# ---- design 1 ----
design_1/metal_stack.png
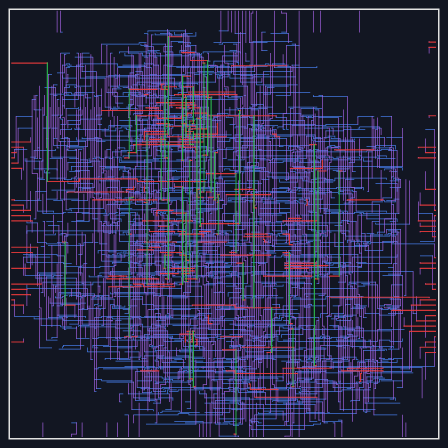

===== config.mk =====
export PLATFORM = sky130hd
export DESIGN_NAME = instr_loader
export DESIGN_NICKNAME = d
export VERILOG_FILES = /design/src/rtl/instr_loader.sv
export SDC_FILE = /design/constraint.sdc
export NUM_CORES = 1
export LEC_CHECK = 0
export ABC_AREA = 1
export CORE_MARGIN = 2
export CORE_UTILIZATION = 38
export DETAILED_ROUTE_END_ITERATION = 8
export PLACE_DENSITY = 0.69
export SETUP_SLACK_MARGIN = 0.5
export SLEW_MARGIN = 20
export SYNTH_ARGS = -nofsm -noshare
export SYNTH_HDL_FRONTEND = slang
export SYNTH_SLANG_ARGS = --single-unit

===== constraint.sdc =====
create_clock -name clk_i -period 1.62 [get_ports clk_i]
set_input_delay 0.324 -clock clk_i [delete_from_list [all_inputs] [get_ports clk_i]]
set_output_delay 0.324 -clock clk_i [all_outputs]
set_load 0.1 [all_outputs]

===== src/rtl/instr_loader.sv =====
// Byte-stream program loader: packs 4 bytes little-endian per word, writes
// consecutive instruction-memory words and holds the CPU in reset until done.
module instr_loader #(
  parameter int unsigned WORD_AW   = 10,
  parameter logic [31:0] BASE_ADDR = 32'h0000_0000
) (
  input  logic               clk_i,
  input  logic               rst_i,
  input  logic               start_i,
  input  logic [WORD_AW:0]   num_words_i,
  input  logic               byte_valid_i,
  input  logic [7:0]         byte_in_i,
  output logic               byte_ready_o,
  output logic               mem_we_o,
  output logic [31:0]        mem_addr_o,
  output logic [31:0]        mem_wd_o,
  output logic               cpu_hold_o,
  output logic               busy_o,
  output logic               done_o,
  output logic               err_o
);

  localparam int unsigned CNT_W = WORD_AW + 1;
  localparam logic [WORD_AW:0] MAX_WORDS = {1'b1, {WORD_AW{1'b0}}};

  typedef enum logic [1:0] {S_IDLE, S_RECV, S_WRITE, S_FIN} state_e;

  state_e           state_q, state_d;
  logic [1:0]       bcnt_q, bcnt_d;
  logic [23:0]      shift_q, shift_d;
  logic [WORD_AW:0] idx_q, idx_d;
  logic [WORD_AW:0] nw_q, nw_d;
  logic             ready_q, ready_d;
  logic             we_q, we_d;
  logic [31:0]      addr_q, addr_d;
  logic [31:0]      wd_q, wd_d;
  logic             hold_q, hold_d;
  logic             busy_q, busy_d;
  logic             done_q, done_d;
  logic             err_q, err_d;
  logic             take_byte;
  logic [WORD_AW:0] idx_inc;

  assign take_byte = ready_q && byte_valid_i;
  assign idx_inc   = idx_q + CNT_W'(1);

  // State and registered outputs
  always_ff @(posedge clk_i) begin
    if (rst_i) begin
      state_q <= S_IDLE;
      bcnt_q  <= 2'd0;
      shift_q <= 24'd0;
      idx_q   <= '0;
      nw_q    <= '0;
      ready_q <= 1'b0;
      we_q    <= 1'b0;
      addr_q  <= BASE_ADDR;
      wd_q    <= 32'd0;
      hold_q  <= 1'b1;
      busy_q  <= 1'b0;
      done_q  <= 1'b0;
      err_q   <= 1'b0;
    end else begin
      state_q <= state_d;
      bcnt_q  <= bcnt_d;
      shift_q <= shift_d;
      idx_q   <= idx_d;
      nw_q    <= nw_d;
      ready_q <= ready_d;
      we_q    <= we_d;
      addr_q  <= addr_d;
      wd_q    <= wd_d;
      hold_q  <= hold_d;
      busy_q  <= busy_d;
      done_q  <= done_d;
      err_q   <= err_d;
    end
  end

  // Next-state and next-output logic
  always_comb begin
    state_d = state_q;
    bcnt_d  = bcnt_q;
    shift_d = shift_q;
    idx_d   = idx_q;
    nw_d    = nw_q;
    addr_d  = addr_q;
    wd_d    = wd_q;
    hold_d  = hold_q;
    busy_d  = busy_q;
    err_d   = 1'b0;

    case (state_q)
      S_IDLE: begin
        if (start_i) begin
          if ((num_words_i != '0) && (num_words_i <= MAX_WORDS)) begin
            nw_d    = num_words_i;
            idx_d   = '0;
            bcnt_d  = 2'd0;
            hold_d  = 1'b1;
            busy_d  = 1'b1;
            state_d = S_RECV;
          end else begin
            err_d = 1'b1;
          end
        end
      end
      S_RECV: begin
        if (take_byte) begin
          if (bcnt_q == 2'd3) begin
            // Fourth byte goes straight into the word; it never lands in shift_q
            wd_d    = {byte_in_i, shift_q};
            addr_d  = BASE_ADDR + 32'({idx_q[WORD_AW-1:0], 2'b00});
            bcnt_d  = 2'd0;
            state_d = S_WRITE;
          end else begin
            shift_d[{bcnt_q, 3'b000} +: 8] = byte_in_i;
            bcnt_d = bcnt_q + 2'd1;
          end
        end
      end
      S_WRITE: begin
        idx_d = idx_inc;
        if (idx_inc == nw_q) begin
          hold_d  = 1'b0;
          busy_d  = 1'b0;
          state_d = S_FIN;
        end else begin
          state_d = S_RECV;
        end
      end
      S_FIN: begin
        state_d = S_IDLE;
      end
      default: begin
        state_d = S_IDLE;
      end
    endcase

    ready_d = (state_d == S_RECV);
    we_d    = (state_d == S_WRITE);
    done_d  = (state_d == S_FIN);
  end

  assign byte_ready_o = ready_q;
  assign mem_we_o     = we_q;
  assign mem_addr_o   = addr_q;
  assign mem_wd_o     = wd_q;
  assign cpu_hold_o   = hold_q;
  assign busy_o       = busy_q;
  assign done_o       = done_q;
  assign err_o        = err_q;

endmodule

# ---- design 2 ----
===== config.mk =====
export PLATFORM = sky130hd
export DESIGN_NAME = input_conditioner
export DESIGN_NICKNAME = d
export VERILOG_FILES = /design/src/rtl/proc_io_pkg.sv /design/src/rtl/debounce_channel.sv /design/src/rtl/input_conditioner.sv
export SDC_FILE = /design/constraint.sdc
export NUM_CORES = 1
export LEC_CHECK = 0
export CAP_MARGIN = 20
export CORE_UTILIZATION = 25
export CTS_CLUSTER_DIAMETER = 40
export DETAILED_ROUTE_END_ITERATION = 12
export SLEW_MARGIN = 40
export SYNTH_ARGS = -nofsm -noshare
export SYNTH_HDL_FRONTEND = slang
export SYNTH_SLANG_ARGS = --single-unit

===== constraint.sdc =====
create_clock -name clk -period 2.2 [get_ports clk]
set_input_delay 0.44 -clock clk [delete_from_list [all_inputs] [get_ports clk]]
set_output_delay 0.44 -clock clk [all_outputs]
set_load 0.02 [all_outputs]

===== src/rtl/proc_io_pkg.sv =====
// Shared defaults and sizing helper for the push-button / switch input conditioner.
package proc_io_pkg;

    localparam int N_BTN_DEFAULT     = 4;
    localparam int N_SW_DEFAULT      = 13;
    localparam int DB_CYCLES_DEFAULT = 50000;

    // Counter must hold values 0..DB_CYCLES-1 without wrapping.
    function automatic int cnt_width(input int db_cycles);
        return $clog2(db_cycles + 1);
    endfunction

endpackage


===== src/rtl/debounce_channel.sv =====
// One input bit: two-flop synchronizer, stability counter and accepted level,
// with an optional registered rising-edge pulse.
module debounce_channel
    import proc_io_pkg::*;
#(
    parameter int DB_CYCLES = DB_CYCLES_DEFAULT,
    parameter bit PULSE_EN  = 1'b0
) (
    input  logic clk,
    input  logic rst_n,
    input  logic raw,
    output logic level,
    output logic pulse
);

    localparam int             CW       = cnt_width(DB_CYCLES);
    localparam logic [CW-1:0]  CNT_LAST = CW'(DB_CYCLES - 1);

    logic          sync1;
    logic          s;
    logic          q;
    logic [CW-1:0] cnt;

    always_ff @(posedge clk or negedge rst_n) begin
        if (!rst_n) begin
            sync1 <= 1'b0;
            s     <= 1'b0;
            q     <= 1'b0;
            cnt   <= '0;
            pulse <= 1'b0;
        end else begin
            sync1 <= raw;
            s     <= sync1;
            pulse <= 1'b0;
            if (s == q) begin
                cnt <= '0;
            end else if (cnt == CNT_LAST) begin
                // Input has differed for DB_CYCLES consecutive cycles: accept it.
                q     <= s;
                cnt   <= '0;
                pulse <= PULSE_EN & s;
            end else begin
                cnt <= cnt + 1'b1;
            end
        end
    end

    assign level = q;

endmodule


===== src/rtl/input_conditioner.sv =====
// Debounces N_BTN push buttons (level + rising pulse) and N_SW switches (level only).
module input_conditioner
    import proc_io_pkg::*;
#(
    parameter int N_BTN     = N_BTN_DEFAULT,
    parameter int N_SW      = N_SW_DEFAULT,
    parameter int DB_CYCLES = DB_CYCLES_DEFAULT
) (
    input  logic             clk,
    input  logic             rst_n,
    input  logic [N_BTN-1:0] btn_in,
    input  logic [N_SW-1:0]  sw_in,
    output logic [N_BTN-1:0] btn_level,
    output logic [N_BTN-1:0] btn_pulse,
    output logic [N_SW-1:0]  sw_level
);

    // Switch channels are built without pulse logic; their pulse ports are tied off here.
    logic [N_SW-1:0] sw_pulse_unused;

    for (genvar i = 0; i < N_BTN; i++) begin : g_btn
        debounce_channel #(
            .DB_CYCLES (DB_CYCLES),
            .PULSE_EN  (1'b1)
        ) u_chan (
            .clk   (clk),
            .rst_n (rst_n),
            .raw   (btn_in[i]),
            .level (btn_level[i]),
            .pulse (btn_pulse[i])
        );
    end

    for (genvar i = 0; i < N_SW; i++) begin : g_sw
        debounce_channel #(
            .DB_CYCLES (DB_CYCLES),
            .PULSE_EN  (1'b0)
        ) u_chan (
            .clk   (clk),
            .rst_n (rst_n),
            .raw   (sw_in[i]),
            .level (sw_level[i]),
            .pulse (sw_pulse_unused[i])
        );
    end

endmodule


design_2/gate_families.png
The bar under the picture is 50 um long.
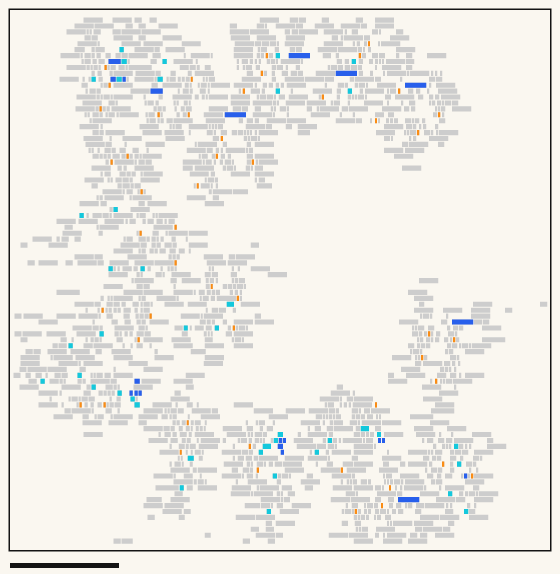
blue -> inverting AOI/OAI gates  # cells 21, most used a21oi_1
cyan -> AND and OR gates  # cells 41, most used and3_1
orange -> inverters  # cells 49, most used inv_1
Layout Cells excl Fill: 2372
Comb area share: 35.35%
Commonest Layout Cell: dfrtp_1

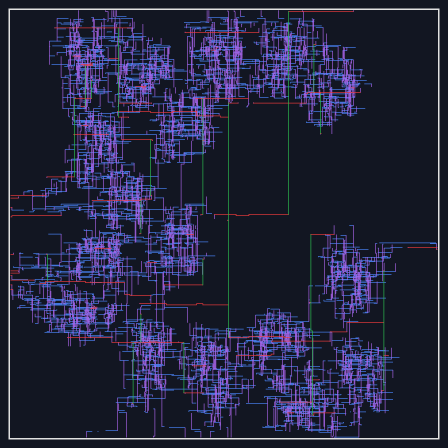
design_2/metal_stack.png
blue -> met1  # wire length 12900 um
purple -> met2  # wire length 13200 um
green -> met4  # wire length 841 um
red -> met3  # wire length 1050 um
gr usage total: 9.427%
Detailed Route WL: 27.97 mm
WL/cell: 11.79 um
Vias: 10580

==> flow_metrics.py, design 2 <==
# Synthesis and PnR figures
metrics = {
    "power": {
        "pg_clk_w": 0.00911,
        "power_frac_seq_pct": 39.5,
        "powerDensity_mw_per_mm2": 851.9,
        "p_clk_share_pct": 57.8,
    },
    "logic_synthesis": {
        "synthAoiAreaFrac_pct": 1.785,
        "fa_ha_area_share_pct": 1.405,
        "ys_sh_simple_pct": 24.39,
        "ys_ff": 327,
    },
    "layout": {
        "n_fill_cell": 6066,
        "clock_buffers": 67,
        "final_nets": 1587,
    },
    "critical_path": {
        "max_stage_delay_ns": 0.64,
        "critical-path-top-delay-family": "buffers and inverters",
        "cp.depth": 1,
    },
    "grt": {
        "grt_pass1_vias": 10607,
        "grt_max_degree": 88,
    },
    "final_timing": {
        "max_slew_margin_pct": 66.31,
    },
    "detailed_routing": {
        "drtIter0Drc": 592,
    },
    "outcome": {
        "status": "completed",
    },
    "die": {
        "taps": 773,
    },
}
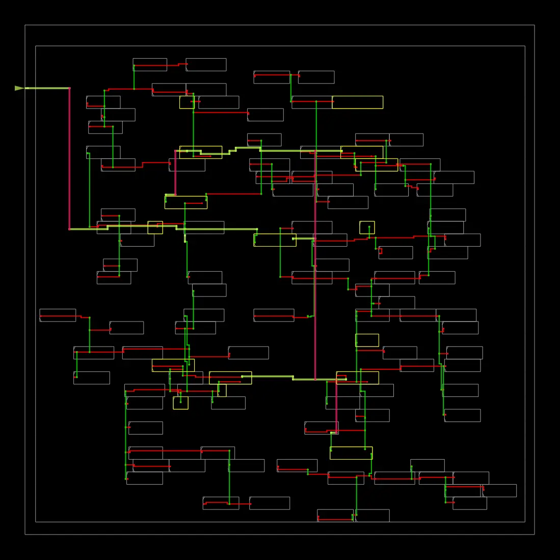
design_1/final_clocks.png
Clock Power: 0.00229 W
layout clock buffer count: 10
clock sink count: 98
Worst-Skew Late Latency: 0.35 ns
registers: 98

Notes on design_1/metal_stack.png above:
purple -> met2  # wire length 9720 um
green -> met4  # wire length 862 um
blue -> met1  # wire length 6860 um
red -> met3  # wire length 1020 um
gr usage total: 24.55%
Vias: 5034
Detailed Route WL: 18.46 mm
WL/cell: 20.63 um

==> flow_metrics.py, design 1 <==
# Synthesis and PnR figures
metrics = {
    "layout": {
        "comb_area_share_pct": 35.72,
        "final_cells": 895,
        "clock_area_share_pct": 3.609,
        "seq_area_share_pct": 24.56,
        "fin_util_pct": 77.97,
        "logic_area_mm2": 0.003059,
    },
    "grt": {
        "met3_usage_pct": 4.116,
        "grt_max_degree": 39,
    },
    "final_timing": {
        "timing.final.ws_setup_ns": -0.3110,
        "hold_violations": 0,
        "setup_viol": 8,
        "finalMaxSlewViolations": 0,
        "grt_setup_unrepaired": "true",
    },
    "die": {
        "die_x_um": 110.6,
    },
    "logic_synthesis": {
        "fa_ha_area_share_pct": 1.738,
        "ys_sh_simple_pct": 22.53,
        "yosysMostFrequentCell": "dfxtp_1",
        "synth.avg_cell_area_um2": 7.688,
        "top_cells_by_area": "dfxtp_1 (45%), o21ai_0 (6.6%), nor2_1 (6.1%)",
    },
    "critical_path": {
        "cp-end-kind": "flip-flop",
        "critPathLaunch": "idx_q[0]$_SDFFE_PP0P_",
        "crit_arrival_ns": 2.16,
        "ff2ff_setup_slack_ns": -0.31,
    },
    "min_path": {
        "holdCritPathClass": "in -> reg",
    },
    "detailed_routing": {
        "avgViaCountPerCell": 5.625,
        "drc": 0,
    },
    "outcome": {
        "violations": "negative setup slack",
        "status": "finished with violations",
    },
    "place": {
        "pre_cts_ws_ns": -0.4411,
        "port-buffer-count": 70,
    },
    "cts": {
        "cts_inserted_buffers": 9,
        "clk_pin_slew_worst_paths_ns": 0.07,
    },
    "power": {
        "total_power_w": 0.005809,
    },
}

# ---- design 3 ----
design_3/final_clocks.png
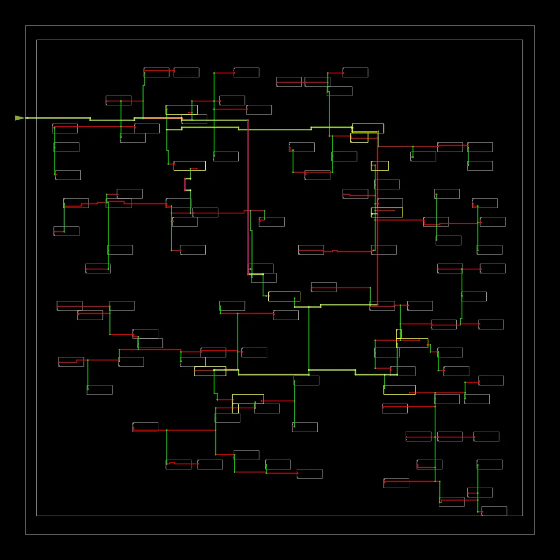

==> src/rtl/cpu_pkg.sv <==
// cpu_pkg: shared CPU types and constants for the fetch stage
// Provides XLEN, the PC increment, the default bubble word, the fetch FSM state
// enum, and helpers for branch-target alignment and saturating counting.
package cpu_pkg;
    localparam int XLEN = 32;
    localparam logic [XLEN-1:0] PC_INC = 32'd4;
    localparam logic [XLEN-1:0] NOP_BUBBLE = 32'h0000_0000;
    typedef enum logic {IDLE, RUN} state_t;
    function automatic logic [XLEN-1:0] word_align(input logic [XLEN-1:0] a);
        return a & ~32'h3;
    endfunction
    function automatic logic [XLEN-1:0] sat_inc(input logic [XLEN-1:0] c, input logic en);
        return (en && c != '1) ? c + 32'd1 : c;
    endfunction
endpackage

==> src/rtl/fetch_stage_if.sv <==
// fetch_stage_if: instruction-memory read bus between the fetch stage and imem
// Signals:
//   imem_addr  - byte address driven by the fetch stage (master)
//   imem_instr - combinational read data returned by the memory (slave)
interface fetch_stage_if;
    import cpu_pkg::*;
    logic [XLEN-1:0] imem_addr;
    logic [XLEN-1:0] imem_instr;
    modport master (output imem_addr, input imem_instr);
    modport slave (input imem_addr, output imem_instr);
endinterface

==> src/rtl/if_id_reg.sv <==
// if_id_reg: IF/ID pipeline register with hold, flush and load controls
// Ports:
//   clk_i, rst_i            - clock, synchronous active-high reset
//   hold_i                  - keep current contents (wins over flush/load)
//   flush_i                 - load {pc_i, BUBBLE_INSTR, valid=0}
//   load_i                  - load {pc_i, instr_i, valid=1}
//   pc_i, instr_i           - incoming PC and instruction
//   ifid_pc_o, ifid_instr_o, ifid_valid_o - registered contents
module if_id_reg
    import cpu_pkg::*;
#(
    parameter logic [XLEN-1:0] BUBBLE_INSTR = NOP_BUBBLE
) (
    input  logic            clk_i,
    input  logic            rst_i,
    input  logic            hold_i,
    input  logic            flush_i,
    input  logic            load_i,
    input  logic [XLEN-1:0] pc_i,
    input  logic [XLEN-1:0] instr_i,
    output logic [XLEN-1:0] ifid_pc_o,
    output logic [XLEN-1:0] ifid_instr_o,
    output logic            ifid_valid_o
);
    always_ff @(posedge clk_i) begin
        if (rst_i) begin
            ifid_pc_o    <= '0;
            ifid_instr_o <= BUBBLE_INSTR;
            ifid_valid_o <= 1'b0;
        end else if (!hold_i) begin
            if (flush_i) begin
                ifid_pc_o    <= pc_i;
                ifid_instr_o <= BUBBLE_INSTR;
                ifid_valid_o <= 1'b0;
            end else if (load_i) begin
                ifid_pc_o    <= pc_i;
                ifid_instr_o <= instr_i;
                ifid_valid_o <= 1'b1;
            end
        end
    end
endmodule

==> src/rtl/fetch_stage.sv <==
// fetch_stage: PC register, IDLE/RUN fetch FSM and IF/ID register with flush/stall
// Ports:
//   clk_i, rst_i     - clock, synchronous active-high reset
//   start_i          - run enable; 0 holds fetch
//   stall_i          - hazard stall (holds PC and IF/ID)
//   flush_i          - taken-branch flush, redirects PC to branch_target_i
//   branch_target_i  - redirect target, low two bits forced to 0
//   imem             - instruction-memory bus (addr = pc_o, combinational data)
//   pc_o             - current PC
//   ifid_*_o         - IF/ID register contents
//   stall_cnt_o, flush_cnt_o - saturating event counters, only with FETCH_STATS_EN
module fetch_stage
    import cpu_pkg::*;
#(
    parameter logic [XLEN-1:0] RESET_PC     = 32'h0000_0000,
    parameter logic [XLEN-1:0] BUBBLE_INSTR = NOP_BUBBLE
) (
    input  logic            clk_i,
    input  logic            rst_i,
    input  logic            start_i,
    input  logic            stall_i,
    input  logic            flush_i,
    input  logic [XLEN-1:0] branch_target_i,
    fetch_stage_if.master   imem,
    output logic [XLEN-1:0] pc_o,
    output logic [XLEN-1:0] ifid_pc_o,
    output logic [XLEN-1:0] ifid_instr_o,
`ifdef FETCH_STATS_EN
    output logic [XLEN-1:0] stall_cnt_o,
    output logic [XLEN-1:0] flush_cnt_o,
`endif
    output logic            ifid_valid_o
);
    state_t state_q, state_d;
    logic [XLEN-1:0] pc_q, pc_d;
    logic ifid_hold, ifid_flush, ifid_load;
    always_ff @(posedge clk_i) begin
        if (rst_i) begin
            state_q <= IDLE;
            pc_q    <= RESET_PC;
        end else begin
            state_q <= state_d;
            pc_q    <= pc_d;
        end
    end
    // IDLE->RUN edge does a normal advance; leaving RUN pushes a bubble into IF/ID
    always_comb begin
        state_d    = start_i ? RUN : IDLE;
        pc_d       = pc_q;
        ifid_hold  = 1'b1;
        ifid_flush = 1'b0;
        ifid_load  = 1'b0;
        if (state_q == IDLE) begin
            if (start_i) begin
                pc_d      = pc_q + PC_INC;
                ifid_hold = 1'b0;
                ifid_load = 1'b1;
            end
        end else if (!start_i) begin
            ifid_hold  = 1'b0;
            ifid_flush = 1'b1;
        end else if (flush_i) begin
            pc_d       = word_align(branch_target_i);
            ifid_hold  = 1'b0;
            ifid_flush = 1'b1;
        end else if (!stall_i) begin
            pc_d      = pc_q + PC_INC;
            ifid_hold = 1'b0;
            ifid_load = 1'b1;
        end
    end
    assign pc_o           = pc_q;
    assign imem.imem_addr = pc_q;
    if_id_reg #(.BUBBLE_INSTR(BUBBLE_INSTR)) u_if_id (
        .clk_i       (clk_i),
        .rst_i       (rst_i),
        .hold_i      (ifid_hold),
        .flush_i     (ifid_flush),
        .load_i      (ifid_load),
        .pc_i        (pc_q),
        .instr_i     (imem.imem_instr),
        .ifid_pc_o   (ifid_pc_o),
        .ifid_instr_o(ifid_instr_o),
        .ifid_valid_o(ifid_valid_o)
    );
`ifdef FETCH_STATS_EN
    logic run_active;
    assign run_active = (state_q == RUN) && start_i;
    always_ff @(posedge clk_i) begin
        if (rst_i) begin
            stall_cnt_o <= '0;
            flush_cnt_o <= '0;
        end else begin
            stall_cnt_o <= sat_inc(stall_cnt_o, run_active && stall_i && !flush_i);
            flush_cnt_o <= sat_inc(flush_cnt_o, run_active && flush_i);
        end
    end
`endif
endmodule

==> src/flat_wrapper.sv <==
// flat-port wrapper written by rule: the top's interface ports become plain ports
module fetch_stage_flat import cpu_pkg::*;
#(
    parameter logic [XLEN-1:0] RESET_PC     = 32'h0000_0000,
    parameter logic [XLEN-1:0] BUBBLE_INSTR = NOP_BUBBLE
)
  (clk_i, rst_i, start_i, stall_i, flush_i, branch_target_i, pc_o, ifid_pc_o, ifid_instr_o, ifid_valid_o, imem_imem_addr, imem_imem_instr);
  fetch_stage_if imem_i ();
  input  logic clk_i;
  input  logic rst_i;
  input  logic start_i;
  input  logic stall_i;
  input  logic flush_i;
  input  logic [XLEN-1:0] branch_target_i;
  output logic [XLEN-1:0] pc_o;
  output logic [XLEN-1:0] ifid_pc_o;
  output logic [XLEN-1:0] ifid_instr_o;
  output logic ifid_valid_o;
  output wire logic [$bits(imem_i.imem_addr)-1:0] imem_imem_addr;
  input wire logic [$bits(imem_i.imem_instr)-1:0] imem_imem_instr;
  assign imem_imem_addr = imem_i.imem_addr;
  assign imem_i.imem_instr = imem_imem_instr;
  fetch_stage #(.RESET_PC(RESET_PC), .BUBBLE_INSTR(BUBBLE_INSTR)) u_core (.clk_i(clk_i), .rst_i(rst_i), .start_i(start_i), .stall_i(stall_i), .flush_i(flush_i), .branch_target_i(branch_target_i), .imem(imem_i), .pc_o(pc_o), .ifid_pc_o(ifid_pc_o), .ifid_instr_o(ifid_instr_o), .ifid_valid_o(ifid_valid_o));
endmodule
==> config.mk <==
export PLATFORM = sky130hd
export DESIGN_NAME = fetch_stage_flat
export DESIGN_NICKNAME = d
export VERILOG_FILES = /design/src/rtl/cpu_pkg.sv /design/src/rtl/fetch_stage_if.sv /design/src/rtl/if_id_reg.sv /design/src/rtl/fetch_stage.sv /design/src/flat_wrapper.sv
export SDC_FILE = /design/constraint.sdc
export NUM_CORES = 1
export LEC_CHECK = 0
export CORE_MARGIN = 3
export CORE_UTILIZATION = 28
export CTS_CLUSTER_SIZE = 20
export DETAILED_ROUTE_END_ITERATION = 8
export GPL_TIMING_DRIVEN = 0
export RECOVER_POWER = 50
export SYNTH_ARGS = -nofsm -noshare
export SYNTH_HDL_FRONTEND = slang
export SYNTH_HIERARCHICAL = 1
export SYNTH_SLANG_ARGS = --single-unit
==> constraint.sdc <==
create_clock -name clk_i -period 6.9 [get_ports clk_i]
set_clock_uncertainty 0.2 [all_clocks]
set_input_delay 1.38 -clock clk_i [delete_from_list [all_inputs] [get_ports clk_i]]
set_output_delay 1.38 -clock clk_i [all_outputs]
set_load 0.1 [all_outputs]
# ---- design 4 ----
**config.mk**
```make
export PLATFORM = sky130hd
export DESIGN_NAME = uart_rx
export DESIGN_NICKNAME = d
export VERILOG_FILES = /design/src/rtl/uart_rx.sv
export SDC_FILE = /design/constraint.sdc
export NUM_CORES = 1
export LEC_CHECK = 0
export CORE_MARGIN = 1
export CORE_UTILIZATION = 40
export CTS_CLUSTER_SIZE = 12
export DETAILED_ROUTE_END_ITERATION = 7
export PLACE_DENSITY = 0.56
export SLEW_MARGIN = 20
export SYNTH_ARGS = -nofsm -noshare
export SYNTH_HDL_FRONTEND = slang
export SYNTH_SLANG_ARGS = --single-unit
```
**constraint.sdc**
```tcl
create_clock -name clk -period 5.1 [get_ports clk]
set_input_delay 0.51 -clock clk [delete_from_list [all_inputs] [get_ports clk]]
set_output_delay 0.51 -clock clk [all_outputs]
set_load 0.02 [all_outputs]
```
**src/rtl/uart_rx.sv**
```systemverilog
// uart_rx: 8N1 UART receiver with an internal 16x oversample tick and a valid/ready byte output.
// Optional feature: define UART_RX_PARITY_EN to receive a parity bit after the data bits
// (PARITY_ODD selects odd parity) and report mismatches on parity_err.
module uart_rx #(
  parameter int unsigned CLOCK      = 100000000,
  parameter int unsigned BAUD_RATE  = 9600,
  parameter int unsigned DATA_BITS  = 8
`ifdef UART_RX_PARITY_EN
  ,
  parameter bit          PARITY_ODD = 1'b0
`endif
) (
  input  logic                 clk,
  input  logic                 rst,
  input  logic                 rx,
  output logic [DATA_BITS-1:0] rx_data,
  output logic                 rx_valid,
  input  logic                 rx_ready,
  output logic                 frame_err,
  output logic                 overrun,
`ifdef UART_RX_PARITY_EN
  output logic                 parity_err,
`endif
  output logic                 busy
);

  localparam int unsigned Div  = CLOCK / (BAUD_RATE * 16);
  localparam int unsigned DivW = (Div > 1) ? $clog2(Div) : 1;
  localparam int unsigned BitW = $clog2(DATA_BITS) + 1;

  typedef enum logic [2:0] {
    StIdle,
    StStart,
    StData,
    StStop,
    StWaitHigh
`ifdef UART_RX_PARITY_EN
    ,
    StParity
`endif
  } state_e;

  state_e                 state_q, state_d;
  logic                   rx_meta_q, rx_s_q;
  logic [DivW-1:0]        tick_cnt_q;
  logic                   tick;
  logic [3:0]             sample_cnt_q, sample_cnt_d;
  logic [BitW-1:0]        bit_cnt_q, bit_cnt_d;
  logic [DATA_BITS-1:0]   shift_q, shift_d;
  logic [DATA_BITS-1:0]   rx_data_q, rx_data_d;
  logic                   rx_valid_q, rx_valid_d;
  logic                   frame_err_q, frame_err_d;
  logic                   overrun_q, overrun_d;
  logic                   frame_good, frame_bad;
  logic                   mid_tick, full_tick, last_bit;
`ifdef UART_RX_PARITY_EN
  logic                   par_q, par_d;
  logic                   parity_err_q, parity_err_d;
`endif

  assign tick      = (tick_cnt_q == DivW'(Div - 1));
  assign mid_tick  = tick && (sample_cnt_q == 4'd7);
  assign full_tick = tick && (sample_cnt_q == 4'd15);
  assign last_bit  = (bit_cnt_q == BitW'(DATA_BITS - 1));

  // Two-flop synchronizer on rx (idles high) and free-running oversample divider.
  always_ff @(posedge clk or negedge rst) begin
    if (!rst) begin
      rx_meta_q  <= 1'b1;
      rx_s_q     <= 1'b1;
      tick_cnt_q <= '0;
    end else begin
      rx_meta_q  <= rx;
      rx_s_q     <= rx_meta_q;
      tick_cnt_q <= tick ? '0 : tick_cnt_q + DivW'(1);
    end
  end

  // State register.
  always_ff @(posedge clk or negedge rst) begin
    if (!rst) state_q <= StIdle;
    else      state_q <= state_d;
  end

  // Next-state logic.
  always_comb begin
    state_d = state_q;
    case (state_q)
      StIdle:     if (!rx_s_q) state_d = StStart;
      // A start bit that is high again at its midpoint was a glitch.
      StStart:    if (mid_tick) state_d = rx_s_q ? StIdle : StData;
`ifdef UART_RX_PARITY_EN
      StData:     if (full_tick && last_bit) state_d = StParity;
      StParity:   if (full_tick) state_d = StStop;
`else
      StData:     if (full_tick && last_bit) state_d = StStop;
`endif
      StStop:     if (full_tick) state_d = rx_s_q ? StIdle : StWaitHigh;
      // Hold off until the line is released so a break is not decoded as frames.
      StWaitHigh: if (rx_s_q) state_d = StIdle;
      default:    state_d = StIdle;
    endcase
  end

  // Counters, shift register and output handshake.
  always_comb begin
    sample_cnt_d = tick ? sample_cnt_q + 4'd1 : sample_cnt_q;
    bit_cnt_d    = bit_cnt_q;
    shift_d      = shift_q;
    frame_good   = 1'b0;
    frame_bad    = 1'b0;
`ifdef UART_RX_PARITY_EN
    par_d        = par_q;
`endif
    case (state_q)
      StIdle: sample_cnt_d = '0;
      StStart: begin
        if (mid_tick && !rx_s_q) begin
          sample_cnt_d = '0;
          bit_cnt_d    = '0;
        end
      end
      StData: begin
        if (full_tick) begin
          shift_d   = {rx_s_q, shift_q[DATA_BITS-1:1]};
          bit_cnt_d = bit_cnt_q + BitW'(1);
        end
      end
`ifdef UART_RX_PARITY_EN
      StParity: if (full_tick) par_d = rx_s_q;
`endif
      StStop: begin
        if (full_tick) begin
          frame_good = rx_s_q;
          frame_bad  = !rx_s_q;
        end
      end
      default: ;
    endcase

    rx_valid_d = rx_valid_q && !rx_ready;
    rx_data_d  = rx_data_q;
    overrun_d  = 1'b0;
    if (frame_good) begin
      // Load only if the holding slot is free or being emptied this cycle.
      if (!rx_valid_q || rx_ready) begin
        rx_data_d  = shift_q;
        rx_valid_d = 1'b1;
      end else begin
        overrun_d = 1'b1;
      end
    end
    frame_err_d = frame_bad;
`ifdef UART_RX_PARITY_EN
    parity_err_d = frame_good && ((^shift_q ^ par_q) != PARITY_ODD);
`endif
  end

  // Datapath and output registers.
  always_ff @(posedge clk or negedge rst) begin
    if (!rst) begin
      sample_cnt_q <= '0;
      bit_cnt_q    <= '0;
      shift_q      <= '0;
      rx_data_q    <= '0;
      rx_valid_q   <= 1'b0;
      frame_err_q  <= 1'b0;
      overrun_q    <= 1'b0;
`ifdef UART_RX_PARITY_EN
      par_q        <= 1'b0;
      parity_err_q <= 1'b0;
`endif
    end else begin
      sample_cnt_q <= sample_cnt_d;
      bit_cnt_q    <= bit_cnt_d;
      shift_q      <= shift_d;
      rx_data_q    <= rx_data_d;
      rx_valid_q   <= rx_valid_d;
      frame_err_q  <= frame_err_d;
      overrun_q    <= overrun_d;
`ifdef UART_RX_PARITY_EN
      par_q        <= par_d;
      parity_err_q <= parity_err_d;
`endif
    end
  end

  assign rx_data    = rx_data_q;
  assign rx_valid   = rx_valid_q;
  assign frame_err  = frame_err_q;
  assign overrun    = overrun_q;
  assign busy       = (state_q != StIdle);
`ifdef UART_RX_PARITY_EN
  assign parity_err = parity_err_q;
`endif

endmodule
```
# ---- design 5 ----
File: config.mk
export PLATFORM = sky130hd
export DESIGN_NAME = sensor_alarm_voter
export DESIGN_NICKNAME = d
export VERILOG_FILES = /design/src/rtl/sensor_alarm_pkg.sv /design/src/rtl/pop_count.sv /design/src/rtl/sensor_alarm_voter.sv
export SDC_FILE = /design/constraint.sdc
export NUM_CORES = 1
export LEC_CHECK = 0
export CELL_PAD_IN_SITES_DETAIL_PLACEMENT = 1
export CELL_PAD_IN_SITES_GLOBAL_PLACEMENT = 2
export CORE_MARGIN = 3
export CORE_UTILIZATION = 26
export DETAILED_ROUTE_END_ITERATION = 10
export PLACE_DENSITY = 0.82
export SLEW_MARGIN = 20
export SYNTH_ARGS = -nofsm -noshare
export SYNTH_HDL_FRONTEND = slang
export SYNTH_SLANG_ARGS = --single-unit
File: constraint.sdc
create_clock -name clk -period 2.5 [get_ports clk]
set_clock_uncertainty 0.1 [all_clocks]
set_input_delay 0.5 -clock clk [delete_from_list [all_inputs] [get_ports clk]]
set_output_delay 0.5 -clock clk [all_outputs]
set_load 0.05 [all_outputs]
File: src/rtl/sensor_alarm_pkg.sv
`default_nettype none
// ============================================================================
//  Module  : sensor_alarm_pkg
//  Brief   : Shared state encoding and width helper for sensor_alarm_voter.
//  Rev     : 1.0 - initial release
// ============================================================================
package sensor_alarm_pkg;

  // Voter FSM encoding; 2'd3 is unused and recovers to ST_IDLE.
  typedef enum logic [1:0] {
    ST_IDLE  = 2'd0,
    ST_PEND  = 2'd1,
    ST_ALARM = 2'd2
  } state_t;

  // Bits needed to hold any value 0..n.
  function automatic int CNT_W(input int n);
    return (n < 1) ? 1 : $clog2(n + 1);
  endfunction

endpackage
`default_nettype wire

File: src/rtl/pop_count.sv
`default_nettype none
// ============================================================================
//  Module  : pop_count
//  Brief   : Purely combinational population count of an N-bit vector.
//  Rev     : 1.0 - initial release
// ============================================================================
module pop_count #(
  parameter int N = 4
) (
  input  logic [N-1:0]            vec_i,
  output logic [$clog2(N+1)-1:0]  cnt_o
);

  localparam int W = $clog2(N + 1);

  // Sum the individual bits of the vector.
  always_comb begin
    cnt_o = '0;
    for (int i = 0; i < N; i++) begin
      cnt_o = cnt_o + W'(vec_i[i]);
    end
  end

endmodule
`default_nettype wire

File: src/rtl/sensor_alarm_voter.sv
`default_nettype none
// ============================================================================
//  Module  : sensor_alarm_voter
//  Brief   : Registers an N-bit sensor vector, counts active inputs and raises
//            alarm after HOLD_CYC consecutive samples with at least THRESH
//            active inputs.
//            Build option: define ALARM_LATCH_EN to hold the alarm until it is
//            acknowledged (ack=1) on a cycle where the condition has cleared.
//  Rev     : 1.0 - initial release
// ============================================================================
module sensor_alarm_voter
  import sensor_alarm_pkg::*;
#(
  parameter int N_IN     = 4,
  parameter int THRESH   = N_IN,
  parameter int HOLD_CYC = 3
) (
  input  logic                      clk,
  input  logic                      rst,
  input  logic [N_IN-1:0]           in_vec,
  input  logic                      ack,
  output logic                      alarm,
  output logic [$clog2(N_IN+1)-1:0] active_cnt,
  output logic [1:0]                state_o
);

  localparam int CW = CNT_W(N_IN);
  localparam int HW = CNT_W(HOLD_CYC);
  localparam logic [CW-1:0] THRESH_C   = CW'(THRESH);
  localparam logic [HW-1:0] HOLD_LAST  = HW'(HOLD_CYC - 1);
  localparam logic [HW-1:0] HOLD_FIRST = HW'(1);

  // Reject parameter sets that can never or always qualify.
  if (THRESH < 1 || THRESH > N_IN || HOLD_CYC < 1) begin : g_param_check
    $error("sensor_alarm_voter: need 1 <= THRESH <= N_IN and HOLD_CYC >= 1");
  end

  logic [N_IN-1:0] in_q;
  logic [HW-1:0]   hold_cnt_q, hold_cnt_d;
  state_t          state_q, state_d;
  logic [CW-1:0]   w_cnt;
  logic            w_hit;

  pop_count #(.N(N_IN)) u_pop_count (
    .vec_i (in_q),
    .cnt_o (w_cnt)
  );

  assign w_hit = (w_cnt >= THRESH_C);

`ifndef ALARM_LATCH_EN
  // Acknowledge is meaningless when the alarm follows the condition directly.
  logic unused_ack;
  assign unused_ack = ack;
`endif

  // State, qualification counter and input sample registers.
  always_ff @(posedge clk) begin
    if (rst) begin
      state_q    <= ST_IDLE;
      hold_cnt_q <= '0;
      in_q       <= '0;
    end else begin
      state_q    <= state_d;
      hold_cnt_q <= hold_cnt_d;
      in_q       <= in_vec;
    end
  end

  // Next-state logic: count consecutive qualifying samples, then alarm.
  always_comb begin
    state_d    = state_q;
    hold_cnt_d = hold_cnt_q;
    case (state_q)
      ST_IDLE: begin
        hold_cnt_d = '0;
        if (w_hit) begin
          if (HOLD_CYC == 1) begin
            state_d = ST_ALARM;
          end else begin
            state_d    = ST_PEND;
            hold_cnt_d = HOLD_FIRST;
          end
        end
      end
      ST_PEND: begin
        // Any non-qualifying sample restarts qualification from zero.
        if (!w_hit) begin
          state_d    = ST_IDLE;
          hold_cnt_d = '0;
        end else if (hold_cnt_q == HOLD_LAST) begin
          state_d = ST_ALARM;
        end else begin
          hold_cnt_d = hold_cnt_q + HW'(1);
        end
      end
      ST_ALARM: begin
`ifdef ALARM_LATCH_EN
        // Acknowledge only counts once the condition is already gone.
        if (ack && !w_hit) begin
`else
        if (!w_hit) begin
`endif
          state_d    = ST_IDLE;
          hold_cnt_d = '0;
        end
      end
      default: begin
        state_d    = ST_IDLE;
        hold_cnt_d = '0;
      end
    endcase
  end

  // Outputs decoded straight from the registered state and input sample.
  always_comb begin
    alarm      = (state_q == ST_ALARM);
    state_o    = state_q;
    active_cnt = w_cnt;
  end

endmodule
`default_nettype wire

# ---- design 6 ----
**config.mk**
```make
export PLATFORM = sky130hd
export DESIGN_NAME = my_sample_serializer
export DESIGN_NICKNAME = d
export VERILOG_FILES = /design/src/rtl/my_sample_serializer.sv
export SDC_FILE = /design/constraint.sdc
export NUM_CORES = 1
export LEC_CHECK = 0
export CORE_ASPECT_RATIO = 1.1
export CORE_MARGIN = 3
export CORE_UTILIZATION = 60
export CTS_CLUSTER_SIZE = 12
export DETAILED_ROUTE_END_ITERATION = 8
export DONT_BUFFER_PORTS = 1
export PLACE_DENSITY = 0.87
export SLEW_MARGIN = 40
export SYNTH_ARGS = -nofsm -noshare
export SYNTH_HDL_FRONTEND = slang
export SYNTH_SLANG_ARGS = --single-unit
```
**constraint.sdc**
```tcl
create_clock -name clk -period 3.2 [get_ports clk]
set_clock_uncertainty 0.2 [all_clocks]
set_input_delay 0.32 -clock clk [delete_from_list [all_inputs] [get_ports clk]]
set_output_delay 0.32 -clock clk [all_outputs]
set_load 0.01 [all_outputs]
```
**src/rtl/my_sample_serializer.sv**
```systemverilog
// Four-channel frame capture with saturating offset subtraction, serialised as a
// channel-tagged valid/ready stream through an active + pending frame buffer.
module my_sample_serializer #(
  parameter int unsigned CHANNELS   = 4,
  parameter int unsigned DATA_WIDTH = 16
) (
  input  logic                           clk,
  input  logic                           reset_n,
  input  logic                           frame_valid,
  input  logic [CHANNELS*DATA_WIDTH-1:0] frame_data,
  input  logic [CHANNELS*DATA_WIDTH-1:0] offset_data,
  input  logic                           out_ready,
  output logic                           out_valid,
  output logic [DATA_WIDTH-1:0]          out_data,
  output logic [1:0]                     out_channel,
  input  logic                           clear_overrun,
  output logic                           overrun,
  output logic [7:0]                     overrun_count
);

  typedef enum logic {StIdle, StSend} state_e;

  // 17-bit difference, clamped back into the signed 16-bit range.
  function automatic logic [DATA_WIDTH-1:0] sat_sub(input logic [DATA_WIDTH-1:0] a,
                                                    input logic [DATA_WIDTH-1:0] b);
    logic [DATA_WIDTH:0] d;
    d = {a[DATA_WIDTH-1], a} - {b[DATA_WIDTH-1], b};
    if (d[DATA_WIDTH] != d[DATA_WIDTH-1]) begin
      return d[DATA_WIDTH] ? {1'b1, {(DATA_WIDTH-1){1'b0}}} : {1'b0, {(DATA_WIDTH-1){1'b1}}};
    end
    return d[DATA_WIDTH-1:0];
  endfunction

  state_e                state_q, state_d;
  logic [1:0]            idx_q, idx_d;
  logic [DATA_WIDTH-1:0] active_q [CHANNELS];
  logic [DATA_WIDTH-1:0] active_d [CHANNELS];
  logic [DATA_WIDTH-1:0] pending_q [CHANNELS];
  logic [DATA_WIDTH-1:0] pending_d [CHANNELS];
  logic [DATA_WIDTH-1:0] new_frame [CHANNELS];
  logic                  pending_full_q, pending_full_d;
  logic                  overrun_q, overrun_d;
  logic [7:0]            count_q, count_d;
  logic                  out_valid_q, out_valid_d;
  logic [DATA_WIDTH-1:0] out_data_q, out_data_d;
  logic [1:0]            out_channel_q, out_channel_d;
  logic                  beat, last_beat, drop;

  always_comb begin
    for (int c = 0; c < CHANNELS; c++) begin
      new_frame[c] = sat_sub(frame_data[c*DATA_WIDTH +: DATA_WIDTH],
                             offset_data[c*DATA_WIDTH +: DATA_WIDTH]);
    end
  end

  assign beat      = (state_q == StSend) && out_ready;
  assign last_beat = beat && (idx_q == 2'(CHANNELS - 1));

  always_comb begin
    state_d        = state_q;
    idx_d          = idx_q;
    active_d       = active_q;
    pending_d      = pending_q;
    pending_full_d = pending_full_q;
    drop           = 1'b0;
    unique case (state_q)
      StIdle: begin
        if (frame_valid) begin
          active_d = new_frame;
          idx_d    = 2'd0;
          state_d  = StSend;
        end
      end
      StSend: begin
        if (last_beat) begin
          idx_d = 2'd0;
          if (pending_full_q) begin
            // Promote pending; a frame arriving now refills it, so no overrun.
            active_d = pending_q;
            if (frame_valid) begin
              pending_d = new_frame;
            end else begin
              pending_full_d = 1'b0;
            end
          end else if (frame_valid) begin
            active_d = new_frame;
          end else begin
            state_d = StIdle;
          end
        end else begin
          if (beat) begin
            idx_d = idx_q + 2'd1;
          end
          if (frame_valid) begin
            if (!pending_full_q) begin
              pending_d      = new_frame;
              pending_full_d = 1'b1;
            end else begin
              drop = 1'b1;
            end
          end
        end
      end
      default: state_d = StIdle;
    endcase
  end

  always_comb begin
    overrun_d = overrun_q;
    count_d   = count_q;
    if (drop) begin
      overrun_d = 1'b1;
      if (clear_overrun) begin
        count_d = 8'd1;
      end else if (count_q != 8'hff) begin
        count_d = count_q + 8'd1;
      end
    end else if (clear_overrun) begin
      overrun_d = 1'b0;
      count_d   = 8'd0;
    end
  end

  always_comb begin
    out_valid_d   = (state_d == StSend);
    out_data_d    = out_data_q;
    out_channel_d = out_channel_q;
    if (out_valid_d) begin
      out_data_d    = active_d[idx_d];
      out_channel_d = idx_d;
    end
  end

  always_ff @(posedge clk or negedge reset_n) begin
    if (!reset_n) begin
      state_q        <= StIdle;
      idx_q          <= 2'd0;
      pending_full_q <= 1'b0;
      overrun_q      <= 1'b0;
      count_q        <= 8'd0;
      out_valid_q    <= 1'b0;
      out_data_q     <= '0;
      out_channel_q  <= 2'd0;
      for (int c = 0; c < CHANNELS; c++) begin
        active_q[c]  <= '0;
        pending_q[c] <= '0;
      end
    end else begin
      state_q        <= state_d;
      idx_q          <= idx_d;
      pending_full_q <= pending_full_d;
      overrun_q      <= overrun_d;
      count_q        <= count_d;
      out_valid_q    <= out_valid_d;
      out_data_q     <= out_data_d;
      out_channel_q  <= out_channel_d;
      active_q       <= active_d;
      pending_q      <= pending_d;
    end
  end

  assign out_valid     = out_valid_q;
  assign out_data      = out_data_q;
  assign out_channel   = out_channel_q;
  assign overrun       = overrun_q;
  assign overrun_count = count_q;

endmodule

```
design_6/final_clocks.png
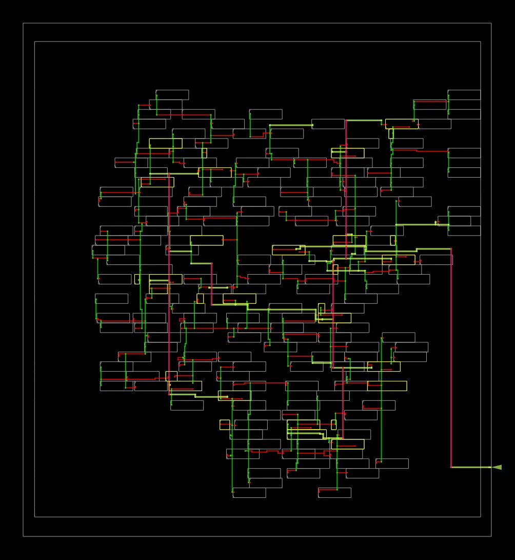
layout clock buffer count: 24
Clock Power: 0.00194 W
Num CTS Buffers: 17

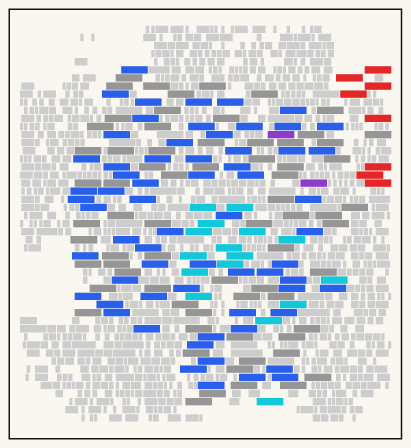
design_6/registers.png
Other sequential cells in the stronger grey, the rest of the logic in the fainter grey.
red -> `overrun_count`  # sequential cells 8, where north-east
purple -> `idx_q`  # sequential cells 2
cyan -> `out_data`  # sequential cells 16, where centre
blue -> `active_q`  # sequential cells 64
not coloured = 69

==> flow_metrics.py, design 6 <==
# Synthesis and PnR figures
metrics = {
    "grt": {
        "grt_max_degree": 160,
        "antenna_found_initial": 0,
        "grt_pass1_vias": 9415,
    },
    "critical_path": {
        "max_stage_delay_ns": 0.49,
        "r2r-start": "idx_q[1]$_DFF_PN0_",
    },
    "outcome": {
        "status": "finished with violations",
        "violations": "negative hold slack",
    },
    "die": {
        "die_x_um": 131.3,
        "taps": 229,
    },
    "final_timing": {
        "hold_violations": 159,
        "hold_ws_ns": -0.6147,
    },
    "layout": {
        "regArea_mm2": 0.003979,
        "fin_util_pct": 71.95,
        "comb_area_share_pct": 48.84,
    },
    "logic_synthesis": {
        "synthAoiAreaFrac_pct": 27.24,
        "syn_area_mm2": 0.01037,
    },
}
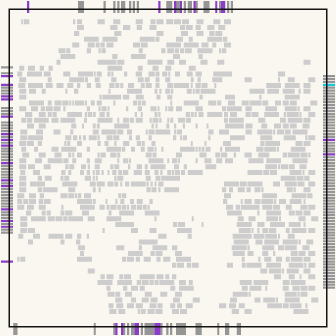
design_3/pins.png
Pins as bars across the die edge, other pins in grey.
purple -> `imem_imem_addr`  # pins 32, direction output, edge 15 west, 8 north, 7 south, 2 east
cyan -> `start_i`  # pins 1, direction input, edge east
all pins by edge = 74 east, 53 west, 37 south, 34 north
Die H: 148.3 um
Port Buffers: 188

Notes on design_3/final_clocks.png above:
Num CTS Buffers: 9
registers: 96
layout clock buffer count: 12

==> flow_metrics.py, design 3 <==
# Synthesis and PnR figures
metrics = {
    "grt": {
        "grt_pass1_vias": 5131,
        "antenna_found_initial": 0,
        "grt_busiest_layer": "met2",
        "gr-usage-met2_pct": 27.06,
        "overflow": 0,
    },
    "power": {
        "pg_clk_w": 0.000473,
        "intPower_w": 0.001002,
    },
    "logic_synthesis": {
        "synthMuxAreaShare_pct": 5.999,
        "fa_ha_area_share_pct": 0.2206,
        "synthTopCellsByCount": "dfxtp_1 (96), nand2b_1 (73), inv_1 (45)",
    },
    "layout": {
        "syn_to_final_growth_pct": 43.91,
        "final_nets": 891,
        "lay_top_count": "clkdlybuf4s50_1",
        "regArea_mm2": 0.001922,
        "largest_class": "logic gates",
    },
    "cts": {
        "cts_resized": 0,
        "cts_setup_buffers": 0,
    },
    "detailed_routing": {
        "drtIter0Drc": 370,
        "wl_met1_mm": 8.675,
    },
    "flow_run": {
        "maxCapViolCount": 0,
    },
    "place": {
        "place_congestion": 0.8937,
        "dpl.hpwl_mm": 14.20,
    },
    "die": {
        "num_io_pins": 198,
        "num_rows": 51,
    },
    "min_path": {
        "holdPathStages": 2,
        "holdCritPathClass": "reg -> reg",
        "hold_start": "u_core/u_if_id/ifid_valid_o$_SDFFE_PP0P_",
    },
    "critical_path": {
        "cp_slowest_cell": "dlygate4sd3_1",
        "crit_path_end": "u_core/u_if_id/ifid_pc_o[10]$_SDFFE_PP0P_",
    },
    "outcome": {
        "status": "completed",
    },
}
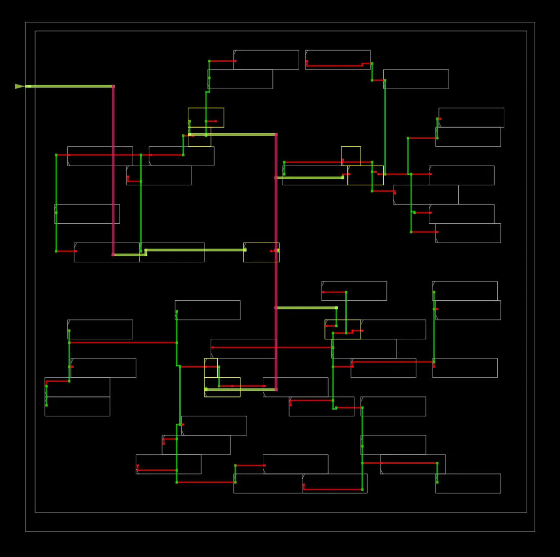
design_4/final_clocks.png
Num CTS Buffers: 5
Worst-Skew Late Latency: 0.30 ns
registers: 42

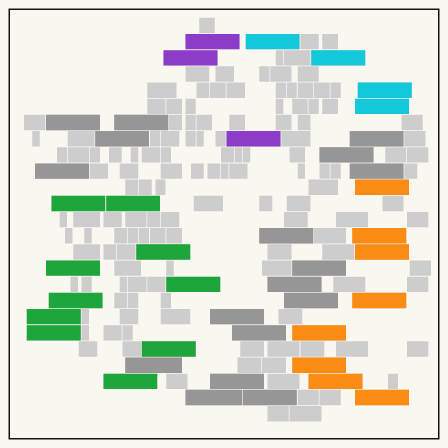
design_4/registers.png
Other sequential cells in the stronger grey, the rest of the logic in the fainter grey.
purple -> `state_q`  # sequential cells 3
green -> `tick_cnt_q`  # sequential cells 10
orange -> `rx_data`  # sequential cells 8
cyan -> `bit_cnt_q`  # sequential cells 4, where north-east
not coloured = 17
Finished Core Util: 47.21%
register area: 0.001054 mm2
sequential power: 0.000335 W
flop share of the area: 47.25%

==> flow_metrics.py, design 4 <==
# Synthesis and PnR figures
metrics = {
    "outcome": {
        "status": "completed",
    },
    "final_timing": {
        "max_slew_margin_pct": 40.19,
        "fin_crit_ns": 2.533,
        "timing.fmax_mhz": 394.8,
        "timing.final.ws_setup_ns": 2.567,
        "period_used_pct": 49.67,
    },
    "place": {
        "dpl.hpwl_mm": 2.292,
        "place_congestion": 0.8346,
    },
    "logic_synthesis": {
        "yosys_most_used_dff": "dfrtp_1",
        "top_cells_by_area": "dfrtp_1 (51%), mux2_4 (6.1%), mux2_2 (4.6%)",
        "synthTopCellsByCount": "dfrtp_1 (40), nor2_1 (10), mux2_2 (8), mux2_4 (8)",
        "yosysSeqAreaShare_pct": 53.80,
        "top_area_share_pct": 51.12,
        "synthMuxAreaShare_pct": 12.27,
        "async_flop_share_pct": 100.0,
        "synth.logic.top_family": "simple AND/OR/NAND/NOR gates",
    },
    "layout": {
        "clock_area_share_pct": 4.040,
        "n_fill_cell": 420,
        "buf_share_pct": 6.510,
        "largest_reg_flops": 10,
        "nNonClkBuffers": 15,
        "syn_to_final_growth_pct": 13.87,
    },
    "grt": {
        "grt_pass1_vias": 1245,
        "gr-usage-met2_pct": 21.70,
    },
    "cts": {
        "cts_resized": 0,
        "cts_max_path_buffers": 2,
        "cts_tree": "done",
        "clk_pin_slew_worst_paths_ns": 0.09,
    },
    "power": {
        "powerDensity_mw_per_mm2": 249.4,
        "pg_clk_w": 0.000213,
        "power_frac_seq_pct": 60.3,
        "total_power_w": 0.0005561,
        "comb-power_w": 0.00000836,
        "vdd_drop_max_uv": 124.1,
    },
    "die": {
        "dieArea_mm2": 0.005179,
        "fp_util_pct": 41.46,
        "num_io_pins": 16,
        "die_x_um": 71.97,
    },
    "critical_path": {
        "crit_buf_inv": 1,
        "critPathLaunch": "tick_cnt_q[0]$_DFF_PN0_",
        "r2r-start": "tick_cnt_q[0]$_DFF_PN0_",
        "crit_path_end": "rx_data[7]$_DFFE_PN0P_",
    },
    "detailed_routing": {
        "avgViaCountPerCell": 5.156,
        "finalWirelength_mm": 3.241,
        "wl_met2_mm": 1.452,
    },
}
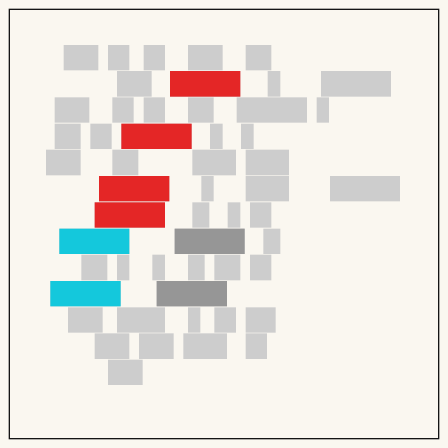
design_5/registers.png
Other sequential cells in the stronger grey, the rest of the logic in the fainter grey.
red -> `in_q`  # sequential cells 4
cyan -> `state_o`  # sequential cells 2
not coloured = 2
flop share of the area: 29.03%
register area: 160.2 um2
Finished Core Util: 41.37%
sequential power: 0.000133 W

==> flow_metrics.py, design 5 <==
# Synthesis and PnR figures
metrics = {
    "grt": {
        "antenna_found_initial": 0,
        "grt_max_degree": 8,
    },
    "critical_path": {
        "crit_arrival_ns": 1.70,
        "critPathLaunch": "in_q[0]$_SDFF_PP0_",
    },
    "detailed_routing": {
        "num_vias": 282,
        "antenna_left": 0,
        "drc": 0,
    },
    "cts": {
        "cts_hold_buf": 0,
        "cts_resized": 0,
        "cts_inserted_buffers": 3,
    },
    "outcome": {
        "status": "completed",
    },
    "power": {
        "combPwrFrac_pct": 20.7,
        "total_power_w": 0.0002854,
    },
    "layout": {
        "nNonClkBuffers": 11,
        "logic_area_um2": 200.2,
        "n_fill_cell": 160,
    },
    "final_timing": {
        "fin_crit_ns": 2.298,
    },
    "logic_synthesis": {
        "synthMuxAreaShare_pct": 0,
        "yosysMostFrequentCell": "dfxtp_1",
    },
    "min_path": {
        "holdCritPathClass": "reg -> reg",
    },
    "die": {
        "num_io_pins": 13,
    },
}

## Gallery

Logic cells by family.
panel A
The bar under the picture is 50 um long.
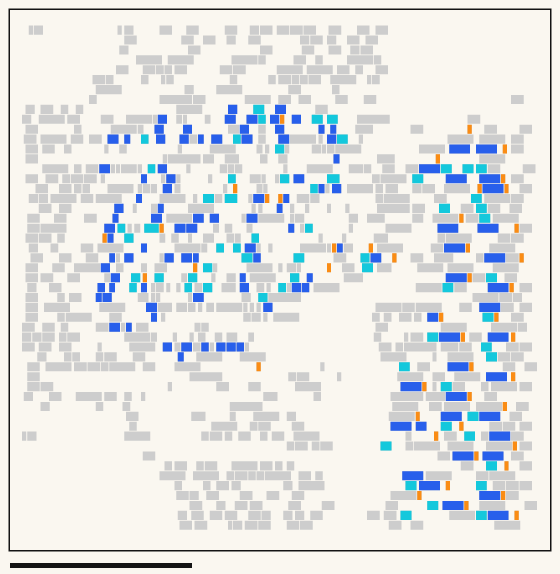
panel B
The bar under the picture is 50 um long.
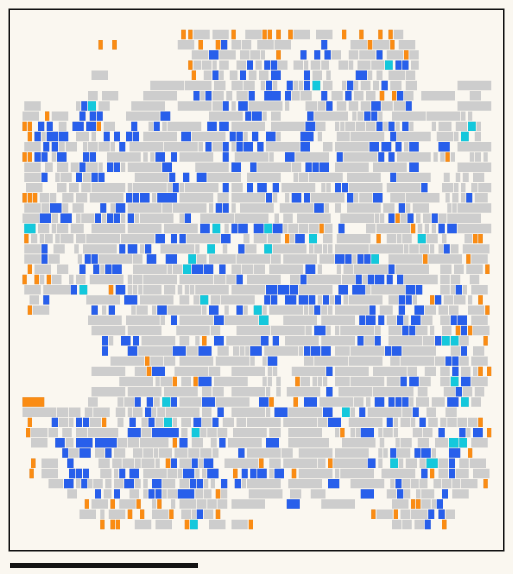
panel C
The bar under the picture is 20 um long.
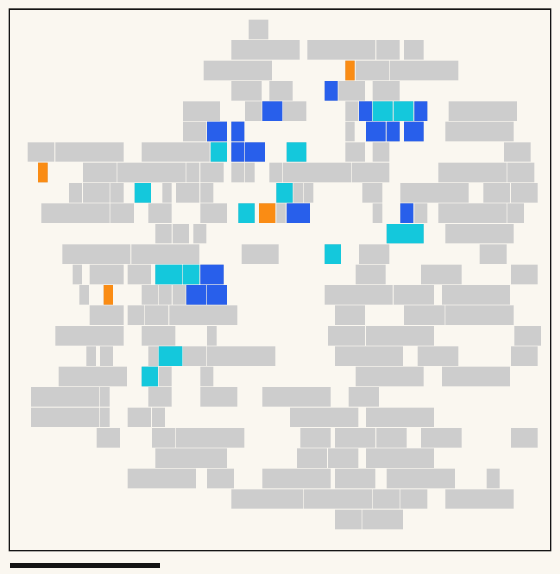
panel D
The bar under the picture is 10 um long.
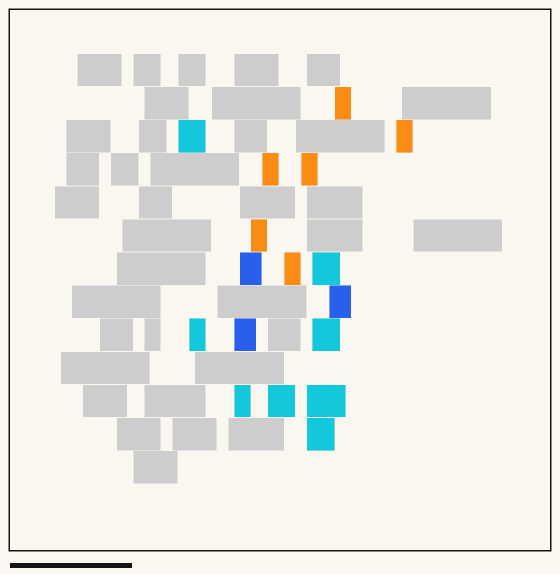
- smallest die: panel D
- fewest cells: panel D
- panel D = design 5
- panel B = design 6
- panel A = design 3
- panel C = design 4

Key to panel C:
blue -> inverting AOI/OAI gates  # cells 16, most used a21oi_1, where north
orange -> inverters  # cells 4, most used inv_1
cyan -> AND and OR gates  # cells 13


# ---- design 7 ----
design_7/final_clocks.png
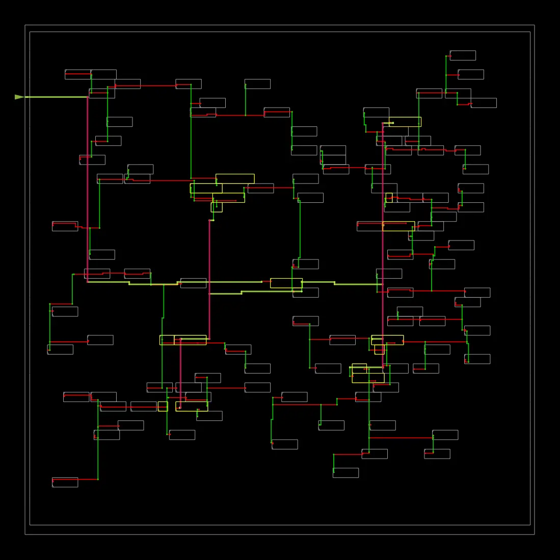

### config.mk
export PLATFORM = sky130hd
export DESIGN_NAME = pipe_ctrl_flat
export DESIGN_NICKNAME = d
export VERILOG_FILES = /design/src/rtl/pipe_ctrl_if.sv /design/src/rtl/pipe_ctrl.sv /design/src/flat_wrapper.sv
export SDC_FILE = /design/constraint.sdc
export NUM_CORES = 1
export LEC_CHECK = 0
export CAP_MARGIN = 20
export CORE_MARGIN = 1
export CORE_UTILIZATION = 35
export DETAILED_ROUTE_END_ITERATION = 16
export GPL_ROUTABILITY_DRIVEN = 0
export PLACE_DENSITY = 0.77
export SYNTH_ARGS = -nofsm -noshare
export SYNTH_HDL_FRONTEND = slang
export SYNTH_SLANG_ARGS = --single-unit
### constraint.sdc
create_clock -name clk -period 5.4 [get_ports clk]
set_input_delay 1.35 -clock clk [delete_from_list [all_inputs] [get_ports clk]]
set_output_delay 1.35 -clock clk [all_outputs]
set_load 0.05 [all_outputs]
### src/rtl/pipe_ctrl_if.sv
// Signal bundle between the pipeline stages and pipe_ctrl: stall/redirect requests in,
// stage-register hold/flush/bubble controls and fetch redirect out.
interface pipe_ctrl_if #(parameter int ADDR_W = 64);
    logic              ifu_stall;
    logic              load_use;
    logic              mdu_busy;
    logic              lsu_busy;
    logic              br_redirect;
    logic [ADDR_W-1:0] br_target;
    logic              trap_redirect;
    logic [ADDR_W-1:0] trap_target;
    logic              fence_i_dc;
    logic [ADDR_W-1:0] fence_pc;
    logic              sb_empty;

    logic              hold_if, hold_dc, hold_ex, hold_mem;
    logic              flush_if, flush_dc, flush_ex, flush_mem;
    logic              cancel_if;
    logic              bubble_ex;
    logic              redirect_valid;
    logic [ADDR_W-1:0] redirect_pc;
    logic              icache_flush;
    logic              br_accept;
    logic [31:0]       stall_cnt;

    modport master (
        output ifu_stall, load_use, mdu_busy, lsu_busy, br_redirect, br_target,
               trap_redirect, trap_target, fence_i_dc, fence_pc, sb_empty,
        input  hold_if, hold_dc, hold_ex, hold_mem, flush_if, flush_dc, flush_ex,
               flush_mem, cancel_if, bubble_ex, redirect_valid, redirect_pc,
               icache_flush, br_accept, stall_cnt
    );

    modport slave (
        input  ifu_stall, load_use, mdu_busy, lsu_busy, br_redirect, br_target,
               trap_redirect, trap_target, fence_i_dc, fence_pc, sb_empty,
        output hold_if, hold_dc, hold_ex, hold_mem, flush_if, flush_dc, flush_ex,
               flush_mem, cancel_if, bubble_ex, redirect_valid, redirect_pc,
               icache_flush, br_accept, stall_cnt
    );
endinterface

### src/rtl/pipe_ctrl.sv
// Pipeline sequencing controller: per-stage hold/flush/bubble controls, fetch redirect
// selection (trap > branch > fence.i refetch) and the fence.i drain/flush/refetch sequence.
module pipe_ctrl #(
    parameter int ADDR_W      = 64,
    parameter int ICFLUSH_CYC = 4
) (
    input logic        clk,
    input logic        rstn,
    pipe_ctrl_if.slave bus
);
    localparam int FL_W = $clog2(ICFLUSH_CYC + 1);

    typedef enum logic [1:0] {RUN, DRAIN, ICFLUSH, REFETCH} state_t;

    state_t            state_q, state_d;
    logic [FL_W-1:0]   fl_cnt_q, fl_cnt_d;
    logic [ADDR_W-1:0] refetch_pc_q, refetch_pc_d;
    logic [31:0]       stall_cnt_q;
    logic              hold_mem_c, hold_ex_c, hold_dc_c;
    logic              br_go, fence_go;

    always_ff @(posedge clk) begin
        if (!rstn) begin
            state_q      <= RUN;
            fl_cnt_q     <= '0;
            refetch_pc_q <= '0;
            stall_cnt_q  <= '0;
        end else begin
            state_q      <= state_d;
            fl_cnt_q     <= fl_cnt_d;
            refetch_pc_q <= refetch_pc_d;
            if (bus.hold_if)
                stall_cnt_q <= stall_cnt_q + 32'd1;
        end
    end

    always_comb begin
        state_d      = state_q;
        fl_cnt_d     = fl_cnt_q;
        refetch_pc_d = refetch_pc_q;

        hold_mem_c = bus.lsu_busy;
        hold_ex_c  = hold_mem_c | bus.mdu_busy;
        hold_dc_c  = hold_ex_c | bus.load_use | (state_q != RUN);

        bus.hold_mem       = hold_mem_c;
        bus.hold_ex        = hold_ex_c;
        bus.hold_dc        = hold_dc_c;
        bus.hold_if        = hold_dc_c;
        bus.bubble_ex      = bus.load_use & ~hold_ex_c;
        bus.cancel_if      = (bus.ifu_stall & ~hold_dc_c) | (state_q == DRAIN);
        bus.flush_if       = 1'b0;
        bus.flush_dc       = 1'b0;
        bus.flush_ex       = 1'b0;
        bus.flush_mem      = 1'b0;
        bus.br_accept      = 1'b0;
        bus.redirect_valid = 1'b0;
        bus.redirect_pc    = '0;
        bus.icache_flush   = (state_q == ICFLUSH);
        bus.stall_cnt      = stall_cnt_q;

        br_go    = (state_q == RUN) & bus.br_redirect & ~hold_ex_c & ~bus.trap_redirect;
        fence_go = (state_q == RUN) & bus.fence_i_dc & ~hold_dc_c & ~bus.trap_redirect & ~br_go;

        case (state_q)
            RUN: begin
                if (br_go) begin
                    // A redirect must not be frozen behind a load-use hold in IF/DC.
                    bus.br_accept      = 1'b1;
                    bus.flush_if       = 1'b1;
                    bus.flush_dc       = 1'b1;
                    bus.hold_if        = 1'b0;
                    bus.hold_dc        = 1'b0;
                    bus.redirect_valid = 1'b1;
                    bus.redirect_pc    = bus.br_target;
                end else if (fence_go) begin
                    bus.flush_if = 1'b1;
                    refetch_pc_d = bus.fence_pc + ADDR_W'(4);
                    state_d      = DRAIN;
                end
            end
            DRAIN: begin
                if (bus.sb_empty & ~bus.lsu_busy & ~bus.mdu_busy) begin
                    fl_cnt_d = FL_W'(ICFLUSH_CYC - 1);
                    state_d  = ICFLUSH;
                end
            end
            ICFLUSH: begin
                if (fl_cnt_q == '0)
                    state_d = REFETCH;
                else
                    fl_cnt_d = fl_cnt_q - FL_W'(1);
            end
            REFETCH: begin
                bus.flush_if       = 1'b1;
                bus.redirect_valid = 1'b1;
                bus.redirect_pc    = refetch_pc_q;
                state_d            = RUN;
            end
            default: state_d = RUN;
        endcase

        if (bus.trap_redirect) begin
            bus.flush_if       = 1'b1;
            bus.flush_dc       = 1'b1;
            bus.flush_ex       = 1'b1;
            bus.flush_mem      = 1'b1;
            bus.hold_if        = 1'b0;
            bus.hold_dc        = 1'b0;
            bus.hold_ex        = 1'b0;
            bus.hold_mem       = 1'b0;
            bus.br_accept      = 1'b0;
            bus.redirect_valid = 1'b1;
            bus.redirect_pc    = bus.trap_target;
            state_d            = RUN;
            fl_cnt_d           = '0;
        end

        // Reset presents every stage register with a cancelled slot and nothing else.
        if (!rstn) begin
            bus.flush_if       = 1'b1;
            bus.flush_dc       = 1'b1;
            bus.flush_ex       = 1'b1;
            bus.flush_mem      = 1'b1;
            bus.hold_if        = 1'b0;
            bus.hold_dc        = 1'b0;
            bus.hold_ex        = 1'b0;
            bus.hold_mem       = 1'b0;
            bus.cancel_if      = 1'b0;
            bus.bubble_ex      = 1'b0;
            bus.br_accept      = 1'b0;
            bus.redirect_valid = 1'b0;
            bus.redirect_pc    = '0;
            bus.icache_flush   = 1'b0;
            bus.stall_cnt      = '0;
        end
    end
endmodule

### src/flat_wrapper.sv
// flat-port wrapper written by rule: the top's interface ports become plain ports
module pipe_ctrl_flat 
#(
    parameter int ADDR_W      = 64,
    parameter int ICFLUSH_CYC = 4
)
  (clk, rstn, bus_ifu_stall, bus_load_use, bus_mdu_busy, bus_lsu_busy, bus_br_redirect, bus_br_target, bus_trap_redirect, bus_trap_target, bus_fence_i_dc, bus_fence_pc, bus_sb_empty, bus_hold_if, bus_hold_dc, bus_hold_ex, bus_hold_mem, bus_flush_if, bus_flush_dc, bus_flush_ex, bus_flush_mem, bus_cancel_if, bus_bubble_ex, bus_redirect_valid, bus_redirect_pc, bus_icache_flush, bus_br_accept, bus_stall_cnt);
  pipe_ctrl_if #(.ADDR_W(ADDR_W)) bus_i ();
  input logic clk;
  input logic rstn;
  input wire logic [$bits(bus_i.ifu_stall)-1:0] bus_ifu_stall;
  input wire logic [$bits(bus_i.load_use)-1:0] bus_load_use;
  input wire logic [$bits(bus_i.mdu_busy)-1:0] bus_mdu_busy;
  input wire logic [$bits(bus_i.lsu_busy)-1:0] bus_lsu_busy;
  input wire logic [$bits(bus_i.br_redirect)-1:0] bus_br_redirect;
  input wire logic [$bits(bus_i.br_target)-1:0] bus_br_target;
  input wire logic [$bits(bus_i.trap_redirect)-1:0] bus_trap_redirect;
  input wire logic [$bits(bus_i.trap_target)-1:0] bus_trap_target;
  input wire logic [$bits(bus_i.fence_i_dc)-1:0] bus_fence_i_dc;
  input wire logic [$bits(bus_i.fence_pc)-1:0] bus_fence_pc;
  input wire logic [$bits(bus_i.sb_empty)-1:0] bus_sb_empty;
  output wire logic [$bits(bus_i.hold_if)-1:0] bus_hold_if;
  output wire logic [$bits(bus_i.hold_dc)-1:0] bus_hold_dc;
  output wire logic [$bits(bus_i.hold_ex)-1:0] bus_hold_ex;
  output wire logic [$bits(bus_i.hold_mem)-1:0] bus_hold_mem;
  output wire logic [$bits(bus_i.flush_if)-1:0] bus_flush_if;
  output wire logic [$bits(bus_i.flush_dc)-1:0] bus_flush_dc;
  output wire logic [$bits(bus_i.flush_ex)-1:0] bus_flush_ex;
  output wire logic [$bits(bus_i.flush_mem)-1:0] bus_flush_mem;
  output wire logic [$bits(bus_i.cancel_if)-1:0] bus_cancel_if;
  output wire logic [$bits(bus_i.bubble_ex)-1:0] bus_bubble_ex;
  output wire logic [$bits(bus_i.redirect_valid)-1:0] bus_redirect_valid;
  output wire logic [$bits(bus_i.redirect_pc)-1:0] bus_redirect_pc;
  output wire logic [$bits(bus_i.icache_flush)-1:0] bus_icache_flush;
  output wire logic [$bits(bus_i.br_accept)-1:0] bus_br_accept;
  output wire logic [$bits(bus_i.stall_cnt)-1:0] bus_stall_cnt;
  assign bus_i.ifu_stall = bus_ifu_stall;
  assign bus_i.load_use = bus_load_use;
  assign bus_i.mdu_busy = bus_mdu_busy;
  assign bus_i.lsu_busy = bus_lsu_busy;
  assign bus_i.br_redirect = bus_br_redirect;
  assign bus_i.br_target = bus_br_target;
  assign bus_i.trap_redirect = bus_trap_redirect;
  assign bus_i.trap_target = bus_trap_target;
  assign bus_i.fence_i_dc = bus_fence_i_dc;
  assign bus_i.fence_pc = bus_fence_pc;
  assign bus_i.sb_empty = bus_sb_empty;
  assign bus_hold_if = bus_i.hold_if;
  assign bus_hold_dc = bus_i.hold_dc;
  assign bus_hold_ex = bus_i.hold_ex;
  assign bus_hold_mem = bus_i.hold_mem;
  assign bus_flush_if = bus_i.flush_if;
  assign bus_flush_dc = bus_i.flush_dc;
  assign bus_flush_ex = bus_i.flush_ex;
  assign bus_flush_mem = bus_i.flush_mem;
  assign bus_cancel_if = bus_i.cancel_if;
  assign bus_bubble_ex = bus_i.bubble_ex;
  assign bus_redirect_valid = bus_i.redirect_valid;
  assign bus_redirect_pc = bus_i.redirect_pc;
  assign bus_icache_flush = bus_i.icache_flush;
  assign bus_br_accept = bus_i.br_accept;
  assign bus_stall_cnt = bus_i.stall_cnt;
  pipe_ctrl #(.ADDR_W(ADDR_W), .ICFLUSH_CYC(ICFLUSH_CYC)) u_core (.clk(clk), .rstn(rstn), .bus(bus_i));
endmodule
# ---- design 8 ----
File: src/rtl/cpu_types_pkg.sv
// Types and constants shared by the BTB and its write-port controller.
package cpu_types_pkg;

  localparam int BTB_IDX_W = 2;
  localparam int BTB_TAG_W = 30 - BTB_IDX_W;

  typedef struct packed {
    logic                 valid;
    logic [BTB_TAG_W-1:0] tag;
    logic [BTB_IDX_W-1:0] idx;
    logic [31:0]          target;
  } btb_update_t;

  typedef enum logic {
    IDLE  = 1'b0,
    SWEEP = 1'b1
  } btbctrl_state_t;

endpackage

File: src/rtl/btb_update_fifo.sv
// Small synchronous FIFO of pending BTB updates; head is read combinationally
// so the controller can write and pop in the same cycle.
module btb_update_fifo
  import cpu_types_pkg::*;
#(
  parameter  int QDEPTH = 2,
  localparam int PTR_W  = $clog2(QDEPTH),
  localparam int CNT_W  = PTR_W + 1
) (
  input  logic             CLK,
  input  logic             RST,
  input  logic             push,
  input  logic             pop,
  input  logic             clear,
  input  btb_update_t      wdata,
  output btb_update_t      head,
  output logic             full,
  output logic             empty,
  output logic [CNT_W-1:0] count
);

  btb_update_t      mem [QDEPTH];
  logic [PTR_W-1:0] wr_ptr_q, rd_ptr_q;
  logic [CNT_W-1:0] count_q;
  logic             do_push, do_pop;

  assign full    = (count_q == CNT_W'(QDEPTH));
  assign empty   = (count_q == '0);
  assign count   = count_q;
  assign head    = mem[rd_ptr_q];
  assign do_push = push & ~full;
  assign do_pop  = pop & ~empty;

  always_ff @(posedge CLK) begin
    if (RST || clear) begin
      wr_ptr_q <= '0;
      rd_ptr_q <= '0;
      count_q  <= '0;
    end else begin
      // Pointers wrap naturally because QDEPTH is a power of two.
      if (do_push) wr_ptr_q <= wr_ptr_q + PTR_W'(1);
      if (do_pop)  rd_ptr_q <= rd_ptr_q + PTR_W'(1);
      case ({do_push, do_pop})
        2'b10:   count_q <= count_q + CNT_W'(1);
        2'b01:   count_q <= count_q - CNT_W'(1);
        default: count_q <= count_q;
      endcase
    end
  end

  always_ff @(posedge CLK) begin
    if (do_push && !clear) mem[wr_ptr_q] <= wdata;
  end

endmodule

File: src/rtl/btb_update_ctrl.sv
// BTB write-port controller: queues mispredict updates from EX and writes them
// one per cycle, or sweeps every entry invalid on request.
module btb_update_ctrl
  import cpu_types_pkg::*;
#(
  parameter int QDEPTH = 2,
  parameter int IDX_W  = BTB_IDX_W,
  parameter int TAG_W  = BTB_TAG_W
) (
  input  logic             CLK,
  input  logic             RST,
  input  logic             ex_valid,
  input  logic             ex_mispredict,
  input  logic             ex_taken,
  input  logic [31:0]      ex_pc,
  input  logic [31:0]      ex_target,
  input  logic             inv_all,
  output logic             stall_ex,
  output logic             btb_wen,
  output logic [IDX_W-1:0] btb_widx,
  output logic [TAG_W-1:0] btb_wtag,
  output logic [31:0]      btb_wtarget,
  output logic             btb_wvalid,
  output logic             busy,
  output logic             inv_done
);

  localparam int CNT_W = $clog2(QDEPTH) + 1;

  btbctrl_state_t   state_q;
  logic [IDX_W-1:0] sweep_cnt_q;
  logic             sweeping, sweep_last;
  logic             fifo_push, fifo_pop, fifo_clear;
  logic             fifo_full, fifo_empty;
  logic [CNT_W-1:0] fifo_count;
  btb_update_t      rec, head;
  logic [1:0]       unused_pc_lsbs;

  assign unused_pc_lsbs = ex_pc[1:0];

  assign sweeping   = (state_q == SWEEP);
  assign sweep_last = (sweep_cnt_q == {IDX_W{1'b1}});
  assign stall_ex   = fifo_full | sweeping;
  assign busy       = (fifo_count != '0) | sweeping;

  // inv_all in IDLE wins over both the incoming update and the head write.
  assign fifo_clear = ~sweeping & inv_all;
  assign fifo_push  = ex_valid & ex_mispredict & ~stall_ex & ~inv_all;
  assign fifo_pop   = ~sweeping & ~inv_all & ~fifo_empty;

  always_comb begin
    rec        = '0;
    rec.valid  = ex_taken;
    rec.tag    = ex_pc[31:IDX_W+2];
    rec.idx    = ex_pc[IDX_W+1:2];
    rec.target = ex_target;
  end

  btb_update_fifo #(.QDEPTH(QDEPTH)) u_fifo (
    .CLK   (CLK),
    .RST   (RST),
    .push  (fifo_push),
    .pop   (fifo_pop),
    .clear (fifo_clear),
    .wdata (rec),
    .head  (head),
    .full  (fifo_full),
    .empty (fifo_empty),
    .count (fifo_count)
  );

  always_ff @(posedge CLK) begin
    if (RST) begin
      state_q     <= IDLE;
      sweep_cnt_q <= '0;
    end else begin
      case (state_q)
        IDLE: begin
          if (inv_all) begin
            state_q     <= SWEEP;
            sweep_cnt_q <= '0;
          end
        end
        SWEEP: begin
          sweep_cnt_q <= sweep_cnt_q + IDX_W'(1);
          if (sweep_last) state_q <= IDLE;
        end
        default: state_q <= IDLE;
      endcase
    end
  end

  // Write-port fields are forced to zero whenever no write is strobed.
  always_comb begin
    btb_wen     = 1'b0;
    btb_widx    = '0;
    btb_wtag    = '0;
    btb_wtarget = '0;
    btb_wvalid  = 1'b0;
    inv_done    = 1'b0;
    if (sweeping) begin
      btb_wen  = 1'b1;
      btb_widx = sweep_cnt_q;
      inv_done = sweep_last;
    end else if (fifo_pop) begin
      btb_wen     = 1'b1;
      btb_widx    = head.idx;
      btb_wtag    = head.tag;
      btb_wtarget = head.target;
      btb_wvalid  = head.valid;
    end
  end

endmodule

File: config.mk
export PLATFORM = sky130hd
export DESIGN_NAME = btb_update_ctrl
export DESIGN_NICKNAME = d
export VERILOG_FILES = /design/src/rtl/cpu_types_pkg.sv /design/src/rtl/btb_update_fifo.sv /design/src/rtl/btb_update_ctrl.sv
export SDC_FILE = /design/constraint.sdc
export NUM_CORES = 1
export LEC_CHECK = 0
export CAP_MARGIN = 10
export CELL_PAD_IN_SITES_DETAIL_PLACEMENT = 1
export CELL_PAD_IN_SITES_GLOBAL_PLACEMENT = 1
export CORE_ASPECT_RATIO = 1.2
export CORE_MARGIN = 3
export CORE_UTILIZATION = 42
export CTS_CLUSTER_SIZE = 16
export DETAILED_ROUTE_END_ITERATION = 8
export PLACE_DENSITY_LB_ADDON = 0.05
export SYNTH_ARGS = -nofsm -noshare
export SYNTH_HDL_FRONTEND = slang
export SYNTH_SLANG_ARGS = --single-unit
File: constraint.sdc
create_clock -name CLK -period 13.8 [get_ports CLK]
set_input_delay 2.76 -clock CLK [delete_from_list [all_inputs] [get_ports CLK]]
set_output_delay 2.76 -clock CLK [all_outputs]
set_load 0.01 [all_outputs]
# ---- design 9 ----
### config.mk
export PLATFORM = sky130hd
export DESIGN_NAME = peripheral_gpio_apb4_arbiter_flat
export DESIGN_NICKNAME = d
export VERILOG_FILES = /design/src/rtl/peripheral_gpio_arb_pkg.sv /design/src/rtl/peripheral_gpio_apb4_arbiter_if.sv /design/src/rtl/peripheral_gpio_rr_arbiter.sv /design/src/rtl/peripheral_gpio_apb4_arbiter.sv /design/src/flat_wrapper.sv
export SDC_FILE = /design/constraint.sdc
export NUM_CORES = 1
export LEC_CHECK = 0
export ABC_AREA = 1
export CORE_ASPECT_RATIO = 0.7
export CORE_MARGIN = 3
export CORE_UTILIZATION = 37
export DETAILED_ROUTE_END_ITERATION = 8
export PLACE_DENSITY_LB_ADDON = 0.3
export SKIP_LAST_GASP = 1
export SYNTH_ARGS = -nofsm -noshare
export SYNTH_HDL_FRONTEND = slang
export SYNTH_SLANG_ARGS = --single-unit
### constraint.sdc
create_clock -name PCLK -period 2.66 [get_ports PCLK]
set_input_delay 0.399 -clock PCLK [delete_from_list [all_inputs] [get_ports PCLK]]
set_output_delay 0.399 -clock PCLK [all_outputs]
set_load 0.02 [all_outputs]
### src/rtl/peripheral_gpio_arb_pkg.sv
// Shared types and defaults for the round-robin APB4 GPIO arbiter.
// Timeout support is enabled by defining PERIPHERAL_GPIO_ARB_TIMEOUT_EN.
package peripheral_gpio_arb_pkg;

  typedef enum logic [1:0] {
    IDLE   = 2'd0,
    SETUP  = 2'd1,
    ACCESS = 2'd2
  } state_t;

  localparam int DEF_PDATA_SIZE     = 8;
  localparam int DEF_PSTRB_SIZE     = DEF_PDATA_SIZE / 8;
  localparam int DEF_PADDR_SIZE     = 4;
  localparam int DEF_N_REQ          = 4;
  localparam int DEF_TIMEOUT_CYCLES = 16;
  localparam int MAX_REQ            = 8;

  // Index of the set bit in a one-hot vector (0 when empty).
  function automatic logic [2:0] onehot_index(input logic [MAX_REQ-1:0] oh);
    logic [2:0] idx;
    idx = '0;
    for (int i = 0; i < MAX_REQ; i++) begin
      if (oh[i]) idx = 3'(i);
    end
    return idx;
  endfunction

endpackage

### src/rtl/peripheral_gpio_apb4_arbiter_if.sv
// APB4 bus between the arbiter (master) and the shared GPIO slave.
interface peripheral_gpio_apb4_arbiter_if #(
  parameter int PDATA_SIZE = 8,
  parameter int PADDR_SIZE = 4
);
  localparam int PSTRB_SIZE = PDATA_SIZE / 8;

  logic                  PSEL;
  logic                  PENABLE;
  logic                  PWRITE;
  logic [PADDR_SIZE-1:0] PADDR;
  logic [PDATA_SIZE-1:0] PWDATA;
  logic [PSTRB_SIZE-1:0] PSTRB;
  logic [PDATA_SIZE-1:0] PRDATA;
  logic                  PREADY;
  logic                  PSLVERR;

  modport master (
    output PSEL, PENABLE, PWRITE, PADDR, PWDATA, PSTRB,
    input  PRDATA, PREADY, PSLVERR
  );

  modport slave (
    input  PSEL, PENABLE, PWRITE, PADDR, PWDATA, PSTRB,
    output PRDATA, PREADY, PSLVERR
  );

endinterface

### src/rtl/peripheral_gpio_rr_arbiter.sv
// Combinational round-robin pick: first requester at or after ptr, wrapping.
module peripheral_gpio_rr_arbiter #(
  parameter  int N_REQ = 4,
  localparam int PTR_W = $clog2(N_REQ)
) (
  input  logic [N_REQ-1:0] req,
  input  logic [PTR_W-1:0] ptr,
  output logic [N_REQ-1:0] grant,
  output logic             valid
);

  always_comb begin
    grant = '0;
    valid = 1'b0;
    for (int i = 0; i < N_REQ; i++) begin
      for (int k = 0; k < N_REQ; k++) begin
        if (!valid && req[k] && (((int'(ptr) + i) % N_REQ) == k)) begin
          grant[k] = 1'b1;
          valid    = 1'b1;
        end
      end
    end
  end

endmodule

### src/rtl/peripheral_gpio_apb4_arbiter.sv
// Round-robin APB4 master sharing one GPIO slave among N_REQ requesters.
// Optional ACCESS timeout: define PERIPHERAL_GPIO_ARB_TIMEOUT_EN.
module peripheral_gpio_apb4_arbiter
  import peripheral_gpio_arb_pkg::*;
#(
  parameter int PDATA_SIZE     = DEF_PDATA_SIZE,
  parameter int PADDR_SIZE     = DEF_PADDR_SIZE,
  parameter int N_REQ          = DEF_N_REQ,
  parameter int TIMEOUT_CYCLES = DEF_TIMEOUT_CYCLES
) (
  input  logic                          PCLK,
  input  logic                          PRESETn,
  input  logic [N_REQ-1:0]              req_i,
  input  logic [N_REQ-1:0]              req_write_i,
  input  logic [N_REQ*PADDR_SIZE-1:0]   req_addr_i,
  input  logic [N_REQ*PDATA_SIZE-1:0]   req_wdata_i,
  input  logic [N_REQ*PDATA_SIZE/8-1:0] req_strb_i,
  output logic [N_REQ-1:0]              gnt_o,
  output logic [N_REQ-1:0]              done_o,
  output logic [PDATA_SIZE-1:0]         rdata_o,
  output logic                          err_o,
  peripheral_gpio_apb4_arbiter_if.master apb
);

  localparam int PSTRB_SIZE = PDATA_SIZE / 8;
  localparam int PTR_W      = $clog2(N_REQ);

  state_t                state, state_nxt;
  logic [PTR_W-1:0]      ptr, ptr_adv, arb_ptr;
  logic [N_REQ-1:0]      owner, arb_mask, win;
  logic                  win_vld, complete, load, timed_out, busy;
  logic [2:0]            own_idx;

  logic                  lat_write;
  logic [PADDR_SIZE-1:0] lat_addr, sel_addr;
  logic [PDATA_SIZE-1:0] lat_wdata, sel_wdata;
  logic [PSTRB_SIZE-1:0] lat_strb, sel_strb;
  logic                  sel_write;

  assign busy     = (state != IDLE);
  assign complete = (state == ACCESS) && (apb.PREADY || timed_out);
  assign own_idx  = onehot_index(MAX_REQ'(owner));

  always_comb begin
    ptr_adv = (int'(own_idx) == N_REQ - 1) ? '0 : PTR_W'(int'(own_idx) + 1);
  end

  // The requester completing now and the one whose done pulse is showing
  // are both excluded, so a req_i still held during done_o is not re-served.
  assign arb_ptr  = complete ? ptr_adv : ptr;
  assign arb_mask = req_i & ~done_o & (complete ? ~owner : '1);

  peripheral_gpio_rr_arbiter #(.N_REQ(N_REQ)) u_rr (
    .req   (arb_mask),
    .ptr   (arb_ptr),
    .grant (win),
    .valid (win_vld)
  );

  assign load = win_vld && ((state == IDLE) || complete);

  always_comb begin
    state_nxt = state;
    case (state)
      IDLE:    if (win_vld) state_nxt = SETUP;
      SETUP:   state_nxt = ACCESS;
      ACCESS:  if (complete) state_nxt = win_vld ? SETUP : IDLE;
      default: state_nxt = IDLE;
    endcase
  end

  always_comb begin
    sel_write = 1'b0;
    sel_addr  = '0;
    sel_wdata = '0;
    sel_strb  = '0;
    for (int k = 0; k < N_REQ; k++) begin
      if (win[k]) begin
        sel_write = req_write_i[k];
        sel_addr  = req_addr_i[k*PADDR_SIZE +: PADDR_SIZE];
        sel_wdata = req_wdata_i[k*PDATA_SIZE +: PDATA_SIZE];
        sel_strb  = req_strb_i[k*PSTRB_SIZE +: PSTRB_SIZE];
      end
    end
  end

  always_ff @(posedge PCLK) begin
    if (!PRESETn) begin
      state   <= IDLE;
      ptr     <= '0;
      owner   <= '0;
      done_o  <= '0;
      rdata_o <= '0;
      err_o   <= 1'b0;
    end else begin
      state   <= state_nxt;
      done_o  <= complete ? owner : '0;
      rdata_o <= (complete && !lat_write && !timed_out) ? apb.PRDATA : '0;
      err_o   <= complete && (timed_out || apb.PSLVERR);
      if (complete) ptr <= ptr_adv;
      if (load)          owner <= win;
      else if (complete) owner <= '0;
    end
  end

  // Request fields are captured once per grant; write-only fields are zeroed for reads.
  always_ff @(posedge PCLK) begin
    if (load) begin
      lat_write <= sel_write;
      lat_addr  <= sel_addr;
      lat_wdata <= sel_write ? sel_wdata : '0;
      lat_strb  <= sel_write ? sel_strb : '0;
    end
  end

`ifdef PERIPHERAL_GPIO_ARB_TIMEOUT_EN
  localparam int TO_W = $clog2(TIMEOUT_CYCLES + 1);
  logic [TO_W-1:0] to_cnt;

  always_ff @(posedge PCLK) begin
    if (!PRESETn || state != ACCESS) to_cnt <= '0;
    else                              to_cnt <= to_cnt + 1'b1;
  end

  assign timed_out = (state == ACCESS) && !apb.PREADY &&
                     (to_cnt == TO_W'(TIMEOUT_CYCLES - 1));
`else
  logic unused_timeout;
  assign unused_timeout = (TIMEOUT_CYCLES > 0);
  assign timed_out      = 1'b0;
`endif

  assign gnt_o       = owner;
  assign apb.PSEL    = busy;
  assign apb.PENABLE = (state == ACCESS);
  assign apb.PWRITE  = busy && lat_write;
  assign apb.PADDR   = busy ? lat_addr : '0;
  assign apb.PWDATA  = busy ? lat_wdata : '0;
  assign apb.PSTRB   = busy ? lat_strb : '0;

endmodule

### src/flat_wrapper.sv
// flat-port wrapper written by rule: the top's interface ports become plain ports
module peripheral_gpio_apb4_arbiter_flat import peripheral_gpio_arb_pkg::*;
#(
  parameter int PDATA_SIZE     = DEF_PDATA_SIZE,
  parameter int PADDR_SIZE     = DEF_PADDR_SIZE,
  parameter int N_REQ          = DEF_N_REQ,
  parameter int TIMEOUT_CYCLES = DEF_TIMEOUT_CYCLES
)
  (PCLK, PRESETn, req_i, req_write_i, req_addr_i, req_wdata_i, req_strb_i, gnt_o, done_o, rdata_o, err_o, apb_PSEL, apb_PENABLE, apb_PWRITE, apb_PADDR, apb_PWDATA, apb_PSTRB, apb_PRDATA, apb_PREADY, apb_PSLVERR);
  peripheral_gpio_apb4_arbiter_if #(.PDATA_SIZE(PDATA_SIZE), .PADDR_SIZE(PADDR_SIZE)) apb_i ();
  input  logic PCLK;
  input  logic PRESETn;
  input  logic [N_REQ-1:0] req_i;
  input  logic [N_REQ-1:0] req_write_i;
  input  logic [N_REQ*PADDR_SIZE-1:0] req_addr_i;
  input  logic [N_REQ*PDATA_SIZE-1:0] req_wdata_i;
  input  logic [N_REQ*PDATA_SIZE/8-1:0] req_strb_i;
  output logic [N_REQ-1:0] gnt_o;
  output logic [N_REQ-1:0] done_o;
  output logic [PDATA_SIZE-1:0] rdata_o;
  output logic err_o;
  output wire logic [$bits(apb_i.PSEL)-1:0] apb_PSEL;
  output wire logic [$bits(apb_i.PENABLE)-1:0] apb_PENABLE;
  output wire logic [$bits(apb_i.PWRITE)-1:0] apb_PWRITE;
  output wire logic [$bits(apb_i.PADDR)-1:0] apb_PADDR;
  output wire logic [$bits(apb_i.PWDATA)-1:0] apb_PWDATA;
  output wire logic [$bits(apb_i.PSTRB)-1:0] apb_PSTRB;
  input wire logic [$bits(apb_i.PRDATA)-1:0] apb_PRDATA;
  input wire logic [$bits(apb_i.PREADY)-1:0] apb_PREADY;
  input wire logic [$bits(apb_i.PSLVERR)-1:0] apb_PSLVERR;
  assign apb_PSEL = apb_i.PSEL;
  assign apb_PENABLE = apb_i.PENABLE;
  assign apb_PWRITE = apb_i.PWRITE;
  assign apb_PADDR = apb_i.PADDR;
  assign apb_PWDATA = apb_i.PWDATA;
  assign apb_PSTRB = apb_i.PSTRB;
  assign apb_i.PRDATA = apb_PRDATA;
  assign apb_i.PREADY = apb_PREADY;
  assign apb_i.PSLVERR = apb_PSLVERR;
  peripheral_gpio_apb4_arbiter #(.PDATA_SIZE(PDATA_SIZE), .PADDR_SIZE(PADDR_SIZE), .N_REQ(N_REQ), .TIMEOUT_CYCLES(TIMEOUT_CYCLES)) u_core (.PCLK(PCLK), .PRESETn(PRESETn), .req_i(req_i), .req_write_i(req_write_i), .req_addr_i(req_addr_i), .req_wdata_i(req_wdata_i), .req_strb_i(req_strb_i), .gnt_o(gnt_o), .done_o(done_o), .rdata_o(rdata_o), .err_o(err_o), .apb(apb_i));
endmodule
# ---- design 10 ----
### config.mk
export PLATFORM = sky130hd
export DESIGN_NAME = wb_regfile
export DESIGN_NICKNAME = d
export VERILOG_FILES = /design/src/rtl/wb_regfile.sv
export SDC_FILE = /design/constraint.sdc
export NUM_CORES = 2
export LEC_CHECK = 0
export CAP_MARGIN = 30
export CELL_PAD_IN_SITES_DETAIL_PLACEMENT = 1
export CELL_PAD_IN_SITES_GLOBAL_PLACEMENT = 1
export CORE_ASPECT_RATIO = 0.6
export CORE_MARGIN = 2
export CORE_UTILIZATION = 45
export CTS_CLUSTER_SIZE = 25
export DETAILED_ROUTE_END_ITERATION = 10
export PLACE_DENSITY = 0.84
export SLEW_MARGIN = 20
export SYNTH_ARGS = -nofsm -noshare
export SYNTH_HDL_FRONTEND = slang
export SYNTH_SLANG_ARGS = --single-unit
export TNS_END_PERCENT = 30
### constraint.sdc
create_clock -name clk -period 45.8 [get_ports clk]
set_clock_uncertainty 0.05 [all_clocks]
set_input_delay 11.45 -clock clk [delete_from_list [all_inputs] [get_ports clk]]
set_output_delay 11.45 -clock clk [all_outputs]
set_load 0.02 [all_outputs]
### src/rtl/wb_regfile.sv
// Writeback stage: selects the writeback value, commits it to the GPR file,
// serves two write-first bypassed read ports and counts retired writebacks.
module wb_regfile #(
    parameter int DATA_WIDTH = 32,
    parameter int REG_NUM    = 32,
    parameter int CNT_WIDTH  = 32,
    localparam int AW        = $clog2(REG_NUM)
) (
    input  logic                  clk,
    input  logic                  rst,
    input  logic [1:0]            i_WB,
    input  logic [DATA_WIDTH-1:0] i_dataread,
    input  logic [DATA_WIDTH-1:0] i_alures,
    input  logic [AW-1:0]         i_wreg,
    input  logic [AW-1:0]         i_raddr1,
    input  logic [AW-1:0]         i_raddr2,
    output logic [DATA_WIDTH-1:0] o_rdata1,
    output logic [DATA_WIDTH-1:0] o_rdata2,
    output logic [DATA_WIDTH-1:0] o_wbdata,
    output logic                  o_wben,
    output logic [CNT_WIDTH-1:0]  o_wbcount
);

    logic [DATA_WIDTH-1:0] regs_q [REG_NUM];
    logic [DATA_WIDTH-1:0] regs_d [REG_NUM];
    logic [CNT_WIDTH-1:0]  wbcount_q;
    logic [CNT_WIDTH-1:0]  wbcount_d;
    logic [DATA_WIDTH-1:0] wbdata;
    logic                  wben;
    logic [DATA_WIDTH-1:0] rdata1;
    logic [DATA_WIDTH-1:0] rdata2;

    // Writeback mux and effective write enable (never for r0, never in reset)
    always_comb begin
        wbdata = i_WB[0] ? i_dataread : i_alures;
        wben   = !rst && i_WB[1] && (i_wreg != '0);
    end

    // Next-state of the register file and the retired-writeback counter
    always_comb begin
        regs_d    = regs_q;
        wbcount_d = wbcount_q;
        if (wben) begin
            regs_d[i_wreg] = wbdata;
            wbcount_d      = wbcount_q + CNT_WIDTH'(1);
        end
        regs_d[0] = '0;
    end

    // State registers, cleared asynchronously
    always_ff @(posedge clk or posedge rst) begin
        if (rst) begin
            regs_q    <= '{default: '0};
            wbcount_q <= '0;
        end else begin
            regs_q    <= regs_d;
            wbcount_q <= wbcount_d;
        end
    end

    // Read port 1: write-first bypass from the current writeback
    always_comb begin
        rdata1 = '0;
        if (!rst) begin
            if (i_raddr1 != '0 && wben && i_raddr1 == i_wreg) rdata1 = wbdata;
            else                                              rdata1 = regs_q[i_raddr1];
        end
    end

    // Read port 2: write-first bypass from the current writeback
    always_comb begin
        rdata2 = '0;
        if (!rst) begin
            if (i_raddr2 != '0 && wben && i_raddr2 == i_wreg) rdata2 = wbdata;
            else                                              rdata2 = regs_q[i_raddr2];
        end
    end

    assign o_rdata1  = rdata1;
    assign o_rdata2  = rdata2;
    assign o_wbdata  = wbdata;
    assign o_wben    = wben;
    assign o_wbcount = wbcount_q;

endmodule

design_7/gate_families.png
The bar under the picture is 50 um long.
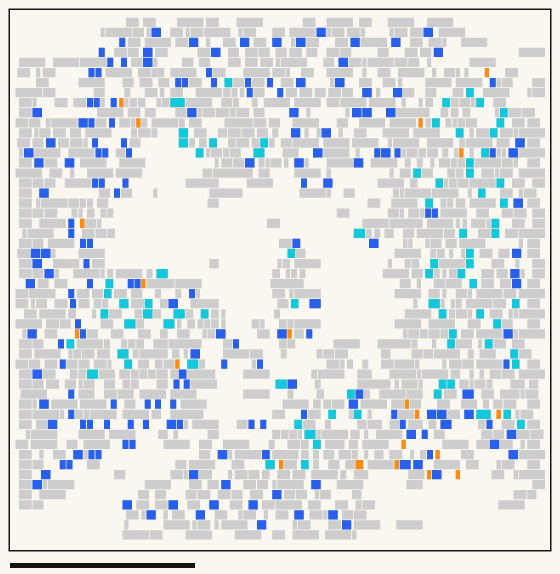
blue -> inverting AOI/OAI gates  # cells 180, most used a22oi_1, where widely spread
cyan -> AND and OR gates  # cells 78, most used and2_1
orange -> inverters  # cells 20, most used inv_1, where widely spread
Layout Cells excl Fill: 1485
Comb area share: 42.20%
Commonest Layout Cell: clkdlybuf4s50_1

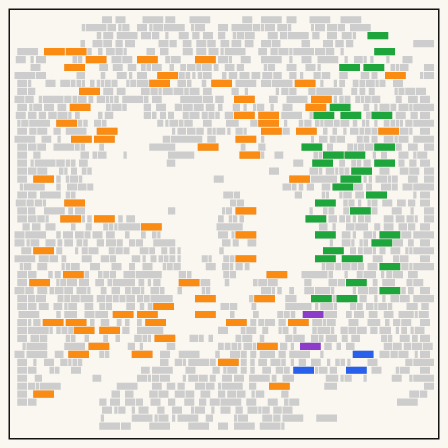
design_7/registers.png
Other cells in grey.
blue -> `u_core.fl_cnt_q`  # sequential cells 3
orange -> `u_core.refetch_pc_q`  # sequential cells 64
green -> `u_core.stall_cnt_q`  # sequential cells 32
purple -> `u_core.state_q`  # sequential cells 2
register area: 0.002022 mm2
flop share of the area: 17.57%

About design_7/final_clocks.png:
layout clock buffer count: 9
clock sink count: 101
registers: 101
Num CTS Buffers: 9

==> flow_metrics.py, design 7 <==
# Synthesis and PnR figures
metrics = {
    "power": {
        "p_clk_share_pct": 34.8,
        "intPower_w": 0.001394,
        "total_power_w": 0.001986,
        "swShare_pct": 29.80,
        "p_sw_w": 0.0005917,
    },
    "place": {
        "port-buffer-count": 310,
    },
    "final_timing": {
        "max_slew_margin_pct": 42.78,
        "worst_pin_slew_ns": 0.8583,
    },
    "logic_synthesis": {
        "ys_sh_simple_pct": 30.62,
        "largest_area_cell": "dfxtp_1",
        "ys_sh_xor_pct": 8.795,
        "yosys_area_mm2": 0.007269,
    },
    "die": {
        "die_h_um": 146.1,
        "taps": 270,
    },
    "critical_path": {
        "start_kind": "primary input",
        "crit_type": "in -> out",
    },
    "cts": {
        "clock.latency.late_pin_ns": 0.35,
        "cts_tree": "done",
        "cts_max_path_buffers": 2,
    },
    "min_path": {
        "hold_path_end": "u_core.refetch_pc_q[0]$_SDFFE_PN0P_",
    },
    "detailed_routing": {
        "first_pass_iters": 5,
        "drtIter0Drc": 470,
        "finalWirelength_mm": 26.25,
    },
    "outcome": {
        "status": "completed",
    },
    "layout": {
        "inv_count": 20,
        "fin_area_mm2": 0.01151,
    },
}
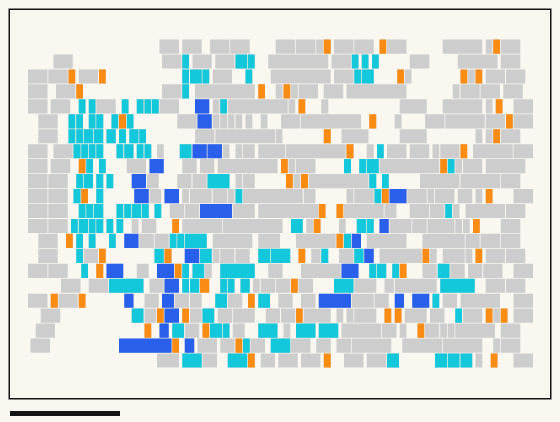
design_9/gate_families.png
The bar under the picture is 20 um long.
cyan -> NAND gates  # cells 129, most used nand2_1
blue -> inverting AOI/OAI gates  # cells 28, most used a21boi_0
orange -> inverters  # cells 63, most used inv_1, where widely spread
Commonest Layout Cell: clkdlybuf4s50_1
Layout Cells excl Fill: 565
Comb area share: 31.94%

==> flow_metrics.py, design 9 <==
# Synthesis and PnR figures
metrics = {
    "cts": {
        "clock.latency.late_pin_ns": 0.28,
        "cts_max_path_buffers": 2,
        "cts_root_buf": "clkbuf_8",
        "cts_tree": "done",
    },
    "logic_synthesis": {
        "synth.logic.top_family": "simple AND/OR/NAND/NOR gates",
        "synth.avg_cell_area_um2": 6.484,
        "yosysMostFrequentCell": "nand2_1",
        "synthMuxAreaShare_pct": 0,
        "top_area_share_pct": 19.07,
        "yosys_most_used_dff": "dfxtp_1",
        "async_flop_share_pct": 0,
    },
    "die": {
        "taps": 72,
        "die_x_um": 98.26,
    },
    "detailed_routing": {
        "num_vias": 2639,
        "post_drt_wl_per_cell_um": 13.27,
        "top_layer": "met4",
        "drc": 0,
    },
    "final_timing": {
        "worst_pin_slew_ns": 0.4052,
        "period_used_pct": 99.24,
    },
    "grt": {
        "met3_usage_pct": 4.729,
        "antenna_found_initial": 0,
        "gr-usage-met2_pct": 32.65,
    },
    "layout": {
        "clock_area_share_pct": 2.281,
        "largest_class": "non-clock buffers",
        "buf_share_pct": 36.50,
    },
    "place": {
        "port-buffer-count": 104,
    },
    "critical_path": {
        "crit_path_end": "u_core.lat_wdata[7]$_SDFFCE_PN0P_",
        "critPathLaunch": "req_i[0]",
    },
    "power": {
        "combPwrFrac_pct": 44.8,
    },
    "outcome": {
        "status": "completed",
    },
}
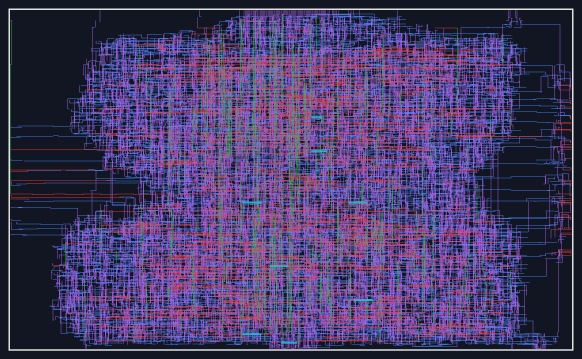
design_10/metal_stack.png
red -> met3  # wire length 26.7 mm
cyan -> met5  # wire length 96.6 um
purple -> met2  # wire length 89.6 mm
blue -> met1  # wire length 81.3 mm
green -> met4  # wire length 9890 um
WL/cell: 31.30 um
Detailed Route WL: 207.6 mm
Vias: 46040

==> flow_metrics.py, design 10 <==
# Synthesis and PnR figures
metrics = {
    "detailed_routing": {
        "drc": 0,
        "avgViaCountPerCell": 6.941,
        "wl_met2_mm": 89.64,
    },
    "flow_run": {
        "warnings": 42,
    },
    "outcome": {
        "status": "completed",
    },
    "power": {
        "comb-power_w": 0.000558,
        "p_clk_share_pct": 34.3,
        "p_seq_w": 0.00119,
        "power.group.top": "sequential cells",
    },
    "grt": {
        "grtUsageTotal_pct": 33.93,
        "grt_first_pass_wirelength_mm": 314.1,
        "gr-usage-met2_pct": 49.10,
    },
    "logic_synthesis": {
        "fa_ha_area_share_pct": 0.02340,
        "synthMuxAreaShare_pct": 21.83,
        "fp_nets": 5117,
        "largest_area_cell": "dfrtp_1",
        "synth.avg_cell_area_um2": 10.62,
    },
    "layout": {
        "fin_area_mm2": 0.06062,
        "comb_cells": 3453,
        "fin_util_pct": 51.71,
        "syn_to_final_growth_pct": 13.36,
        "n_antenna_cell": 4,
        "ff_count": 1024,
    },
    "critical_path": {
        "crit_type": "in -> out",
        "critPathLaunch": "i_raddr1[0]",
        "rr_worst_depth": 5,
        "start_kind": "primary input",
        "crit_arrival_ns": 16.39,
    },
    "final_timing": {
        "period_used_pct": 60.90,
    },
    "die": {
        "die_h_um": 271.0,
    },
    "cts": {
        "cts_setup_buffers": 0,
        "cts_sinks": 1024,
    },
}
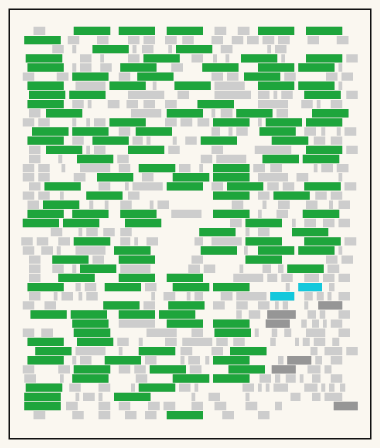
design_8/registers.png
Other sequential cells in the stronger grey, the rest of the logic in the fainter grey.
cyan -> `sweep_cnt_q`  # sequential cells 2
green -> `u_fifo.mem`  # sequential cells 126, where widely spread
not coloured = 6

==> flow_metrics.py, design 8 <==
# Synthesis and PnR figures
metrics = {
    "outcome": {
        "status": "completed",
    },
    "die": {
        "die_x_um": 107.0,
        "num_rows": 43,
        "fp_util_pct": 43.68,
        "num_io_pins": 137,
    },
    "layout": {
        "fin_area_mm2": 0.007258,
        "lay_top_count": "clkdlybuf4s50_1",
        "drive_above_1_share_pct": 8.333,
        "regArea_mm2": 0.003948,
        "clock_buffers": 17,
    },
    "logic_synthesis": {
        "largest_area_cell": "edfxtp_1",
        "async_flop_share_pct": 0,
        "yosysMostFrequentCell": "edfxtp_1",
        "ys_ff": 134,
        "syn_area_mm2": 0.005146,
        "synthMuxAreaShare_pct": 12.55,
        "top_cells_by_area": "edfxtp_1 (74%), mux2i_1 (12%), nor2_1 (5.0%)",
        "ys_warn_count": 0,
        "top_area_share_pct": 73.52,
    },
    "power": {
        "p_clk_share_pct": 48.0,
        "total_power_w": 0.0009571,
        "p_leak_nw": 2.307,
        "power.group.top": "clock",
        "p_seq_w": 0.000455,
        "pg_clk_w": 0.000459,
    },
    "cts": {
        "cts_setup_buffers": 0,
        "clk_pin_slew_worst_paths_ns": 0.06,
    },
    "grt": {
        "grt_max_degree": 64,
    },
    "detailed_routing": {
        "first_pass_iters": 4,
        "drc": 0,
        "finalWirelength_mm": 11.03,
        "top_layer": "met4",
    },
    "critical_path": {
        "cp.depth": 6,
        "rr_worst_depth": 6,
        "crit_arrival_ns": 5.01,
        "critPathLaunch": "inv_all",
        "crit_type": "in -> out",
    },
    "final_timing": {
        "hold_ws_ns": 0.5337,
        "period_used_pct": 56.31,
    },
    "place": {
        "place_congestion": 0.6929,
        "dpl.cell_count": 593,
        "dpl.hpwl_mm": 6.812,
    },
    "min_path": {
        "holdCritPathClass": "reg -> reg",
    },
}

# ---- design 11 ----
design_11/final_clocks.png
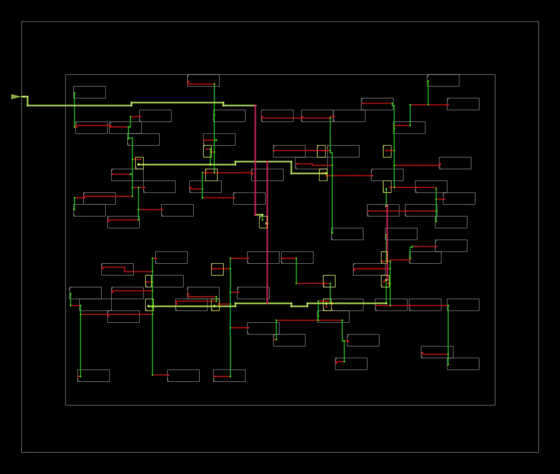
design_11/registers.png
Other sequential cells in the stronger grey, the rest of the logic in the fainter grey.
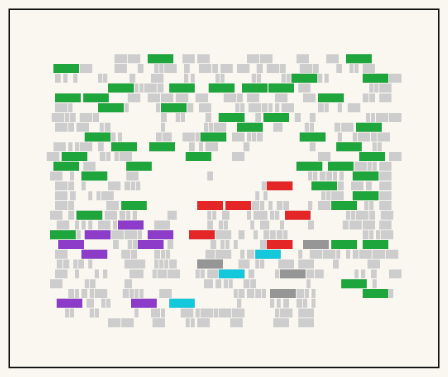
$ cat config.mk
export PLATFORM = sky130hd
export DESIGN_NAME = bnn_seq_driver
export DESIGN_NICKNAME = d
export VERILOG_FILES = /design/src/rtl/bnn_seq_driver.sv
export SDC_FILE = /design/constraint.sdc
export NUM_CORES = 1
export LEC_CHECK = 0
export ABC_AREA = 1
export CELL_PAD_IN_SITES_DETAIL_PLACEMENT = 0
export CELL_PAD_IN_SITES_GLOBAL_PLACEMENT = 1
export CORE_ASPECT_RATIO = 0.8
export CORE_MARGIN = 10
export CORE_UTILIZATION = 33
export CTS_BUF_LIST = sky130_fd_sc_hd__clkbuf_2
export DETAILED_ROUTE_END_ITERATION = 10
export GPL_ROUTABILITY_DRIVEN = 0
export PLACE_DENSITY_LB_ADDON = 0.3
export SLEW_MARGIN = 10
export SYNTH_ARGS = -nofsm -noshare
export SYNTH_HDL_FRONTEND = slang
export SYNTH_SLANG_ARGS = --single-unit
$ cat constraint.sdc
create_clock -name clk -period 2.9 [get_ports clk]
set_clock_uncertainty 0.05 [all_clocks]
set_input_delay 0.58 -clock clk [delete_from_list [all_inputs] [get_ports clk]]
set_output_delay 0.58 -clock clk [all_outputs]
set_load 0.05 [all_outputs]
$ cat src/rtl/bnn_seq_driver.sv
// bnn_seq_driver
//   Sequences one sequential BNN classifier core from a valid/ready stream of
//   packed feature vectors. An accepted vector is held on core_data, the core is
//   pulsed through reset, the driver waits the fixed inference latency LAT, then
//   captures klass and offers C-1-klass with a running sequence index on a
//   valid/ready result stream.
//
//   Optional build macro: BNN_DRV_CHECK_EN adds an expected-class input captured
//   with each vector, a per-result mismatch flag and a saturating error counter.
//
// Ports
//   clk, rst           single clock, synchronous active-high reset
//   in_valid/in_ready  feature vector handshake (in_ready decoded from state)
//   in_data            packed feature vector, B*N bits
//   core_data          registered vector to the core data input
//   core_rst           registered reset to the core
//   core_klass         class index from the core
//   res_valid/ready    result handshake
//   res_klass          remapped class C-1-core_klass
//   res_index          sequence number of the result (wraps at 2^IW)
//   busy               driver is not idle
//   in_expect          (BNN_DRV_CHECK_EN) expected class for in_data
//   res_mismatch       (BNN_DRV_CHECK_EN) res_klass differs from expectation
//   err_count          (BNN_DRV_CHECK_EN) saturating count of handshaked mismatches
module bnn_seq_driver #(
  parameter  int N   = 11,
  parameter  int B   = 4,
  parameter  int M   = 40,
  parameter  int C   = 6,
  parameter  int LAT = N + M,
  parameter  int IW  = 8,
  localparam int KW  = $clog2(C),
  localparam int DW  = B * N,
  localparam int CW  = $clog2(LAT + 1)
) (
  input  logic          clk,
  input  logic          rst,
  input  logic          in_valid,
  output logic          in_ready,
  input  logic [DW-1:0] in_data,
  output logic [DW-1:0] core_data,
  output logic          core_rst,
  input  logic [KW-1:0] core_klass,
  output logic          res_valid,
  input  logic          res_ready,
  output logic [KW-1:0] res_klass,
  output logic [IW-1:0] res_index,
  output logic          busy
`ifdef BNN_DRV_CHECK_EN
  ,
  input  logic [KW-1:0] in_expect,
  output logic          res_mismatch,
  output logic [IW-1:0] err_count
`endif
);

  typedef enum logic [1:0] {IDLE, CRST, RUN, OUT} state_e;

  state_e        state_q, state_d;
  logic [DW-1:0] data_q, data_d;
  logic          core_rst_q, core_rst_d;
  logic [CW-1:0] cnt_q, cnt_d;
  logic          valid_q, valid_d;
  logic [KW-1:0] klass_q, klass_d;
  logic [IW-1:0] index_q, index_d;
`ifdef BNN_DRV_CHECK_EN
  logic [KW-1:0] expect_q, expect_d;
  logic          mm_q, mm_d;
  logic [IW-1:0] err_q, err_d;
`endif

  always_comb begin
    state_d  = state_q;
    data_d   = data_q;
    cnt_d    = cnt_q;
    valid_d  = valid_q;
    klass_d  = klass_q;
    index_d  = index_q;
`ifdef BNN_DRV_CHECK_EN
    expect_d = expect_q;
    mm_d     = mm_q;
    err_d    = err_q;
`endif
    case (state_q)
      IDLE: begin
        if (in_valid) begin
          data_d   = in_data;
`ifdef BNN_DRV_CHECK_EN
          expect_d = in_expect;
`endif
          state_d  = CRST;
        end
      end
      CRST: begin
        cnt_d   = '0;
        state_d = RUN;
      end
      RUN: begin
        cnt_d = cnt_q + CW'(1);
        if (cnt_q == CW'(LAT - 1)) begin
          // Class order of the core is reversed relative to the label space.
          klass_d = KW'(C - 1) - core_klass;
          valid_d = 1'b1;
`ifdef BNN_DRV_CHECK_EN
          mm_d    = (klass_d != expect_q);
`endif
          state_d = OUT;
        end
      end
      OUT: begin
        if (res_ready) begin
          valid_d = 1'b0;
          index_d = index_q + IW'(1);
`ifdef BNN_DRV_CHECK_EN
          if (mm_q && (err_q != {IW{1'b1}})) err_d = err_q + IW'(1);
`endif
          state_d = IDLE;
        end
      end
      default: state_d = IDLE;
    endcase
    // Core is held in reset while idle and for the single CRST cycle, so it
    // sees a reset edge with the new vector already stable on its data input.
    core_rst_d = (state_d == IDLE) || (state_d == CRST);
  end

  always_ff @(posedge clk) begin
    if (rst) begin
      state_q    <= IDLE;
      data_q     <= '0;
      core_rst_q <= 1'b1;
      cnt_q      <= '0;
      valid_q    <= 1'b0;
      klass_q    <= '0;
      index_q    <= '0;
`ifdef BNN_DRV_CHECK_EN
      expect_q   <= '0;
      mm_q       <= 1'b0;
      err_q      <= '0;
`endif
    end else begin
      state_q    <= state_d;
      data_q     <= data_d;
      core_rst_q <= core_rst_d;
      cnt_q      <= cnt_d;
      valid_q    <= valid_d;
      klass_q    <= klass_d;
      index_q    <= index_d;
`ifdef BNN_DRV_CHECK_EN
      expect_q   <= expect_d;
      mm_q       <= mm_d;
      err_q      <= err_d;
`endif
    end
  end

  assign in_ready  = (state_q == IDLE);
  assign busy      = (state_q != IDLE);
  assign core_data = data_q;
  assign core_rst  = core_rst_q;
  assign res_valid = valid_q;
  assign res_klass = klass_q;
  assign res_index = index_q;
`ifdef BNN_DRV_CHECK_EN
  assign res_mismatch = mm_q;
  assign err_count    = err_q;
`endif

endmodule

==> flow_metrics.py <==
# Synthesis and PnR figures
metrics = {
    "layout": {
        "largest_class": "registers",
        "logic_area_mm2": 0.001091,
        "n_antenna_cell": 0,
        "buf_share_pct": 29.37,
    },
    "final_timing": {
        "timing.final.ws_setup_ns": 0.2834,
        "timing.fmax_mhz": 382.2,
        "worst_pin_slew_ns": 0.5447,
    },
    "logic_synthesis": {
        "synth.avg_cell_area_um2": 7.754,
    },
    "die": {
        "num_io_pins": 110,
        "die_x_um": 119.1,
    },
    "detailed_routing": {
        "drtIter0Drc": 109,
        "wl_met1_mm": 3.402,
        "avgViaCountPerCell": 4.365,
    },
    "outcome": {
        "status": "completed",
    },
    "critical_path": {
        "crit_chain": "inv_1, ha_1, clkdlybuf4s50_1",
        "crit_type": "reg -> out",
        "r2r-start": "state_q[0]$_SDFF_PP0_",
    },
    "power": {
        "p_sw_w": 0.0007497,
    },
}
Notes on design_11/final_clocks.png above:
registers: 65
clock sink count: 65
Clock Power: 0.000432 W
Num CTS Buffers: 9
Worst-Skew Late Latency: 0.47 ns

Notes on design_11/registers.png above:
green -> `core_data`  # sequential cells 44
cyan -> `res_klass`  # sequential cells 3
purple -> `res_index`  # sequential cells 8
red -> `cnt_q`  # sequential cells 6, where centre
not coloured = 4



==> layout pictures side by side <==
The clock network.
(a)
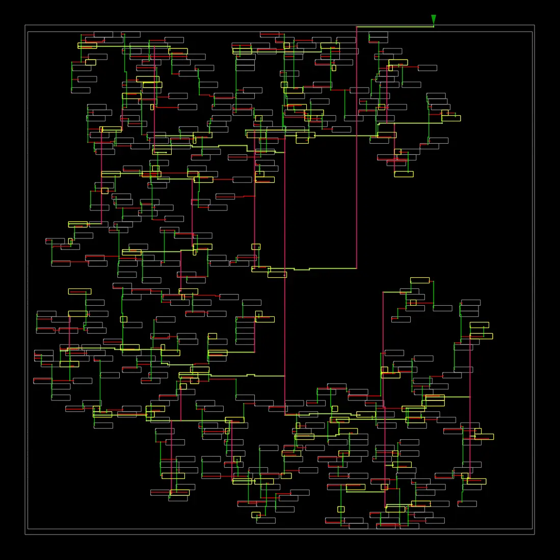
(b)
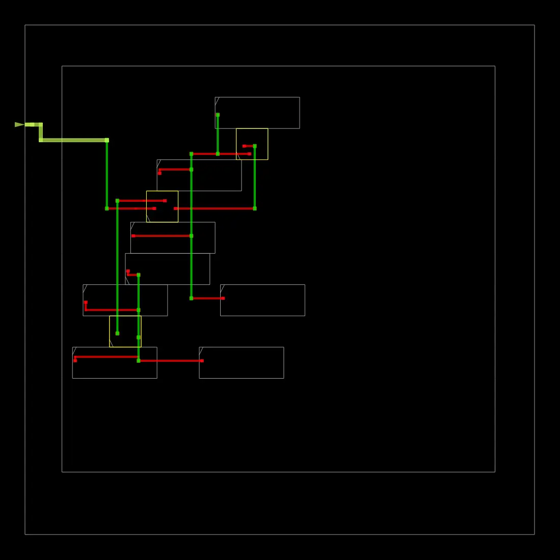
(c)
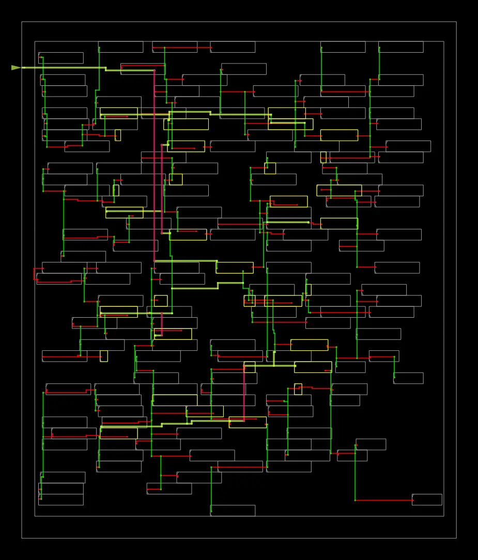
(d)
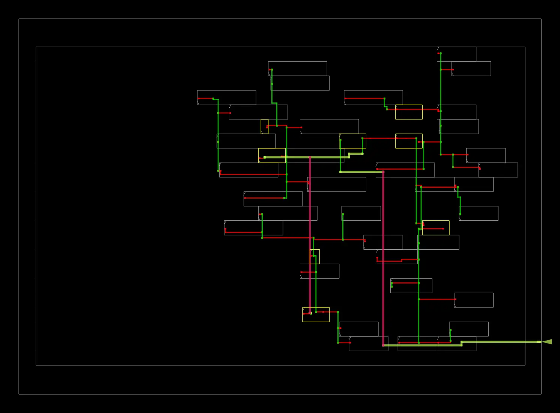
(e)
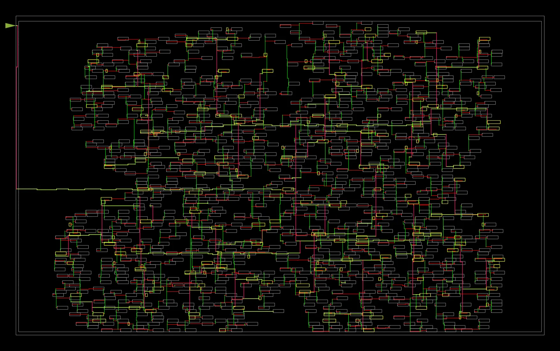
Design 10 is (e).
Design 5 is (b).
Design 8 is (c).
Design 9 is (d).
Design 2 is (a).
- fewest sequential cells: (b)


==> screenshots <==
Signal wires by layer.
shot_01.png
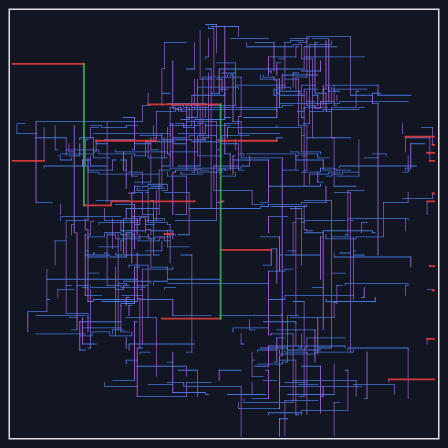
shot_02.png
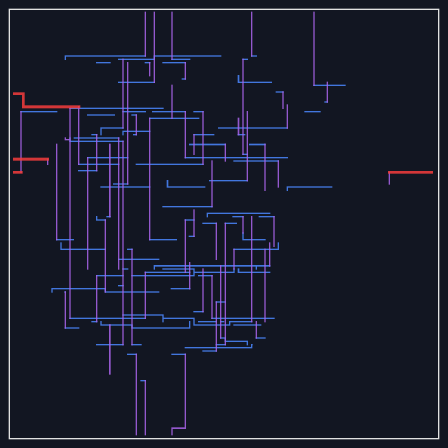
shot_03.png
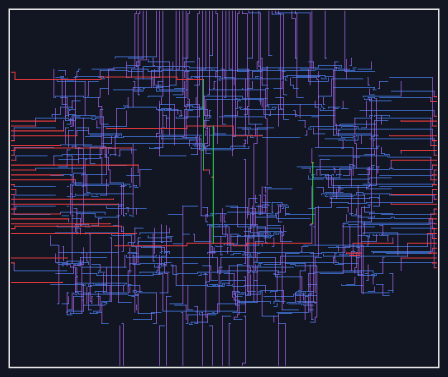
shot_04.png
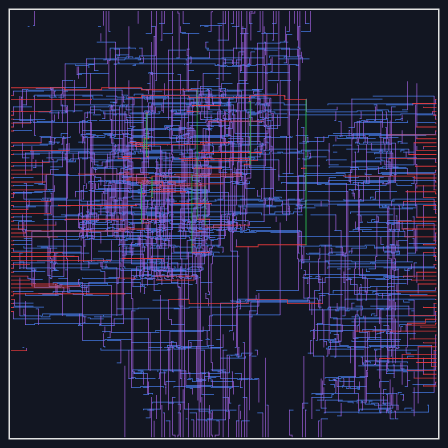
shot_05.png
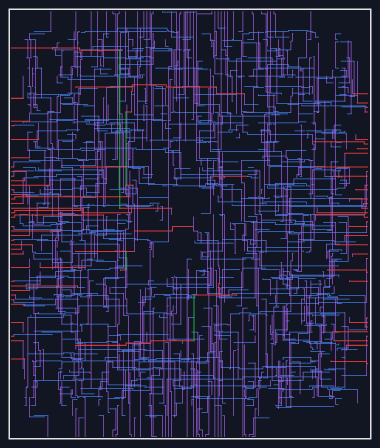
shot_06.png
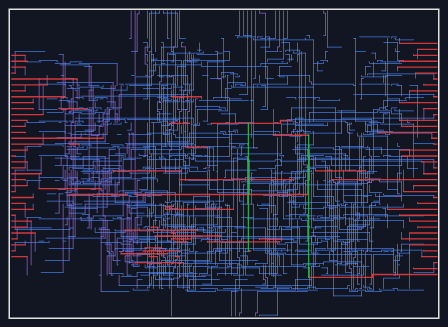
Design 3 is shot_04.png.
Design 8 is shot_05.png.
Design 11 is shot_03.png.
Design 4 is shot_01.png.
Design 5 is shot_02.png.
Design 9 is shot_06.png.
Of these, most wire: shot_04.png
Of these, least wire: shot_02.png

Key to shot_01.png:
red -> met3  # wire length 106 um
blue -> met1  # wire length 1620 um
purple -> met2  # wire length 1450 um
green -> met4  # wire length 59.8 um

Power and IR drop assume default switching activity.
